# block 1

### Signal metal coverage by tile, block 1

(4 px per µm) 17 x 18 tiles, from white (low) to dark blue (high), scaled to the fullest tile. Values are wire area over tile area, all layers added.
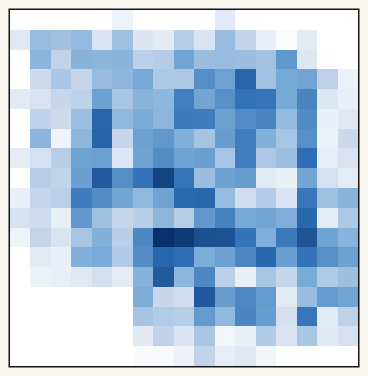

==> src/rtl/fifo_param_sync_pkg.sv <==
// Shared definitions for the parametrised synchronous FIFO.
// Holds the error-code bit positions and the pointer wrap helper.
package fifo_param_sync_pkg;

   localparam int ERR_OVF = 0;
   localparam int ERR_UDF = 1;
   localparam int ERR_W   = 2;

   typedef logic [ERR_W-1:0] err_code_t;

   // Depth need not be a power of two, so pointers wrap explicitly.
   function automatic int unsigned wrap_inc(input int unsigned ptr, input int unsigned depth);
      return (ptr == depth - 1) ? 0 : ptr + 1;
   endfunction

endpackage

==> src/rtl/fifo_mem_dp.sv <==
// MAIN_SIZE x DATA_SIZE storage with one synchronous write port and one registered read port.
// A same-cycle read and write to one address returns the old word.
module fifo_mem_dp #(
   parameter int DATA_SIZE = 8,
   parameter int MAIN_SIZE = 8,
   parameter int ADDR_W    = 3
) (
   input  logic                 clk,
   input  logic                 reset,
   input  logic                 wr_en,
   input  logic [ADDR_W-1:0]    wr_addr,
   input  logic [DATA_SIZE-1:0] wr_data,
   input  logic                 rd_en,
   input  logic [ADDR_W-1:0]    rd_addr,
   output logic [DATA_SIZE-1:0] rd_data
);

   logic [DATA_SIZE-1:0] mem [MAIN_SIZE];

   always_ff @(posedge clk) begin
      if (wr_en) mem[wr_addr] <= wr_data;
   end

   // Only the output register is reset; array contents survive reset.
   always_ff @(posedge clk) begin
      if (reset)      rd_data <= '0;
      else if (rd_en) rd_data <= mem[rd_addr];
   end

endmodule

==> src/rtl/fifo_param_sync.sv <==
// Parametrised synchronous FIFO with programmable almost-full/almost-empty levels,
// occupancy count, read-valid strobe and sticky typed overflow/underflow report.
module fifo_param_sync
   import fifo_param_sync_pkg::*;
#(
   parameter  int DATA_SIZE = 8,
   parameter  int MAIN_SIZE = 8,
   localparam int CNT_W     = $clog2(MAIN_SIZE + 1)
) (
   input  logic                 clk,
   input  logic                 reset,
   input  logic                 write,
   input  logic [DATA_SIZE-1:0] data_in_push,
   input  logic                 read,
   input  logic [CNT_W-1:0]     th_full,
   input  logic [CNT_W-1:0]     th_empty,
   input  logic                 err_clr,
   output logic [DATA_SIZE-1:0] data_out_pop,
   output logic                 valid_out,
   output logic [CNT_W-1:0]     fifo_count,
   output logic                 fifo_empty,
   output logic                 fifo_full,
   output logic                 almost_full,
   output logic                 almost_empty,
   output logic                 fifo_pause,
   output logic                 fifo_error,
   output logic [ERR_W-1:0]     err_code
);

   localparam int               PTR_W = $clog2(MAIN_SIZE);
   localparam logic [CNT_W-1:0] DEPTH = CNT_W'(MAIN_SIZE);

   logic [PTR_W-1:0] wr_ptr;
   logic [PTR_W-1:0] rd_ptr;
   logic             push_ok;
   logic             pop_ok;
   logic             ovf;
   logic             udf;
   err_code_t        err_next;

   assign fifo_empty = (fifo_count == '0);
   assign fifo_full  = (fifo_count == DEPTH);

   // A read on a full FIFO frees the slot the simultaneous write takes.
   assign push_ok = ~reset & write & (~fifo_full | read);
   assign pop_ok  = ~reset & read & ~fifo_empty;
   assign ovf     = write & fifo_full & ~read;
   assign udf     = read & fifo_empty;

   fifo_mem_dp #(
      .DATA_SIZE (DATA_SIZE),
      .MAIN_SIZE (MAIN_SIZE),
      .ADDR_W    (PTR_W)
   ) u_mem (
      .clk     (clk),
      .reset   (reset),
      .wr_en   (push_ok),
      .wr_addr (wr_ptr),
      .wr_data (data_in_push),
      .rd_en   (pop_ok),
      .rd_addr (rd_ptr),
      .rd_data (data_out_pop)
   );

   always_ff @(posedge clk) begin
      if (reset) begin
         wr_ptr     <= '0;
         rd_ptr     <= '0;
         fifo_count <= '0;
         valid_out  <= 1'b0;
      end else begin
         if (push_ok) wr_ptr <= PTR_W'(wrap_inc(32'(wr_ptr), MAIN_SIZE));
         if (pop_ok)  rd_ptr <= PTR_W'(wrap_inc(32'(rd_ptr), MAIN_SIZE));
         valid_out <= pop_ok;
         case ({push_ok, pop_ok})
            2'b10:   fifo_count <= fifo_count + 1'b1;
            2'b01:   fifo_count <= fifo_count - 1'b1;
            default: ;
         endcase
      end
   end

   // Clear first, then OR in new causes so a coincident error survives err_clr.
   always_comb begin
      err_next          = err_clr ? '0 : err_code;
      err_next[ERR_OVF] = err_next[ERR_OVF] | ovf;
      err_next[ERR_UDF] = err_next[ERR_UDF] | udf;
   end

   always_ff @(posedge clk) begin
      if (reset) begin
         err_code   <= '0;
         fifo_error <= 1'b0;
      end else begin
         err_code   <= err_next;
         fifo_error <= |err_next;
      end
   end

   // A threshold above the depth degenerates to "almost full only when full".
   assign almost_full  = (fifo_count >= th_full) | fifo_full;
   assign almost_empty = (fifo_count <= th_empty);
   assign fifo_pause   = almost_full | fifo_full;

endmodule

==> config.mk <==
export PLATFORM = sky130hd
export DESIGN_NAME = fifo_param_sync
export DESIGN_NICKNAME = d
export VERILOG_FILES = /design/src/rtl/fifo_param_sync_pkg.sv /design/src/rtl/fifo_mem_dp.sv /design/src/rtl/fifo_param_sync.sv
export SDC_FILE = /design/constraint.sdc
export NUM_CORES = 1
export LEC_CHECK = 0
export CORE_AREA = 2 2 85 87
export CTS_BUF_LIST = sky130_fd_sc_hd__clkbuf_8
export DETAILED_ROUTE_END_ITERATION = 8
export DIE_AREA = 0 0 87 89
export PLACE_DENSITY = 0.74
export SKIP_CTS_REPAIR_TIMING = 1
export SYNTH_ARGS = -nofsm -noshare
export SYNTH_HDL_FRONTEND = slang
export SYNTH_SLANG_ARGS = --single-unit
==> constraint.sdc <==
create_clock -name clk -period 5.9 [get_ports clk]
set_clock_uncertainty 0.1 [all_clocks]
set_input_delay 1.475 -clock clk [delete_from_list [all_inputs] [get_ports clk]]
set_output_delay 1.475 -clock clk [all_outputs]
set_load 0.05 [all_outputs]
# block 2

`config.mk`:
```
export PLATFORM = sky130hd
export DESIGN_NAME = dmux8way16_buffered
export DESIGN_NICKNAME = d
export VERILOG_FILES = /design/src/rtl/dmux8way16_buffered.sv
export SDC_FILE = /design/constraint.sdc
export NUM_CORES = 1
export LEC_CHECK = 0
export ABC_AREA = 1
export CAP_MARGIN = 20
export CORE_ASPECT_RATIO = 1.1
export CORE_MARGIN = 2
export CORE_UTILIZATION = 45
export DETAILED_ROUTE_END_ITERATION = 16
export PLACE_DENSITY = 0.8
export SYNTH_ARGS = -nofsm -noshare
export SYNTH_HDL_FRONTEND = slang
export SYNTH_SLANG_ARGS = --single-unit
```
`constraint.sdc`:
```
create_clock -name clk -period 14.9 [get_ports clk]
set_input_delay 4.47 -clock clk [delete_from_list [all_inputs] [get_ports clk]]
set_output_delay 4.47 -clock clk [all_outputs]
set_load 0.01 [all_outputs]
```
`src/rtl/dmux8way16_buffered.sv`:
```
// 8-way word distributor: one producer fans out to eight channels,
// each with a single-entry holding register and valid/ready handshake.
module dmux8way16_buffered #(
    parameter int WIDTH     = 16,
    parameter int CNT_WIDTH = 16
) (
    input  logic                 clk,
    input  logic                 reset,
    input  logic [WIDTH-1:0]     in,
    input  logic [2:0]           sel,
    input  logic                 in_valid,
    output logic                 in_ready,
    output logic [WIDTH-1:0]     a,
    output logic [WIDTH-1:0]     b,
    output logic [WIDTH-1:0]     c,
    output logic [WIDTH-1:0]     d,
    output logic [WIDTH-1:0]     e,
    output logic [WIDTH-1:0]     f,
    output logic [WIDTH-1:0]     g,
    output logic [WIDTH-1:0]     h,
    output logic [7:0]           out_valid,
    input  logic [7:0]           out_ready,
    output logic [CNT_WIDTH-1:0] count
);

    logic [WIDTH-1:0] data [8];
    logic [7:0]       full;
    logic [7:0]       wr;
    logic             accept;

    // A full channel may still take a word when its consumer drains it now.
    assign in_ready = !full[sel] || out_ready[sel];
    assign accept   = in_valid && in_ready;

    always_comb begin
        wr      = '0;
        wr[sel] = accept;
    end

    always_ff @(posedge clk or posedge reset) begin
        if (reset) begin
            for (int i = 0; i < 8; i++) begin
                data[i] <= '0;
            end
            full  <= '0;
            count <= '0;
        end else begin
            for (int i = 0; i < 8; i++) begin
                if (wr[i]) begin
                    data[i] <= in;
                    full[i] <= 1'b1;
                end else if (out_ready[i]) begin
                    full[i] <= 1'b0;
                end
            end
            count <= count + CNT_WIDTH'(accept);
        end
    end

    assign out_valid = full;
    assign a = data[0];
    assign b = data[1];
    assign c = data[2];
    assign d = data[3];
    assign e = data[4];
    assign f = data[5];
    assign g = data[6];
    assign h = data[7];

endmodule

```
# block 3

<file path="config.mk">
export PLATFORM = sky130hd
export DESIGN_NAME = main
export DESIGN_NICKNAME = d
export VERILOG_FILES = /design/src/rtl/main.sv
export SDC_FILE = /design/constraint.sdc
export NUM_CORES = 1
export LEC_CHECK = 0
export CAP_MARGIN = 25
export CORE_UTILIZATION = 25
export DETAILED_ROUTE_END_ITERATION = 10
export SYNTH_ARGS = -nofsm -noshare
export SYNTH_HDL_FRONTEND = slang
export SYNTH_SLANG_ARGS = --single-unit
</file>
<file path="constraint.sdc">
create_clock -name clk -period 0.8 [get_ports clk]
set_input_delay 0.12 -clock clk [delete_from_list [all_inputs] [get_ports clk]]
set_output_delay 0.12 -clock clk [all_outputs]
set_load 0.005 [all_outputs]
</file>
<file path="src/rtl/main.sv">
// ---------------------------------------------------------------------------
// main: registered four-digit packed-BCD divisibility checker.
//
// The 4-digit number N = D C B A is sampled on every rising clock edge.
// `result` goes high one cycle later when N is divisible by 3 or by 11 and
// every digit is a legal BCD digit (0..9). An illegal digit forces result 0.
//
// Optional feature macro: MAIN_BCD_ERR_EN
//   When defined, the registered `bcd_err` output is added. It is 1 when any
//   digit is greater than 9.
//
// Ports:
//   clk      in   system clock, rising edge
//   rst_n    in   asynchronous active-low reset, clears all outputs
//   a3..a0   in   units digit (a3 = MSB)
//   b3..b0   in   tens digit
//   c3..c0   in   hundreds digit
//   d3..d0   in   thousands digit
//   result   out  registered: N divisible by 3 or 11, all digits valid
//   bcd_err  out  registered: some digit > 9 (MAIN_BCD_ERR_EN only)
// ---------------------------------------------------------------------------
module main (
    input  logic clk,
    input  logic rst_n,
    input  logic a3,
    input  logic a2,
    input  logic a1,
    input  logic a0,
    input  logic b3,
    input  logic b2,
    input  logic b1,
    input  logic b0,
    input  logic c3,
    input  logic c2,
    input  logic c1,
    input  logic c0,
    input  logic d3,
    input  logic d2,
    input  logic d1,
    input  logic d0,
`ifdef MAIN_BCD_ERR_EN
    output logic bcd_err,
`endif
    output logic result
);

    // Digit-sum reduction mod 3. Because 4 and 16 are both 1 (mod 3), adding
    // the three 2-bit chunks of the 6-bit sum keeps the residue. The reduced
    // value is at most 9, so a four-way compare finishes the test.
    function automatic logic is_div3(input logic [5:0] s3);
        logic [3:0] red;
        red = {2'b00, s3[5:4]} + {2'b00, s3[3:2]} + {2'b00, s3[1:0]};
        return (red == 4'd0) || (red == 4'd3) || (red == 4'd6) || (red == 4'd9);
    endfunction

    // Alternating digit sum. It ranges over -18..18, so only -11, 0 and +11
    // are multiples of 11.
    function automatic logic is_div11(input logic [4:0] e, input logic [4:0] o);
        logic signed [5:0] diff;
        diff = $signed({1'b0, e}) - $signed({1'b0, o});
        return (diff == 6'sd0) || (diff == 6'sd11) || (diff == -6'sd11);
    endfunction

    logic [3:0] dig_a, dig_b, dig_c, dig_d;
    logic [5:0] sum3;
    logic [4:0] even_sum, odd_sum;
    logic       valid;
    logic       bad_digit;
    logic       next_result;

    assign dig_a = {a3, a2, a1, a0};
    assign dig_b = {b3, b2, b1, b0};
    assign dig_c = {c3, c2, c1, c0};
    assign dig_d = {d3, d2, d1, d0};

    assign sum3     = {2'b00, dig_a} + {2'b00, dig_b} + {2'b00, dig_c} + {2'b00, dig_d};
    assign even_sum = {1'b0, dig_a} + {1'b0, dig_c};
    assign odd_sum  = {1'b0, dig_b} + {1'b0, dig_d};

    assign bad_digit   = (dig_a > 4'd9) || (dig_b > 4'd9) || (dig_c > 4'd9) || (dig_d > 4'd9);
    assign valid       = ~bad_digit;
    assign next_result = valid & (is_div3(sum3) | is_div11(even_sum, odd_sum));

    // Output register stage
    logic result_p1;

    always_ff @(posedge clk or negedge rst_n) begin
        if (!rst_n) begin
            result_p1 <= 1'b0;
        end else begin
            result_p1 <= next_result;
        end
    end

    assign result = result_p1;

`ifdef MAIN_BCD_ERR_EN
    logic bcd_err_p1;

    always_ff @(posedge clk or negedge rst_n) begin
        if (!rst_n) begin
            bcd_err_p1 <= 1'b0;
        end else begin
            bcd_err_p1 <= bad_digit;
        end
    end

    assign bcd_err = bcd_err_p1;
`endif

endmodule

</file>
### Port wiring, block 2

(4 px per µm)
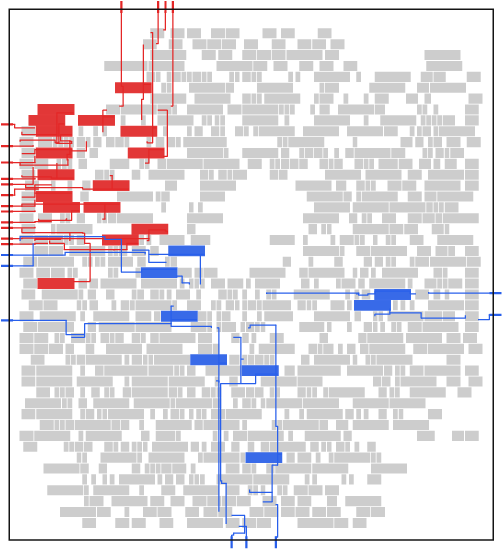
Red is c, bits 16, direction output, edge 12 left, 4 top, end cells 16, buffers 16, wire 540 µm. Blue is out_valid, bits 8, direction output, edge 3 bottom, 3 left, 2 right, end cells 8, buffers 8, wire 498 µm.
port bufs: 182
Top-Level Pins: 183

==> Slide: Implementation Results, block 2 <==
Run Summary

Status
  • Outcome: finished, final reports clean

Detailed routing
  • Max layer used: met4
  • Via density per instance: 5.553
  • DRT met1 WL: 8000 µm

Clock tree
  • Cts hold-fix bufs: 0

Critical path
  • CP startpoint: sel[0]
  • Crit. End Element: output port
  • Worst path buffer plus inverter count: 4
  • Flop2flop setup slack: 11.75 ns
  • Largest delay share family, worst path: buffers and inverters

Global route
  • Met1 usage: 34.46%
  • Largest net degree at the start of global routing: 94

Final timing
  • Fin crit period: 11.72 ns
  • Final Hold Viols: 0
  • Rel. slew slack: 35.77%

Finish
  • Buffers excl. clock: 189
  • Area occupied by registers: 3804 µm²
  • Fraction of layout cells with a size suffix above 1: 6.940%

Power
  • Combinational Power Share: 27.1%
  • Switch share: 29.25%
  • Combinational power: 384 µW

Flow run
  • Tool warnings: 26

Logic synthesis
  • Top post-synthesis cells by count: nand2_1, dfrtp_1, nand4_1
  • Area fraction in mux cells: 0%
  • Aoi share: 0.5945%
  • Asr flop ratio synth: 100.0%
  • Top area contributor share: 56.47%

Min path
  • Hold endpoint: e[0]

Floorplan
  • Die ar.: 15960 µm²
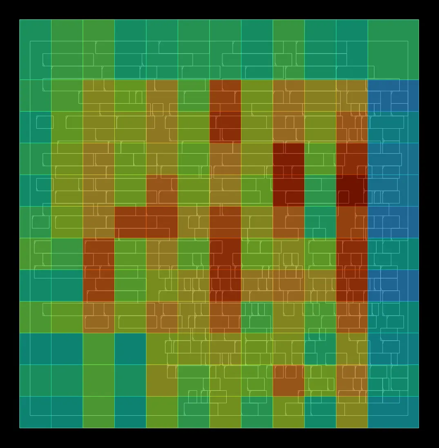
*Routing congestion map, block 1*
Global Route met3 Usage: 3.970%
routing usage on met2: 28.87%
Final Util: 63.59%
total global-route track usage: 18.15%

## Picture notes: 'Signal metal coverage by tile' of block 1
The emptiest ninth of the die: bottom left. The mean over all tiles is 0.14. The fullest tile reaches 0.40. The densest ninth of the die: middle. 18% of the tiles are nearly empty.
routed len/inst: 18.01 µm
aggregate routed wire length: 6646 µm
via count: 2116

==> Slide: Implementation Results, block 1 <==
Run Summary

Status
  • Outcome: finished, final reports clean

Final timing
  • Final setup viols: 0
  • Final Hold Viols: 0

Place
  • GPL Wtd Cong: 0.7407
  • Pre-CTS setup slack: 0.6474 ns
  • Detailed Place HPWL: 4321 µm

Critical path
  • Worst path buffer plus inverter count: 3

Logic synthesis
  • Area fraction in mux cells: 11.11%
  • Flops out of synthesis: 86
  • Top comb family, area: multiplexers
  • Synth Net Count: 273

Finish
  • Max reg flops: 64
  • Layout fillers: 496
  • Combinational share of cell area: 26.94%

Floorplan
  • Rows: 30

Clock tree
  • CTS max path bufs: 2
  • Clk slew on worst S/H paths: 0.09 ns
  • TritonCTS buffer count: 9

Power
  • Combinational power: 283 µW
  • Internal power: 941.9 µW

Flow run
  • Tool warnings: 27
  • MaxCap Viol Count: 0

Min path
  • Worst hold path depth: 2
  • Hold Crit Start: u_mem.rd_data[6]
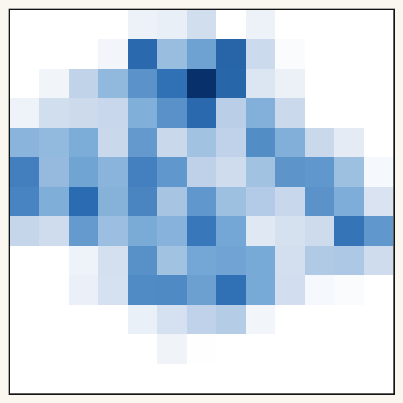
*Signal metal coverage by tile, block 3*
(6 px per µm) 13 x 13 tiles, from white (low) to dark blue (high), scaled to the fullest tile. Values are wire area over tile area, all layers added.
The mean over all tiles is 0.081. The fullest tile reaches 0.33. 21% of the tiles are over half the peak. The emptiest ninth of the die: bottom left.
via count: 828
routed len/inst: 11.05 µm
aggregate routed wire length: 2166 µm
total global-route track usage: 11.72%

==> Slide: Implementation Results, block 3 <==
Run Summary

Status
  • Failing checks: negative setup slack
  • Outcome: finished, violations left

Clock tree
  • Setup bufs post-CTS: 0
  • Clk slew on worst S/H paths: 0 ns

Final timing
  • PnR worst setup slack: -2.810 ns
  • Hold WS: 0.2702 ns
  • Fin crit period: 3.610 ns
  • Final Hold Viols: 0
  • Rel. slew slack: 81.92%
  • Final setup viols: 1

Critical path
  • Crit path top cell by count: fa_1
  • CP startpoint: c2
  • Critical Path Fanout Max: 2
  • CP cell instances: clkdlybuf4s15_1 > fa_1 > fa_1 > inv_2 > fa_2 > nor2b_2 > o21ai_1 > nand2b_1 > fa_1 > ha_4 > ha_4 > nor2b_4 > a211oi_2 > a21oi_2 > a41oi_2 > a21oi_2
  • CP max stage cell: fa_1

Logic synthesis
  • Yosys simple share: 8.877%
  • Area fraction in mux cells: 1.044%
  • XOR Share, Synth: 4.569%
  • Syn Area/Cell: 8.957 µm²

Global route
  • Most Crowded Layer GR: met2
  • Routing usage on met2: 22.34%

Place
  • Cells after DPL: 196

Power
  • Combinational Power Share: 97.9%
  • Internal power: 1.890 mW

Floorplan
  • Top-Level Pins: 19
  • Rows: 22

Detailed routing
  • DRT Pass-1 Iters: 3
  • Routed met2 length: 1055 µm

Finish
  • Dominant kind of cell: combinational gates

# block 4

### Selected gate families, block 4

(6 px per µm)
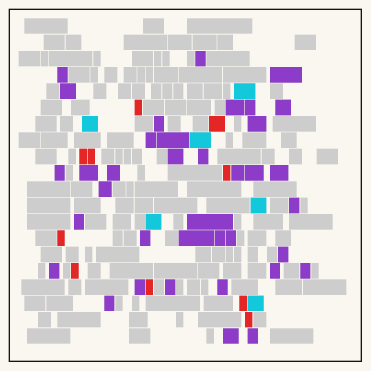

<file path="src/rtl/entropy_conditioner.sv">
// Conditions an asynchronous noise bit for the prng: synchroniser, decimator, repetition-count
// health test, von Neumann pair extractor and a small bit pool drained one bit per cycle.
module entropy_conditioner #(
  parameter int unsigned SYNC_STAGES = 2,
  parameter int unsigned SAMPLE_DIV  = 4,
  parameter int unsigned POOL_BITS   = 8,
  parameter int unsigned STUCK_LIMIT = 32
) (
  input  logic                               clk,
  input  logic                               rst_n,
  input  logic                               raw_in_i,
  input  logic                               enable_i,
  input  logic                               stuck_clr_i,
  output logic                               entropy_o,
  output logic                               entropy_valid_o,
  output logic                               stuck_o,
  output logic [$clog2(POOL_BITS+1)-1:0]     fill_o
);

  localparam int unsigned FillW = $clog2(POOL_BITS + 1);
  localparam int unsigned DivW  = (SAMPLE_DIV > 1) ? $clog2(SAMPLE_DIV) : 1;
  localparam int unsigned RepW  = $clog2(STUCK_LIMIT + 1);

  typedef enum logic {StIdle = 1'b0, StFirst = 1'b1} pair_st_e;

  logic [SYNC_STAGES-1:0] sync_q, sync_d;
  logic [DivW-1:0]        div_q, div_d;
  logic [RepW-1:0]        rep_q, rep_d;
  logic                   last_q, last_d;
  logic                   stuck_q, stuck_d;
  pair_st_e               state_q, state_d;
  logic                   first_q, first_d;
  logic [POOL_BITS-1:0]   pool_q, pool_d;
  logic [FillW-1:0]       fill_q, fill_d;

  logic sample;
  logic tick;
  logic stuck_set;
  logic push;
  logic pop;

  assign sample = sync_q[SYNC_STAGES-1];
  assign sync_d = {sync_q[SYNC_STAGES-2:0], raw_in_i};
  assign tick   = enable_i && (div_q == DivW'(SAMPLE_DIV - 1));

  always_comb begin
    div_d = div_q;
    if (enable_i) begin
      div_d = (div_q == DivW'(SAMPLE_DIV - 1)) ? '0 : div_q + DivW'(1);
    end
  end

  // Repetition test; a zero count marks the first sample after reset or clear.
  always_comb begin
    rep_d     = rep_q;
    last_d    = last_q;
    stuck_d   = stuck_q;
    stuck_set = 1'b0;
    if (tick) begin
      last_d = sample;
      if (rep_q == '0 || sample != last_q) begin
        rep_d = RepW'(1);
      end else if (rep_q != RepW'(STUCK_LIMIT)) begin
        rep_d = rep_q + RepW'(1);
      end
      stuck_set = !stuck_q && (rep_d == RepW'(STUCK_LIMIT));
      if (stuck_set) begin
        stuck_d = 1'b1;
      end
    end
    if (stuck_clr_i) begin
      stuck_d = 1'b0;
      rep_d   = '0;
    end
  end

  always_comb begin
    state_d = state_q;
    first_d = first_q;
    push    = 1'b0;
    if (stuck_clr_i || stuck_set) begin
      state_d = StIdle;
    end else if (tick && !stuck_q) begin
      unique case (state_q)
        StIdle: begin
          state_d = StFirst;
          first_d = sample;
        end
        StFirst: begin
          state_d = StIdle;
          push    = (sample != first_q);
        end
        default: state_d = StIdle;
      endcase
    end
  end

  // Pool: oldest bit at index 0; a simultaneous push lands behind the shifted contents.
  always_comb begin
    pop    = enable_i && (fill_q != '0);
    pool_d = pool_q;
    fill_d = fill_q;
    if (pop) begin
      pool_d = pool_q >> 1;
    end
    if (push && pop) begin
      for (int unsigned i = 0; i < POOL_BITS; i++) begin
        if (FillW'(i + 1) == fill_q) begin
          pool_d[i] = first_q;
        end
      end
    end else if (push) begin
      if (fill_q != FillW'(POOL_BITS)) begin
        for (int unsigned i = 0; i < POOL_BITS; i++) begin
          if (FillW'(i) == fill_q) begin
            pool_d[i] = first_q;
          end
        end
        fill_d = fill_q + FillW'(1);
      end
    end else if (pop) begin
      fill_d = fill_q - FillW'(1);
    end
  end

  always_ff @(posedge clk) begin
    if (!rst_n) begin
      sync_q  <= '0;
      div_q   <= '0;
      rep_q   <= '0;
      last_q  <= 1'b0;
      stuck_q <= 1'b0;
      state_q <= StIdle;
      first_q <= 1'b0;
      pool_q  <= '0;
      fill_q  <= '0;
    end else begin
      sync_q  <= sync_d;
      div_q   <= div_d;
      rep_q   <= rep_d;
      last_q  <= last_d;
      stuck_q <= stuck_d;
      state_q <= state_d;
      first_q <= first_d;
      pool_q  <= pool_d;
      fill_q  <= fill_d;
    end
  end

  assign entropy_o       = pop & pool_q[0];
  assign entropy_valid_o = pop;
  assign stuck_o         = stuck_q;
  assign fill_o          = fill_q;

endmodule

</file>
<file path="config.mk">
export PLATFORM = sky130hd
export DESIGN_NAME = entropy_conditioner
export DESIGN_NICKNAME = d
export VERILOG_FILES = /design/src/rtl/entropy_conditioner.sv
export SDC_FILE = /design/constraint.sdc
export NUM_CORES = 1
export LEC_CHECK = 0
export CAP_MARGIN = 20
export CORE_UTILIZATION = 50
export CTS_BUF_LIST = sky130_fd_sc_hd__clkbuf_16
export CTS_CLUSTER_DIAMETER = 150
export DETAILED_ROUTE_END_ITERATION = 7
export GPL_TIMING_DRIVEN = 0
export PLACE_DENSITY = 0.7
export REMOVE_ABC_BUFFERS = 1
export SYNTH_ARGS = -nofsm -noshare
export SYNTH_HDL_FRONTEND = slang
export SYNTH_SLANG_ARGS = --single-unit
</file>
<file path="constraint.sdc">
create_clock -name clk -period 3.6 [get_ports clk]
set_input_delay 0.54 -clock clk [delete_from_list [all_inputs] [get_ports clk]]
set_output_delay 0.54 -clock clk [all_outputs]
set_load 0.05 [all_outputs]
</file>
# block 5

`src/rtl/fir_pin_driver.sv`:
```
// fir_pin_driver
//   Host-side initiator for the 8-pin FIR tile pin protocol. It sequences the
//   tile reset and coefficient load, then streams samples from a valid/ready
//   source onto the tile pins. Tile results come back on dut_out and are
//   captured into a small result FIFO with a valid/ready output.
//
//   Pin map of dut_in: [0] tile clock (driven 0, integrator wires clk there),
//                      [1] tile reset, [7:2] signed sample / coefficient.
//
// Ports
//   clk, reset           clock, synchronous active-high reset
//   start                pulse: (re)run the tile reset + coefficient load
//   busy                 high while resetting / collecting / loading the tile
//   coef_valid/ready/data coefficient input handshake (signed BW_in)
//   s_valid/ready/data   sample input handshake (signed BW_in)
//   r_valid/ready/data   result output handshake (BW_out raw tile bits)
//   dut_in               tile input pins
//   dut_out              tile output pins, bits BW_out-1:0 used
//   mismatch             (FIRDRV_CHECK_EN only) sticky result-check flag
//
// Optional feature: define FIRDRV_CHECK_EN to add a single-tap reference
// model that compares every captured result against coef[0]*sample.

module fir_pin_driver #(
    parameter int N_TAPS         = 1,
    parameter int BW_in          = 6,
    parameter int BW_out         = 8,
    parameter int RESET_CYCLES   = 2,
    parameter int RESULT_LATENCY = 1,
    parameter int RES_DEPTH      = 4
) (
    input  logic              clk,
    input  logic              reset,
    input  logic              start,
    output logic              busy,
    input  logic              coef_valid,
    output logic              coef_ready,
    input  logic [BW_in-1:0]  coef_data,
    input  logic              s_valid,
    output logic              s_ready,
    input  logic [BW_in-1:0]  s_data,
    output logic              r_valid,
    input  logic              r_ready,
    output logic [BW_out-1:0] r_data,
    output logic [7:0]        dut_in,
    input  logic [7:0]        dut_out
`ifdef FIRDRV_CHECK_EN
    ,
    output logic              mismatch
`endif
);

    localparam int          SR_LEN     = 1 + RESULT_LATENCY;
    localparam int          CNT_W      = $clog2(RES_DEPTH + 1);
    localparam int          IDX_W      = (N_TAPS > 1) ? $clog2(N_TAPS) : 1;
    localparam int          COEF_SLOTS = 1 << IDX_W;
    localparam int          RC_W       = (RESET_CYCLES > 1) ? $clog2(RESET_CYCLES) : 1;
    localparam int unsigned DEPTH_U    = RES_DEPTH;
    localparam logic [RC_W-1:0]  RC_LAST  = RC_W'(RESET_CYCLES - 1);
    localparam logic [IDX_W-1:0] IDX_LAST = IDX_W'(N_TAPS - 1);

    typedef enum logic [2:0] {
        ST_IDLE,
        ST_RST,
        ST_COLLECT,
        ST_LOAD,
        ST_STREAM
    } state_t;

    state_t state, state_nx;

    logic [RC_W-1:0]   rst_cnt;
    logic [IDX_W-1:0]  coef_idx;
    logic [IDX_W-1:0]  load_idx;
    logic [BW_in-1:0]  coef_buf [COEF_SLOTS];

    // One bit per cycle of tile latency: a 1 marks a cycle whose tile result
    // must be captured when it reaches the end of the line.
    logic [SR_LEN-1:0] infl, infl_nx;
    int unsigned       infl_cnt;

    // Shift-down FIFO: entry 0 is always the head, so r_data is a register.
    logic [BW_out-1:0] fifo_mem [RES_DEPTH];
    logic [BW_out-1:0] mem_nx   [RES_DEPTH];
    logic [CNT_W-1:0]  fifo_cnt, cnt_nx;

    logic coef_acc, s_acc, push, pop;

    // ---------------- handshakes ----------------
    always_comb begin
        infl_cnt = 0;
        for (int unsigned i = 0; i < SR_LEN; i++) begin
            infl_cnt = infl_cnt + 32'(infl[i]);
        end
    end

    // start wins over any same-cycle handshake
    assign coef_ready = (state == ST_COLLECT) && !start;
    assign s_ready    = (state == ST_STREAM) && !start &&
                        ((32'(fifo_cnt) + infl_cnt) < DEPTH_U);
    assign r_valid    = (fifo_cnt != '0);
    assign r_data     = fifo_mem[0];

    assign coef_acc = coef_valid && coef_ready;
    assign s_acc    = s_valid && s_ready;
    assign push     = infl[SR_LEN-1];
    assign pop      = r_valid && r_ready;

    // ---------------- next state ----------------
    always_comb begin
        state_nx = state;
        if (start) begin
            state_nx = ST_RST;
        end else begin
            case (state)
                ST_IDLE:    state_nx = ST_IDLE;
                ST_RST:     if (rst_cnt == RC_LAST) state_nx = ST_COLLECT;
                ST_COLLECT: if (coef_acc && coef_idx == IDX_LAST) state_nx = ST_LOAD;
                ST_LOAD:    if (load_idx == IDX_LAST) state_nx = ST_STREAM;
                ST_STREAM:  state_nx = ST_STREAM;
                default:    state_nx = ST_IDLE;
            endcase
        end
    end

    // ---------------- in-flight line and FIFO next values ----------------
    always_comb begin
        infl_nx    = '0;
        infl_nx[0] = s_acc;
        for (int unsigned i = 1; i < SR_LEN; i++) begin
            infl_nx[i] = infl[i-1];
        end
    end

    // Pop shifts first, then the push lands at the post-pop count, so a
    // simultaneous push/pop on a single-entry FIFO writes the new head.
    always_comb begin
        mem_nx = fifo_mem;
        cnt_nx = fifo_cnt;
        if (pop) begin
            for (int unsigned i = 0; i + 1 < DEPTH_U; i++) begin
                mem_nx[i] = fifo_mem[i+1];
            end
            cnt_nx = cnt_nx - CNT_W'(1);
        end
        if (push) begin
            for (int unsigned i = 0; i < DEPTH_U; i++) begin
                if (i == 32'(cnt_nx)) mem_nx[i] = dut_out[BW_out-1:0];
            end
            cnt_nx = cnt_nx + CNT_W'(1);
        end
    end

    // ---------------- registers ----------------
    always_ff @(posedge clk) begin
        if (reset) begin
            state    <= ST_IDLE;
            busy     <= 1'b0;
            dut_in   <= 8'h02;
            rst_cnt  <= '0;
            coef_idx <= '0;
            load_idx <= '0;
            infl     <= '0;
            fifo_cnt <= '0;
            for (int unsigned i = 0; i < COEF_SLOTS; i++) coef_buf[i] <= '0;
            for (int unsigned i = 0; i < DEPTH_U; i++)    fifo_mem[i] <= '0;
        end else begin
            state <= state_nx;
            busy  <= (state_nx == ST_RST) || (state_nx == ST_COLLECT) ||
                     (state_nx == ST_LOAD);
            if (start) begin
                dut_in   <= 8'h02;
                rst_cnt  <= '0;
                coef_idx <= '0;
                load_idx <= '0;
                infl     <= '0;
                fifo_cnt <= '0;
                for (int unsigned i = 0; i < COEF_SLOTS; i++) coef_buf[i] <= '0;
                for (int unsigned i = 0; i < DEPTH_U; i++)    fifo_mem[i] <= '0;
            end else begin
                infl     <= infl_nx;
                fifo_mem <= mem_nx;
                fifo_cnt <= cnt_nx;
                case (state)
                    ST_IDLE: dut_in <= 8'h02;
                    ST_RST: begin
                        dut_in  <= 8'h02;
                        rst_cnt <= rst_cnt + RC_W'(1);
                    end
                    ST_COLLECT: begin
                        if (coef_acc) begin
                            coef_buf[coef_idx] <= coef_data;
                            coef_idx           <= coef_idx + IDX_W'(1);
                        end
                    end
                    ST_LOAD: begin
                        // tile reset drops together with coef[0] on the pins
                        dut_in   <= 8'({coef_buf[load_idx], 2'b00});
                        load_idx <= load_idx + IDX_W'(1);
                    end
                    ST_STREAM: begin
                        if (s_acc) dut_in <= 8'({s_data, 2'b00});
                    end
                    default: ;
                endcase
            end
        end
    end

`ifdef FIRDRV_CHECK_EN
    generate
        if (N_TAPS == 1) begin : g_chk
            // Sample line runs parallel to infl so each captured result
            // meets the sample that produced it.
            logic [BW_in-1:0]         smp_line [SR_LEN];
            logic signed [BW_out-1:0] expect_lo;

            always_comb begin
                expect_lo = $signed(coef_buf[0]) * $signed(smp_line[SR_LEN-1]);
            end

            always_ff @(posedge clk) begin
                if (reset || start) begin
                    mismatch <= 1'b0;
                    for (int unsigned i = 0; i < SR_LEN; i++) smp_line[i] <= '0;
                end else begin
                    smp_line[0] <= s_data;
                    for (int unsigned i = 1; i < SR_LEN; i++) smp_line[i] <= smp_line[i-1];
                    if (push && (dut_out[BW_out-1:0] != expect_lo)) mismatch <= 1'b1;
                end
            end
        end else begin : g_nochk
            assign mismatch = 1'b0;
        end
    endgenerate
`endif

endmodule

```
`config.mk`:
```
export PLATFORM = sky130hd
export DESIGN_NAME = fir_pin_driver
export DESIGN_NICKNAME = d
export VERILOG_FILES = /design/src/rtl/fir_pin_driver.sv
export SDC_FILE = /design/constraint.sdc
export NUM_CORES = 1
export LEC_CHECK = 0
export ABC_CLOCK_PERIOD_IN_PS = 3580
export CAP_MARGIN = 20
export CORE_MARGIN = 4
export CORE_UTILIZATION = 53
export DETAILED_ROUTE_END_ITERATION = 10
export PLACE_DENSITY_LB_ADDON = 0.08
export REMOVE_ABC_BUFFERS = 1
export SYNTH_ARGS = -nofsm -noshare
export SYNTH_HDL_FRONTEND = slang
export SYNTH_SLANG_ARGS = --single-unit
```
`constraint.sdc`:
```
create_clock -name clk -period 3.58 [get_ports clk]
set_clock_uncertainty 0.2 [all_clocks]
set_input_delay 0.537 -clock clk [delete_from_list [all_inputs] [get_ports clk]]
set_output_delay 0.537 -clock clk [all_outputs]
set_load 0.01 [all_outputs]
```
# block 6

**src/rtl/id_stage_pipe_if.sv**
```systemverilog
// Handshake and data bundle around the decode stage: IF/ID side, EX hazard info,
// write-back port and the registered ID/EX bundle.
interface id_stage_pipe_if #(
  parameter int XLEN = 32
);
  logic            in_valid;
  logic            in_ready;
  logic [31:0]     inst;
  logic            flush;
  logic            ex_memread;
  logic [4:0]      ex_rd;
  logic            wb_we;
  logic [4:0]      wb_rd;
  logic [XLEN-1:0] wb_data;
  logic            out_valid;
  logic            out_ready;
  logic [6:0]      out_ctrl;
  logic [4:0]      out_rs1;
  logic [4:0]      out_rs2;
  logic [4:0]      out_rd;
  logic [XLEN-1:0] out_rdata1;
  logic [XLEN-1:0] out_rdata2;
  logic [XLEN-1:0] out_imm;

  modport master (
    output in_valid, inst, flush, ex_memread, ex_rd, wb_we, wb_rd, wb_data, out_ready,
    input  in_ready, out_valid, out_ctrl, out_rs1, out_rs2, out_rd,
           out_rdata1, out_rdata2, out_imm
  );

  modport slave (
    input  in_valid, inst, flush, ex_memread, ex_rd, wb_we, wb_rd, wb_data, out_ready,
    output in_ready, out_valid, out_ctrl, out_rs1, out_rs2, out_rd,
           out_rdata1, out_rdata2, out_imm
  );
endinterface

```
**src/rtl/id_stage_pipe.sv**
```systemverilog
// RV32I decode stage with internal register file, WB bypass, load-use stall,
// flush and a registered valid/ready ID/EX bundle.
module id_stage_pipe #(
  parameter int XLEN     = 32,
  parameter int NUM_REGS = 32
) (
  input  logic           clk,
  input  logic           rst,
  id_stage_pipe_if.slave io_bus
);
  localparam int AW = $clog2(NUM_REGS);

  localparam logic [6:0] OP_R     = 7'b0110011;
  localparam logic [6:0] OP_IMM   = 7'b0010011;
  localparam logic [6:0] OP_LOAD  = 7'b0000011;
  localparam logic [6:0] OP_STORE = 7'b0100011;
  localparam logic [6:0] OP_BR    = 7'b1100011;
  localparam logic [6:0] OP_JAL   = 7'b1101111;
  localparam logic [6:0] OP_JALR  = 7'b1100111;
  localparam logic [6:0] OP_LUI   = 7'b0110111;
  localparam logic [6:0] OP_AUIPC = 7'b0010111;

  typedef struct packed {
    logic branch;
    logic memread;
    logic memtoreg;
    logic memwrite;
    logic alusrc;
    logic regwrite;
    logic illegal;
  } ctrl_t;

  function automatic logic in_range(input logic [4:0] r);
    return int'(r) < NUM_REGS;
  endfunction

  logic [XLEN-1:0]    r_regs [NUM_REGS];
  logic               r_valid;
  ctrl_t              r_ctrl;
  logic [4:0]         r_rs1, r_rs2, r_rd;
  logic [XLEN-1:0]    r_rdata1, r_rdata2, r_imm;

  logic [31:0]        w_inst;
  logic [6:0]         w_op;
  logic [4:0]         w_rs1, w_rs2, w_rd;
  ctrl_t              w_ctrl;
  logic               w_use_rs1, w_use_rs2;
  logic signed [31:0] w_imm32;
  logic [XLEN-1:0]    w_imm;
  logic [XLEN-1:0]    w_rdata1, w_rdata2;
  logic               w_hazard, w_in_ready, w_accept;

  assign w_inst = io_bus.inst;
  assign w_op   = w_inst[6:0];
  assign w_rs1  = w_inst[19:15];
  assign w_rs2  = w_inst[24:20];
  assign w_rd   = w_inst[11:7];
  assign w_imm  = XLEN'(w_imm32);

  always_comb begin
    w_ctrl    = '0;
    w_imm32   = '0;
    w_use_rs1 = 1'b1;
    w_use_rs2 = 1'b0;
    case (w_op)
      OP_R: begin
        w_ctrl.regwrite = 1'b1;
        w_use_rs2       = 1'b1;
      end
      OP_IMM: begin
        w_ctrl.alusrc   = 1'b1;
        w_ctrl.regwrite = 1'b1;
        w_imm32         = {{20{w_inst[31]}}, w_inst[31:20]};
      end
      OP_LOAD: begin
        w_ctrl.memread  = 1'b1;
        w_ctrl.memtoreg = 1'b1;
        w_ctrl.alusrc   = 1'b1;
        w_ctrl.regwrite = 1'b1;
        w_imm32         = {{20{w_inst[31]}}, w_inst[31:20]};
      end
      OP_STORE: begin
        w_ctrl.memwrite = 1'b1;
        w_ctrl.alusrc   = 1'b1;
        w_use_rs2       = 1'b1;
        w_imm32         = {{20{w_inst[31]}}, w_inst[31:25], w_inst[11:7]};
      end
      OP_BR: begin
        w_ctrl.branch = 1'b1;
        w_use_rs2     = 1'b1;
        w_imm32       = {{19{w_inst[31]}}, w_inst[31], w_inst[7], w_inst[30:25],
                         w_inst[11:8], 1'b0};
      end
      OP_JAL: begin
        w_ctrl.regwrite = 1'b1;
        w_ctrl.branch   = 1'b1;
        w_use_rs1       = 1'b0;
        w_imm32         = {{11{w_inst[31]}}, w_inst[31], w_inst[19:12], w_inst[20],
                           w_inst[30:21], 1'b0};
      end
      OP_JALR: begin
        w_ctrl.regwrite = 1'b1;
        w_ctrl.branch   = 1'b1;
        w_ctrl.alusrc   = 1'b1;
        w_imm32         = {{20{w_inst[31]}}, w_inst[31:20]};
      end
      OP_LUI, OP_AUIPC: begin
        w_ctrl.regwrite = 1'b1;
        w_ctrl.alusrc   = 1'b1;
        w_use_rs1       = 1'b0;
        w_imm32         = {w_inst[31:12], 12'b0};
      end
      default: w_ctrl.illegal = 1'b1;
    endcase
    // Only fields the instruction actually uses as register indices are range-checked.
    if ((w_use_rs1 && !in_range(w_rs1)) || (w_use_rs2 && !in_range(w_rs2)) ||
        (w_ctrl.regwrite && !in_range(w_rd))) begin
      w_ctrl.illegal  = 1'b1;
      w_ctrl.regwrite = 1'b0;
    end
  end

  always_comb begin
    w_rdata1 = '0;
    w_rdata2 = '0;
    if (w_rs1 != 5'd0 && in_range(w_rs1)) w_rdata1 = r_regs[w_rs1[AW-1:0]];
    if (w_rs2 != 5'd0 && in_range(w_rs2)) w_rdata2 = r_regs[w_rs2[AW-1:0]];
    if (io_bus.wb_we && w_rs1 != 5'd0 && w_rs1 == io_bus.wb_rd) w_rdata1 = io_bus.wb_data;
    if (io_bus.wb_we && w_rs2 != 5'd0 && w_rs2 == io_bus.wb_rd) w_rdata2 = io_bus.wb_data;
  end

  assign w_hazard = io_bus.ex_memread && io_bus.ex_rd != 5'd0 &&
                    ((w_use_rs1 && io_bus.ex_rd == w_rs1) ||
                     (w_use_rs2 && io_bus.ex_rd == w_rs2));
  assign w_in_ready = (!r_valid || io_bus.out_ready) && !w_hazard;
  assign w_accept   = io_bus.in_valid && w_in_ready;

  // Write-back is independent of the ID/EX slot, so it commits through stall, hold and flush.
  always_ff @(posedge clk or posedge rst) begin
    if (rst) begin
      for (int i = 0; i < NUM_REGS; i++) r_regs[i] <= '0;
    end else if (io_bus.wb_we && io_bus.wb_rd != 5'd0 && in_range(io_bus.wb_rd)) begin
      r_regs[io_bus.wb_rd[AW-1:0]] <= io_bus.wb_data;
    end
  end

  always_ff @(posedge clk or posedge rst) begin
    if (rst) begin
      r_valid  <= 1'b0;
      r_ctrl   <= '0;
      r_rs1    <= '0;
      r_rs2    <= '0;
      r_rd     <= '0;
      r_rdata1 <= '0;
      r_rdata2 <= '0;
      r_imm    <= '0;
    end else if (io_bus.flush) begin
      r_valid <= 1'b0;
    end else if (w_accept) begin
      r_valid  <= 1'b1;
      r_ctrl   <= w_ctrl;
      r_rs1    <= w_rs1;
      r_rs2    <= w_rs2;
      r_rd     <= w_rd;
      r_rdata1 <= w_rdata1;
      r_rdata2 <= w_rdata2;
      r_imm    <= w_imm;
    end else if (io_bus.out_ready) begin
      r_valid <= 1'b0;
    end
  end

  assign io_bus.in_ready   = w_in_ready;
  assign io_bus.out_valid  = r_valid;
  assign io_bus.out_ctrl   = r_ctrl;
  assign io_bus.out_rs1    = r_rs1;
  assign io_bus.out_rs2    = r_rs2;
  assign io_bus.out_rd     = r_rd;
  assign io_bus.out_rdata1 = r_rdata1;
  assign io_bus.out_rdata2 = r_rdata2;
  assign io_bus.out_imm    = r_imm;
endmodule

```
**src/flat_wrapper.sv**
```systemverilog
// flat-port wrapper written by rule: the top's interface ports become plain ports
module id_stage_pipe_flat 
#(
  parameter int XLEN     = 32,
  parameter int NUM_REGS = 32
)
  (clk, rst, io_bus_in_valid, io_bus_inst, io_bus_flush, io_bus_ex_memread, io_bus_ex_rd, io_bus_wb_we, io_bus_wb_rd, io_bus_wb_data, io_bus_out_ready, io_bus_in_ready, io_bus_out_valid, io_bus_out_ctrl, io_bus_out_rs1, io_bus_out_rs2, io_bus_out_rd, io_bus_out_rdata1, io_bus_out_rdata2, io_bus_out_imm);
  id_stage_pipe_if #(.XLEN(XLEN)) io_bus_i ();
  input  logic clk;
  input  logic rst;
  input wire logic [$bits(io_bus_i.in_valid)-1:0] io_bus_in_valid;
  input wire logic [$bits(io_bus_i.inst)-1:0] io_bus_inst;
  input wire logic [$bits(io_bus_i.flush)-1:0] io_bus_flush;
  input wire logic [$bits(io_bus_i.ex_memread)-1:0] io_bus_ex_memread;
  input wire logic [$bits(io_bus_i.ex_rd)-1:0] io_bus_ex_rd;
  input wire logic [$bits(io_bus_i.wb_we)-1:0] io_bus_wb_we;
  input wire logic [$bits(io_bus_i.wb_rd)-1:0] io_bus_wb_rd;
  input wire logic [$bits(io_bus_i.wb_data)-1:0] io_bus_wb_data;
  input wire logic [$bits(io_bus_i.out_ready)-1:0] io_bus_out_ready;
  output wire logic [$bits(io_bus_i.in_ready)-1:0] io_bus_in_ready;
  output wire logic [$bits(io_bus_i.out_valid)-1:0] io_bus_out_valid;
  output wire logic [$bits(io_bus_i.out_ctrl)-1:0] io_bus_out_ctrl;
  output wire logic [$bits(io_bus_i.out_rs1)-1:0] io_bus_out_rs1;
  output wire logic [$bits(io_bus_i.out_rs2)-1:0] io_bus_out_rs2;
  output wire logic [$bits(io_bus_i.out_rd)-1:0] io_bus_out_rd;
  output wire logic [$bits(io_bus_i.out_rdata1)-1:0] io_bus_out_rdata1;
  output wire logic [$bits(io_bus_i.out_rdata2)-1:0] io_bus_out_rdata2;
  output wire logic [$bits(io_bus_i.out_imm)-1:0] io_bus_out_imm;
  assign io_bus_i.in_valid = io_bus_in_valid;
  assign io_bus_i.inst = io_bus_inst;
  assign io_bus_i.flush = io_bus_flush;
  assign io_bus_i.ex_memread = io_bus_ex_memread;
  assign io_bus_i.ex_rd = io_bus_ex_rd;
  assign io_bus_i.wb_we = io_bus_wb_we;
  assign io_bus_i.wb_rd = io_bus_wb_rd;
  assign io_bus_i.wb_data = io_bus_wb_data;
  assign io_bus_i.out_ready = io_bus_out_ready;
  assign io_bus_in_ready = io_bus_i.in_ready;
  assign io_bus_out_valid = io_bus_i.out_valid;
  assign io_bus_out_ctrl = io_bus_i.out_ctrl;
  assign io_bus_out_rs1 = io_bus_i.out_rs1;
  assign io_bus_out_rs2 = io_bus_i.out_rs2;
  assign io_bus_out_rd = io_bus_i.out_rd;
  assign io_bus_out_rdata1 = io_bus_i.out_rdata1;
  assign io_bus_out_rdata2 = io_bus_i.out_rdata2;
  assign io_bus_out_imm = io_bus_i.out_imm;
  id_stage_pipe #(.XLEN(XLEN), .NUM_REGS(NUM_REGS)) u_core (.clk(clk), .rst(rst), .io_bus(io_bus_i));
endmodule
```
**config.mk**
```make
export PLATFORM = sky130hd
export DESIGN_NAME = id_stage_pipe_flat
export DESIGN_NICKNAME = d
export VERILOG_FILES = /design/src/rtl/id_stage_pipe_if.sv /design/src/rtl/id_stage_pipe.sv /design/src/flat_wrapper.sv
export SDC_FILE = /design/constraint.sdc
export NUM_CORES = 2
export LEC_CHECK = 0
export CORE_MARGIN = 2
export CORE_UTILIZATION = 64
export DETAILED_ROUTE_END_ITERATION = 8
export GPL_ROUTABILITY_DRIVEN = 0
export PLACE_DENSITY = 0.83
export SYNTH_ARGS = -nofsm -noshare
export SYNTH_HDL_FRONTEND = slang
export SYNTH_SLANG_ARGS = --single-unit
```
**constraint.sdc**
```tcl
create_clock -name clk -period 86.5 [get_ports clk]
set_input_delay 25.95 -clock clk [delete_from_list [all_inputs] [get_ports clk]]
set_output_delay 25.95 -clock clk [all_outputs]
set_load 0.01 [all_outputs]
```
# block 7

## src/rtl/saa_wr_pkg.sv

```systemverilog
// Shared types for the SAA1099 write sequencer: queued write entry and FSM states.
package saa_wr_pkg;
  localparam int CNT_W = 4;

  typedef struct packed {
    logic       a0;
    logic [7:0] data;
  } saa_wr_t;

  typedef enum logic [2:0] {IDLE, SETUP, STROBE, HOLD, GAP} saa_wr_state_t;
endpackage

```

## src/rtl/saa_wr_fifo.sv

```systemverilog
// Small synchronous FIFO of queued sound-core writes with a combinational head.
module saa_wr_fifo
  import saa_wr_pkg::*;
#(
  parameter int DEPTH = 16
) (
  input  logic                   clk_sys,
  input  logic                   rst_n,
  input  logic                   push,
  input  logic                   pop,
  input  saa_wr_t                din,
  output saa_wr_t                dout,
  output logic [$clog2(DEPTH):0] level,
  output logic                   full
);
  localparam int AW = $clog2(DEPTH);

  saa_wr_t        mem_reg [DEPTH];
  logic [AW:0]    wr_ptr_reg;
  logic [AW:0]    rd_ptr_reg;

  // Extra pointer bit distinguishes full from empty when the indices coincide.
  always_ff @(posedge clk_sys or negedge rst_n) begin
    if (!rst_n) begin
      wr_ptr_reg <= '0;
      rd_ptr_reg <= '0;
    end else begin
      if (push) wr_ptr_reg <= wr_ptr_reg + (AW+1)'(1);
      if (pop)  rd_ptr_reg <= rd_ptr_reg + (AW+1)'(1);
    end
  end

  always_ff @(posedge clk_sys) begin
    if (push) mem_reg[wr_ptr_reg[AW-1:0]] <= din;
  end

  assign dout  = mem_reg[rd_ptr_reg[AW-1:0]];
  assign level = wr_ptr_reg - rd_ptr_reg;
  assign full  = (level == (AW+1)'(DEPTH));
endmodule

```

## src/rtl/saa1099_wr_sequencer.sv

```systemverilog
// Queues CPU port writes and replays them to the SAA1099 core as paced,
// glitch-free cs_n/wr_n cycles timed on the 8 MHz clock enable.
module saa1099_wr_sequencer
  import saa_wr_pkg::*;
#(
  parameter int DEPTH  = 16,
  parameter int LOW_CE = 2,
  parameter int GAP_CE = 2
) (
  input  logic                   clk_sys,
  input  logic                   rst_n,
  input  logic                   ce,
  input  logic                   cpu_wr,
  input  logic                   cpu_a0,
  input  logic [7:0]             cpu_din,
  input  logic                   clr_ovf,
  output logic                   full,
  output logic                   empty,
  output logic [$clog2(DEPTH):0] level,
  output logic                   ovf,
  output logic                   saa_cs_n,
  output logic                   saa_a0,
  output logic                   saa_wr_n,
  output logic [7:0]             saa_din
);
  saa_wr_state_t    state_reg, state_next;
  logic [CNT_W-1:0] cnt_reg, cnt_next;
  logic             cs_n_reg, cs_n_next;
  logic             wr_n_reg, wr_n_next;
  logic             ovf_reg, ovf_next;
  saa_wr_t          out_reg, out_next;
  saa_wr_t          head;
  logic             pop, push_ok, drop, fifo_empty;

  // A push into a full FIFO still fits when the head leaves in the same cycle.
  assign push_ok    = cpu_wr && (!full || pop);
  assign drop       = cpu_wr && full && !pop;
  assign fifo_empty = (level == '0);

  saa_wr_fifo #(.DEPTH(DEPTH)) u_fifo (
    .clk_sys (clk_sys),
    .rst_n   (rst_n),
    .push    (push_ok),
    .pop     (pop),
    .din     ({cpu_a0, cpu_din}),
    .dout    (head),
    .level   (level),
    .full    (full)
  );

  always_ff @(posedge clk_sys or negedge rst_n) begin
    if (!rst_n) begin
      state_reg <= IDLE;
      cnt_reg   <= '0;
      cs_n_reg  <= 1'b1;
      wr_n_reg  <= 1'b1;
      ovf_reg   <= 1'b0;
      out_reg   <= '0;
    end else begin
      state_reg <= state_next;
      cnt_reg   <= cnt_next;
      cs_n_reg  <= cs_n_next;
      wr_n_reg  <= wr_n_next;
      ovf_reg   <= ovf_next;
      out_reg   <= out_next;
    end
  end

  always_comb begin
    state_next = state_reg;
    cnt_next   = cnt_reg;
    cs_n_next  = cs_n_reg;
    wr_n_next  = wr_n_reg;
    out_next   = out_reg;
    pop        = 1'b0;
    // A drop in the same cycle as a clear must remain visible.
    ovf_next   = drop ? 1'b1 : (clr_ovf ? 1'b0 : ovf_reg);

    unique case (state_reg)
      IDLE: begin
        if (!fifo_empty) begin
          pop        = 1'b1;
          out_next   = head;
          cs_n_next  = 1'b0;
          state_next = SETUP;
        end
      end
      SETUP: begin
        if (ce) begin
          wr_n_next  = 1'b0;
          cnt_next   = CNT_W'(LOW_CE - 1);
          state_next = STROBE;
        end
      end
      STROBE: begin
        if (ce) begin
          if (cnt_reg == '0) begin
            wr_n_next  = 1'b1;
            state_next = HOLD;
          end else begin
            cnt_next = cnt_reg - CNT_W'(1);
          end
        end
      end
      HOLD: begin
        if (ce) begin
          cs_n_next  = 1'b1;
          cnt_next   = CNT_W'(GAP_CE - 1);
          state_next = GAP;
        end
      end
      GAP: begin
        if (ce) begin
          if (cnt_reg == '0) state_next = IDLE;
          else               cnt_next   = cnt_reg - CNT_W'(1);
        end
      end
      default: state_next = IDLE;
    endcase
  end

  assign empty    = fifo_empty && (state_reg == IDLE);
  assign ovf      = ovf_reg;
  assign saa_cs_n = cs_n_reg;
  assign saa_wr_n = wr_n_reg;
  assign saa_a0   = out_reg.a0;
  assign saa_din  = out_reg.data;
endmodule
```

## config.mk

```make
export PLATFORM = sky130hd
export DESIGN_NAME = saa1099_wr_sequencer
export DESIGN_NICKNAME = d
export VERILOG_FILES = /design/src/rtl/saa_wr_pkg.sv /design/src/rtl/saa_wr_fifo.sv /design/src/rtl/saa1099_wr_sequencer.sv
export SDC_FILE = /design/constraint.sdc
export NUM_CORES = 1
export LEC_CHECK = 0
export CORE_MARGIN = 2
export CORE_UTILIZATION = 33
export DETAILED_ROUTE_END_ITERATION = 6
export GPL_TIMING_DRIVEN = 0
export PLACE_DENSITY = 0.52
export SLEW_MARGIN = 10
export SYNTH_ARGS = -nofsm -noshare
export SYNTH_HDL_FRONTEND = slang
export SYNTH_SLANG_ARGS = --single-unit
```

## constraint.sdc

```tcl
create_clock -name clk_sys -period 4.7 [get_ports clk_sys]
set_clock_uncertainty 0.05 [all_clocks]
set_input_delay 1.175 -clock clk_sys [delete_from_list [all_inputs] [get_ports clk_sys]]
set_output_delay 1.175 -clock clk_sys [all_outputs]
set_load 0.05 [all_outputs]
```

### Signal metal coverage by tile, block 4

(6 px per µm) 12 x 12 tiles, from white (low) to dark blue (high), scaled to the fullest tile. Values are wire area over tile area, all layers added.
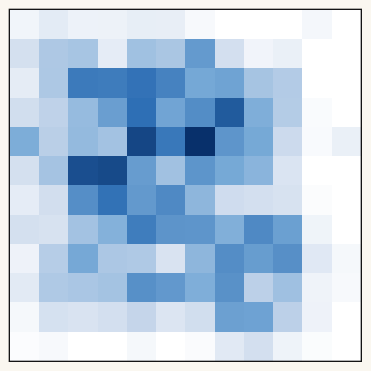
The mean over all tiles is 0.16. The densest ninth of the die: middle. The emptiest ninth of the die: top right. The fullest tile reaches 0.52. 28% of the tiles are over half the peak.
routed len/inst: 14.18 µm
via count: 1423
total global-route track usage: 21.33%
aggregate routed wire length: 3488 µm

Notes on 'Selected gate families' of block 4 above:
Cyan is non-inverting ao/oa cells, cells 6. Red is inv cells, cells 10. Purple is aoi and oai cells, cells 37.
Final Non-Filler Cells: 246
Top cell excl fill/tap: dfxtp_1
combinational share of cell area: 53.82%

==> Slide: Implementation Results, block 4 <==
Run Summary

Logic synthesis
  • Yosys simple share: 25.71%
  • Post-synth EDFFs: 0
  • Synth top area cells: dfxtp_1, nand2_1, mux2i_1

Clock tree
  • TritonCTS buffer count: 3
  • CTS tree: yes

Global route
  • Vias in the first global route: 1234
  • Largest net degree at the start of global routing: 19

Critical path
  • Worst flop-to-flop path endpoint: pool_q[3]
  • Worst Setup Start Kind: flop

Power
  • P_sw: 519.4 µW
  • Combinational power: 614 µW

Final timing
  • TNS Setup: 0 ns
  • Final slew viol count: 0

Finish
  • Ant diodes: 0

Detailed routing
  • Via density per instance: 5.785

Status
  • Outcome: finished, final reports clean
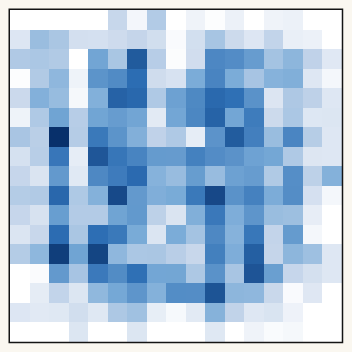
*Signal metal coverage by tile, block 5*
(4 px per µm) 17 x 17 tiles, from white (low) to dark blue (high), scaled to the fullest tile. Values are wire area over tile area, all layers added.
31% of the tiles are over half the peak. The densest ninth of the die: middle. 11% of the tiles are nearly empty.
total global-route track usage: 17.74%
via count: 2229
aggregate routed wire length: 5697 µm

==> Slide: Implementation Results, block 5 <==
Run Summary

Place
  • Detailed Place HPWL: 4099 µm

Flow run
  • MaxCap Viol Count: 0

Status
  • Outcome: finished, final reports clean

Global route
  • Vias in the first global route: 2161
  • Global Route met3 Usage: 5.754%

Min path
  • Hold endpoint: fifo_mem[7]
  • Hold Crit Start: fifo_mem[7]

Power
  • Cell Pwr Density: 401.4 nW/µm²

Clock tree
  • Post-CTS Resized: 0
  • Clk root buf: clkbuf_8

Final timing
  • Tcrit/Tclk final: 81.81%

Critical path
  • R2r worst-path depth: 10
  • Crit Path Category: flop to output port

Logic synthesis
  • Distinct lib cells used: 41
  • Top comb family, area: simple AND/OR/NAND/NOR gates

Floorplan
  • Tap Cells: 72

Finish
  • Fraction of layout cells with a size suffix above 1: 7.059%
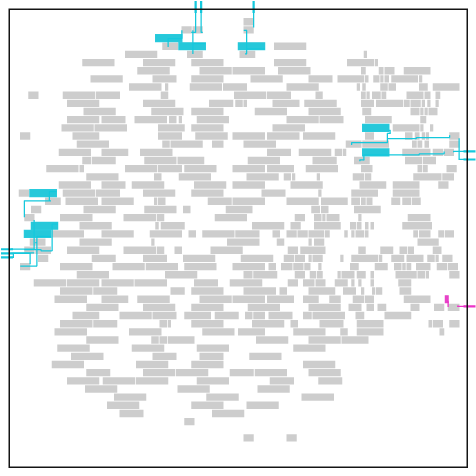
*Port wiring, block 7*
(3 px per µm)
Cyan is saa_din, bits 8, direction output, edge 3 top, 3 left, 2 right, end cells 8, buffers 8, wire 240 µm. Magenta is full, bits 1, direction output, edge right, end cells 1, buffers 1, wire 4.60 µm.
Top-Level Pins: 33
port bufs: 32

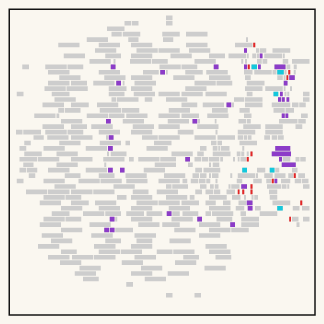
*Selected gate families, block 7*
(2 px per µm)
Cyan is non-inverting ao/oa cells, cells 6. Purple is aoi and oai cells, cells 39. Red is inv cells, cells 14.
Final Non-Filler Cells: 738
combinational share of cell area: 24.24%
Top cell excl fill/tap: edfxtp_1

==> Slide: Implementation Results, block 7 <==
Run Summary

Status
  • Outcome: finished, final reports clean

Critical path
  • CP max stage cell: fa_1
  • Critical path depth: 9
  • Arrival @ worst endpoint: 3.27 ns
  • Crit. End Element: output port

Logic synthesis
  • Top-count cell post-synth: edfxtp_1
  • Gate Count Post-Synth: 390
  • Aoi share: 5.009%
  • Synth top area cells: edfxtp_1, mux4_2, dfrtp_1
  • Yosys simple share: 6.097%

Global route
  • Vias in the first global route: 3928
  • Total global-route track usage: 13.93%

Floorplan
  • Tap Cells: 280
  • Starting density of the core: 33.40%
  • Core Footprint: 21690 µm²

Finish
  • Final-layout clock-cell area share: 7.432%
  • Logic area: 2093 µm²
  • Fin nets: 470

Flow run
  • Tool warnings: 29

Power
  • Sequential share of power: 33.0%

Place
  • Placed cell area: 7980 µm²

Detailed routing
  • Routed wl met3: 801 µm
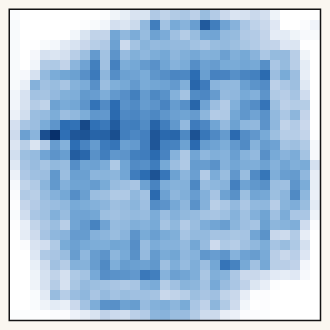
*Signal metal coverage by tile, block 6*
(1 px per µm) 31 x 31 tiles, from white (low) to dark blue (high), scaled to the fullest tile. Values are wire area over tile area, all layers added.
The densest ninth of the die: middle. 31% of the tiles are over half the peak. 10% of the tiles are nearly empty. The mean over all tiles is 0.34. The fullest tile reaches 0.89.
via count: 41.24k
total global-route track usage: 39.32%
routed len/inst: 34.40 µm
aggregate routed wire length: 186900 µm

==> Slide: Implementation Results, block 6 <==
Run Summary

Power
  • Total power: 1.559 mW
  • Biggest consumer: sequential cells
  • Leak: 28.54 nW
  • P_sw: 426.4 µW

Global route
  • Vias in the first global route: 41.99k
  • Most Crowded Layer GR: met2
  • Antenna violations before repair: 11

Clock tree
  • Clk root buf: clkbuf_16
  • Clk slew on worst S/H paths: 0.06 ns

Finish
  • Final Non-Filler Cells: 5434
  • Most frequent cells in the layout: dfrtp_1, mux2_2, mux4_2
  • Post-Layout Inst Area: 66240 µm²

Floorplan
  • Rows: 112

Critical path
  • Critical Path Fanout Max: 29
  • R2r worst-path depth: 6
  • CP startpoint: io_bus_inst[23]

Status
  • Outcome: finished, final reports clean

Logic synthesis
  • XOR Share, Synth: 0.2926%

Detailed routing
  • Final antenna-violating net count: 0

Final timing
  • Hold WS: 0.4023 ns
  • Final slew viol count: 0

Min path
  • Worst hold path depth: 0


## Gallery

Routed clock nets over the placement.
shot_01.png
(6 px per µm)
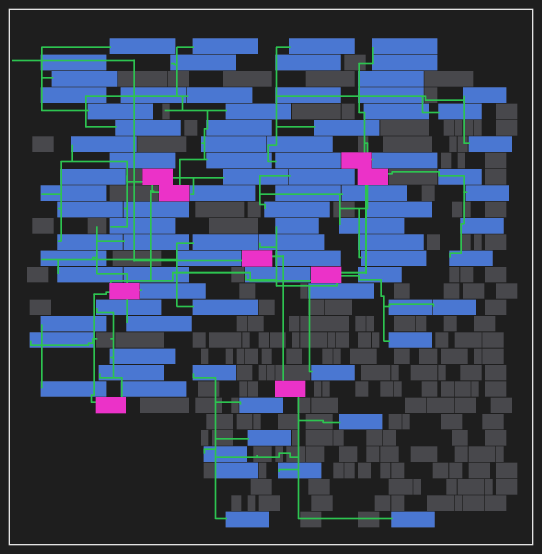
shot_02.png
(4 px per µm)
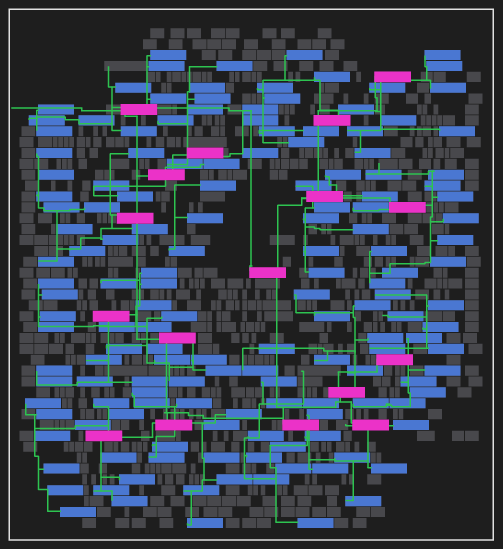
shot_03.png
(3 px per µm)
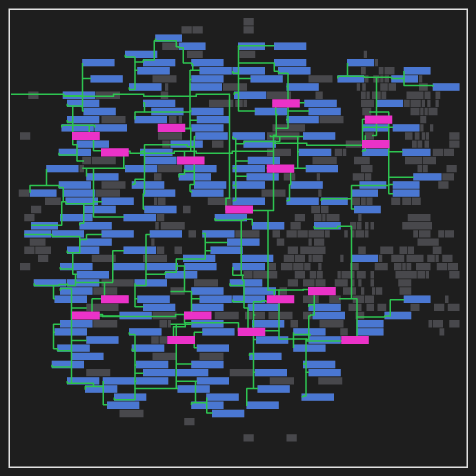
shot_04.png
(8 px per µm)
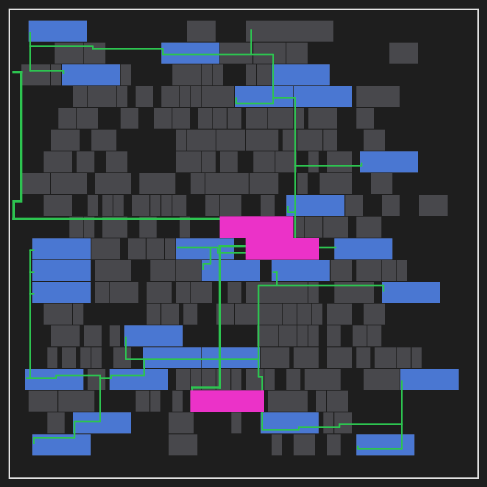
shot_05.png
(8 px per µm)
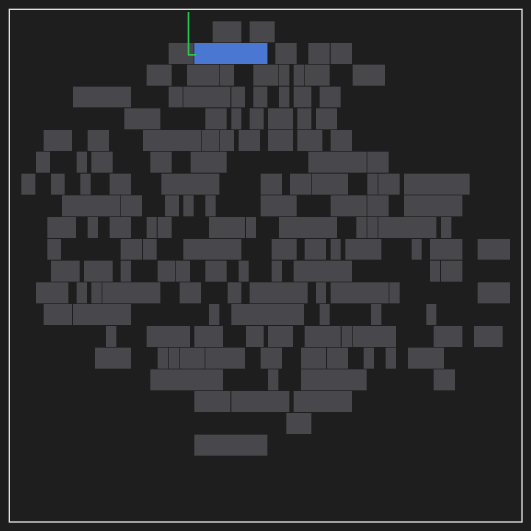
shot_06.png
(6 px per µm)
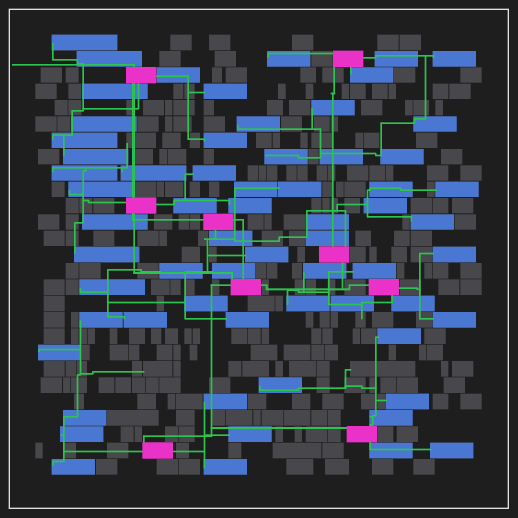
- block 4 = shot_04.png
- block 7 = shot_03.png
- block 1 = shot_01.png
- block 2 = shot_02.png
- block 5 = shot_06.png
- block 3 = shot_05.png
Of these, fewest sequential cells: shot_05.png
Of these, largest die: shot_03.png


==> notes/layouts.md <==
Pictures saved along the way, in no particular order.

Port wiring.
panel A
(1.5 px per µm)
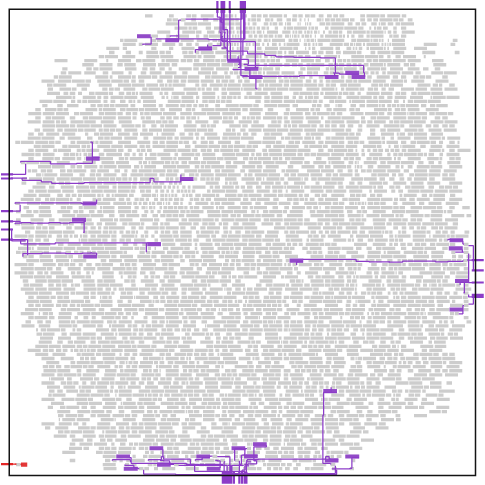
panel B
(8 px per µm)
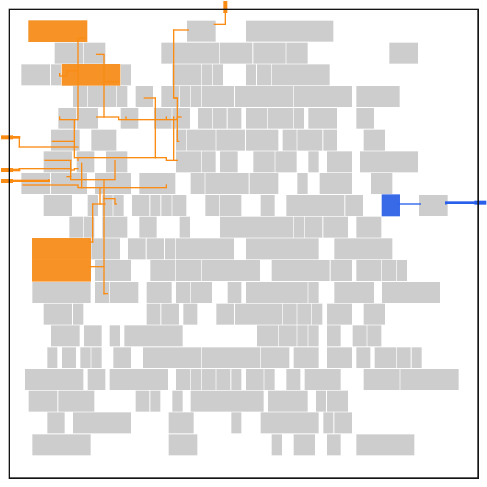
panel C
(8 px per µm)
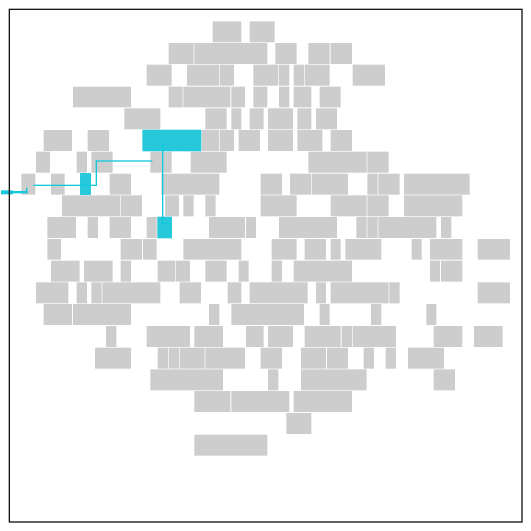
panel D
(6 px per µm)
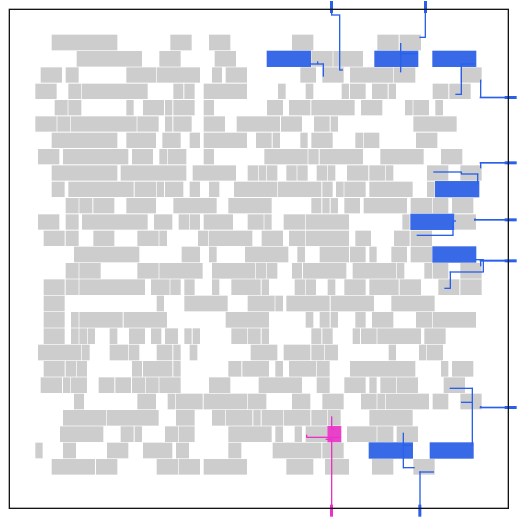
panel E
(6 px per µm)
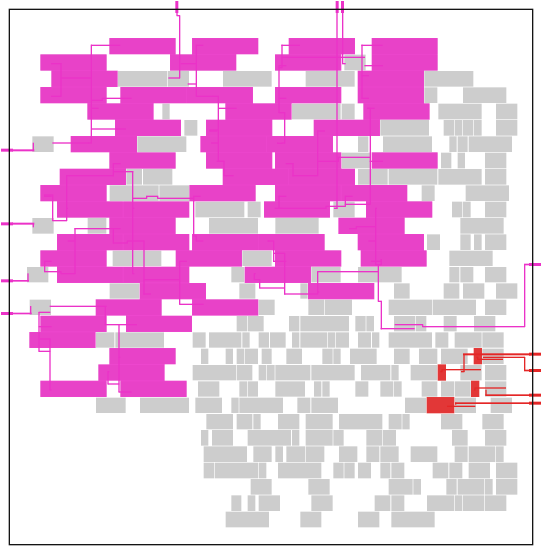
- panel B = block 4
- panel E = block 1
- panel D = block 5
- panel A = block 6
- panel C = block 3

Power is estimated from default activity; no workload was simulated.
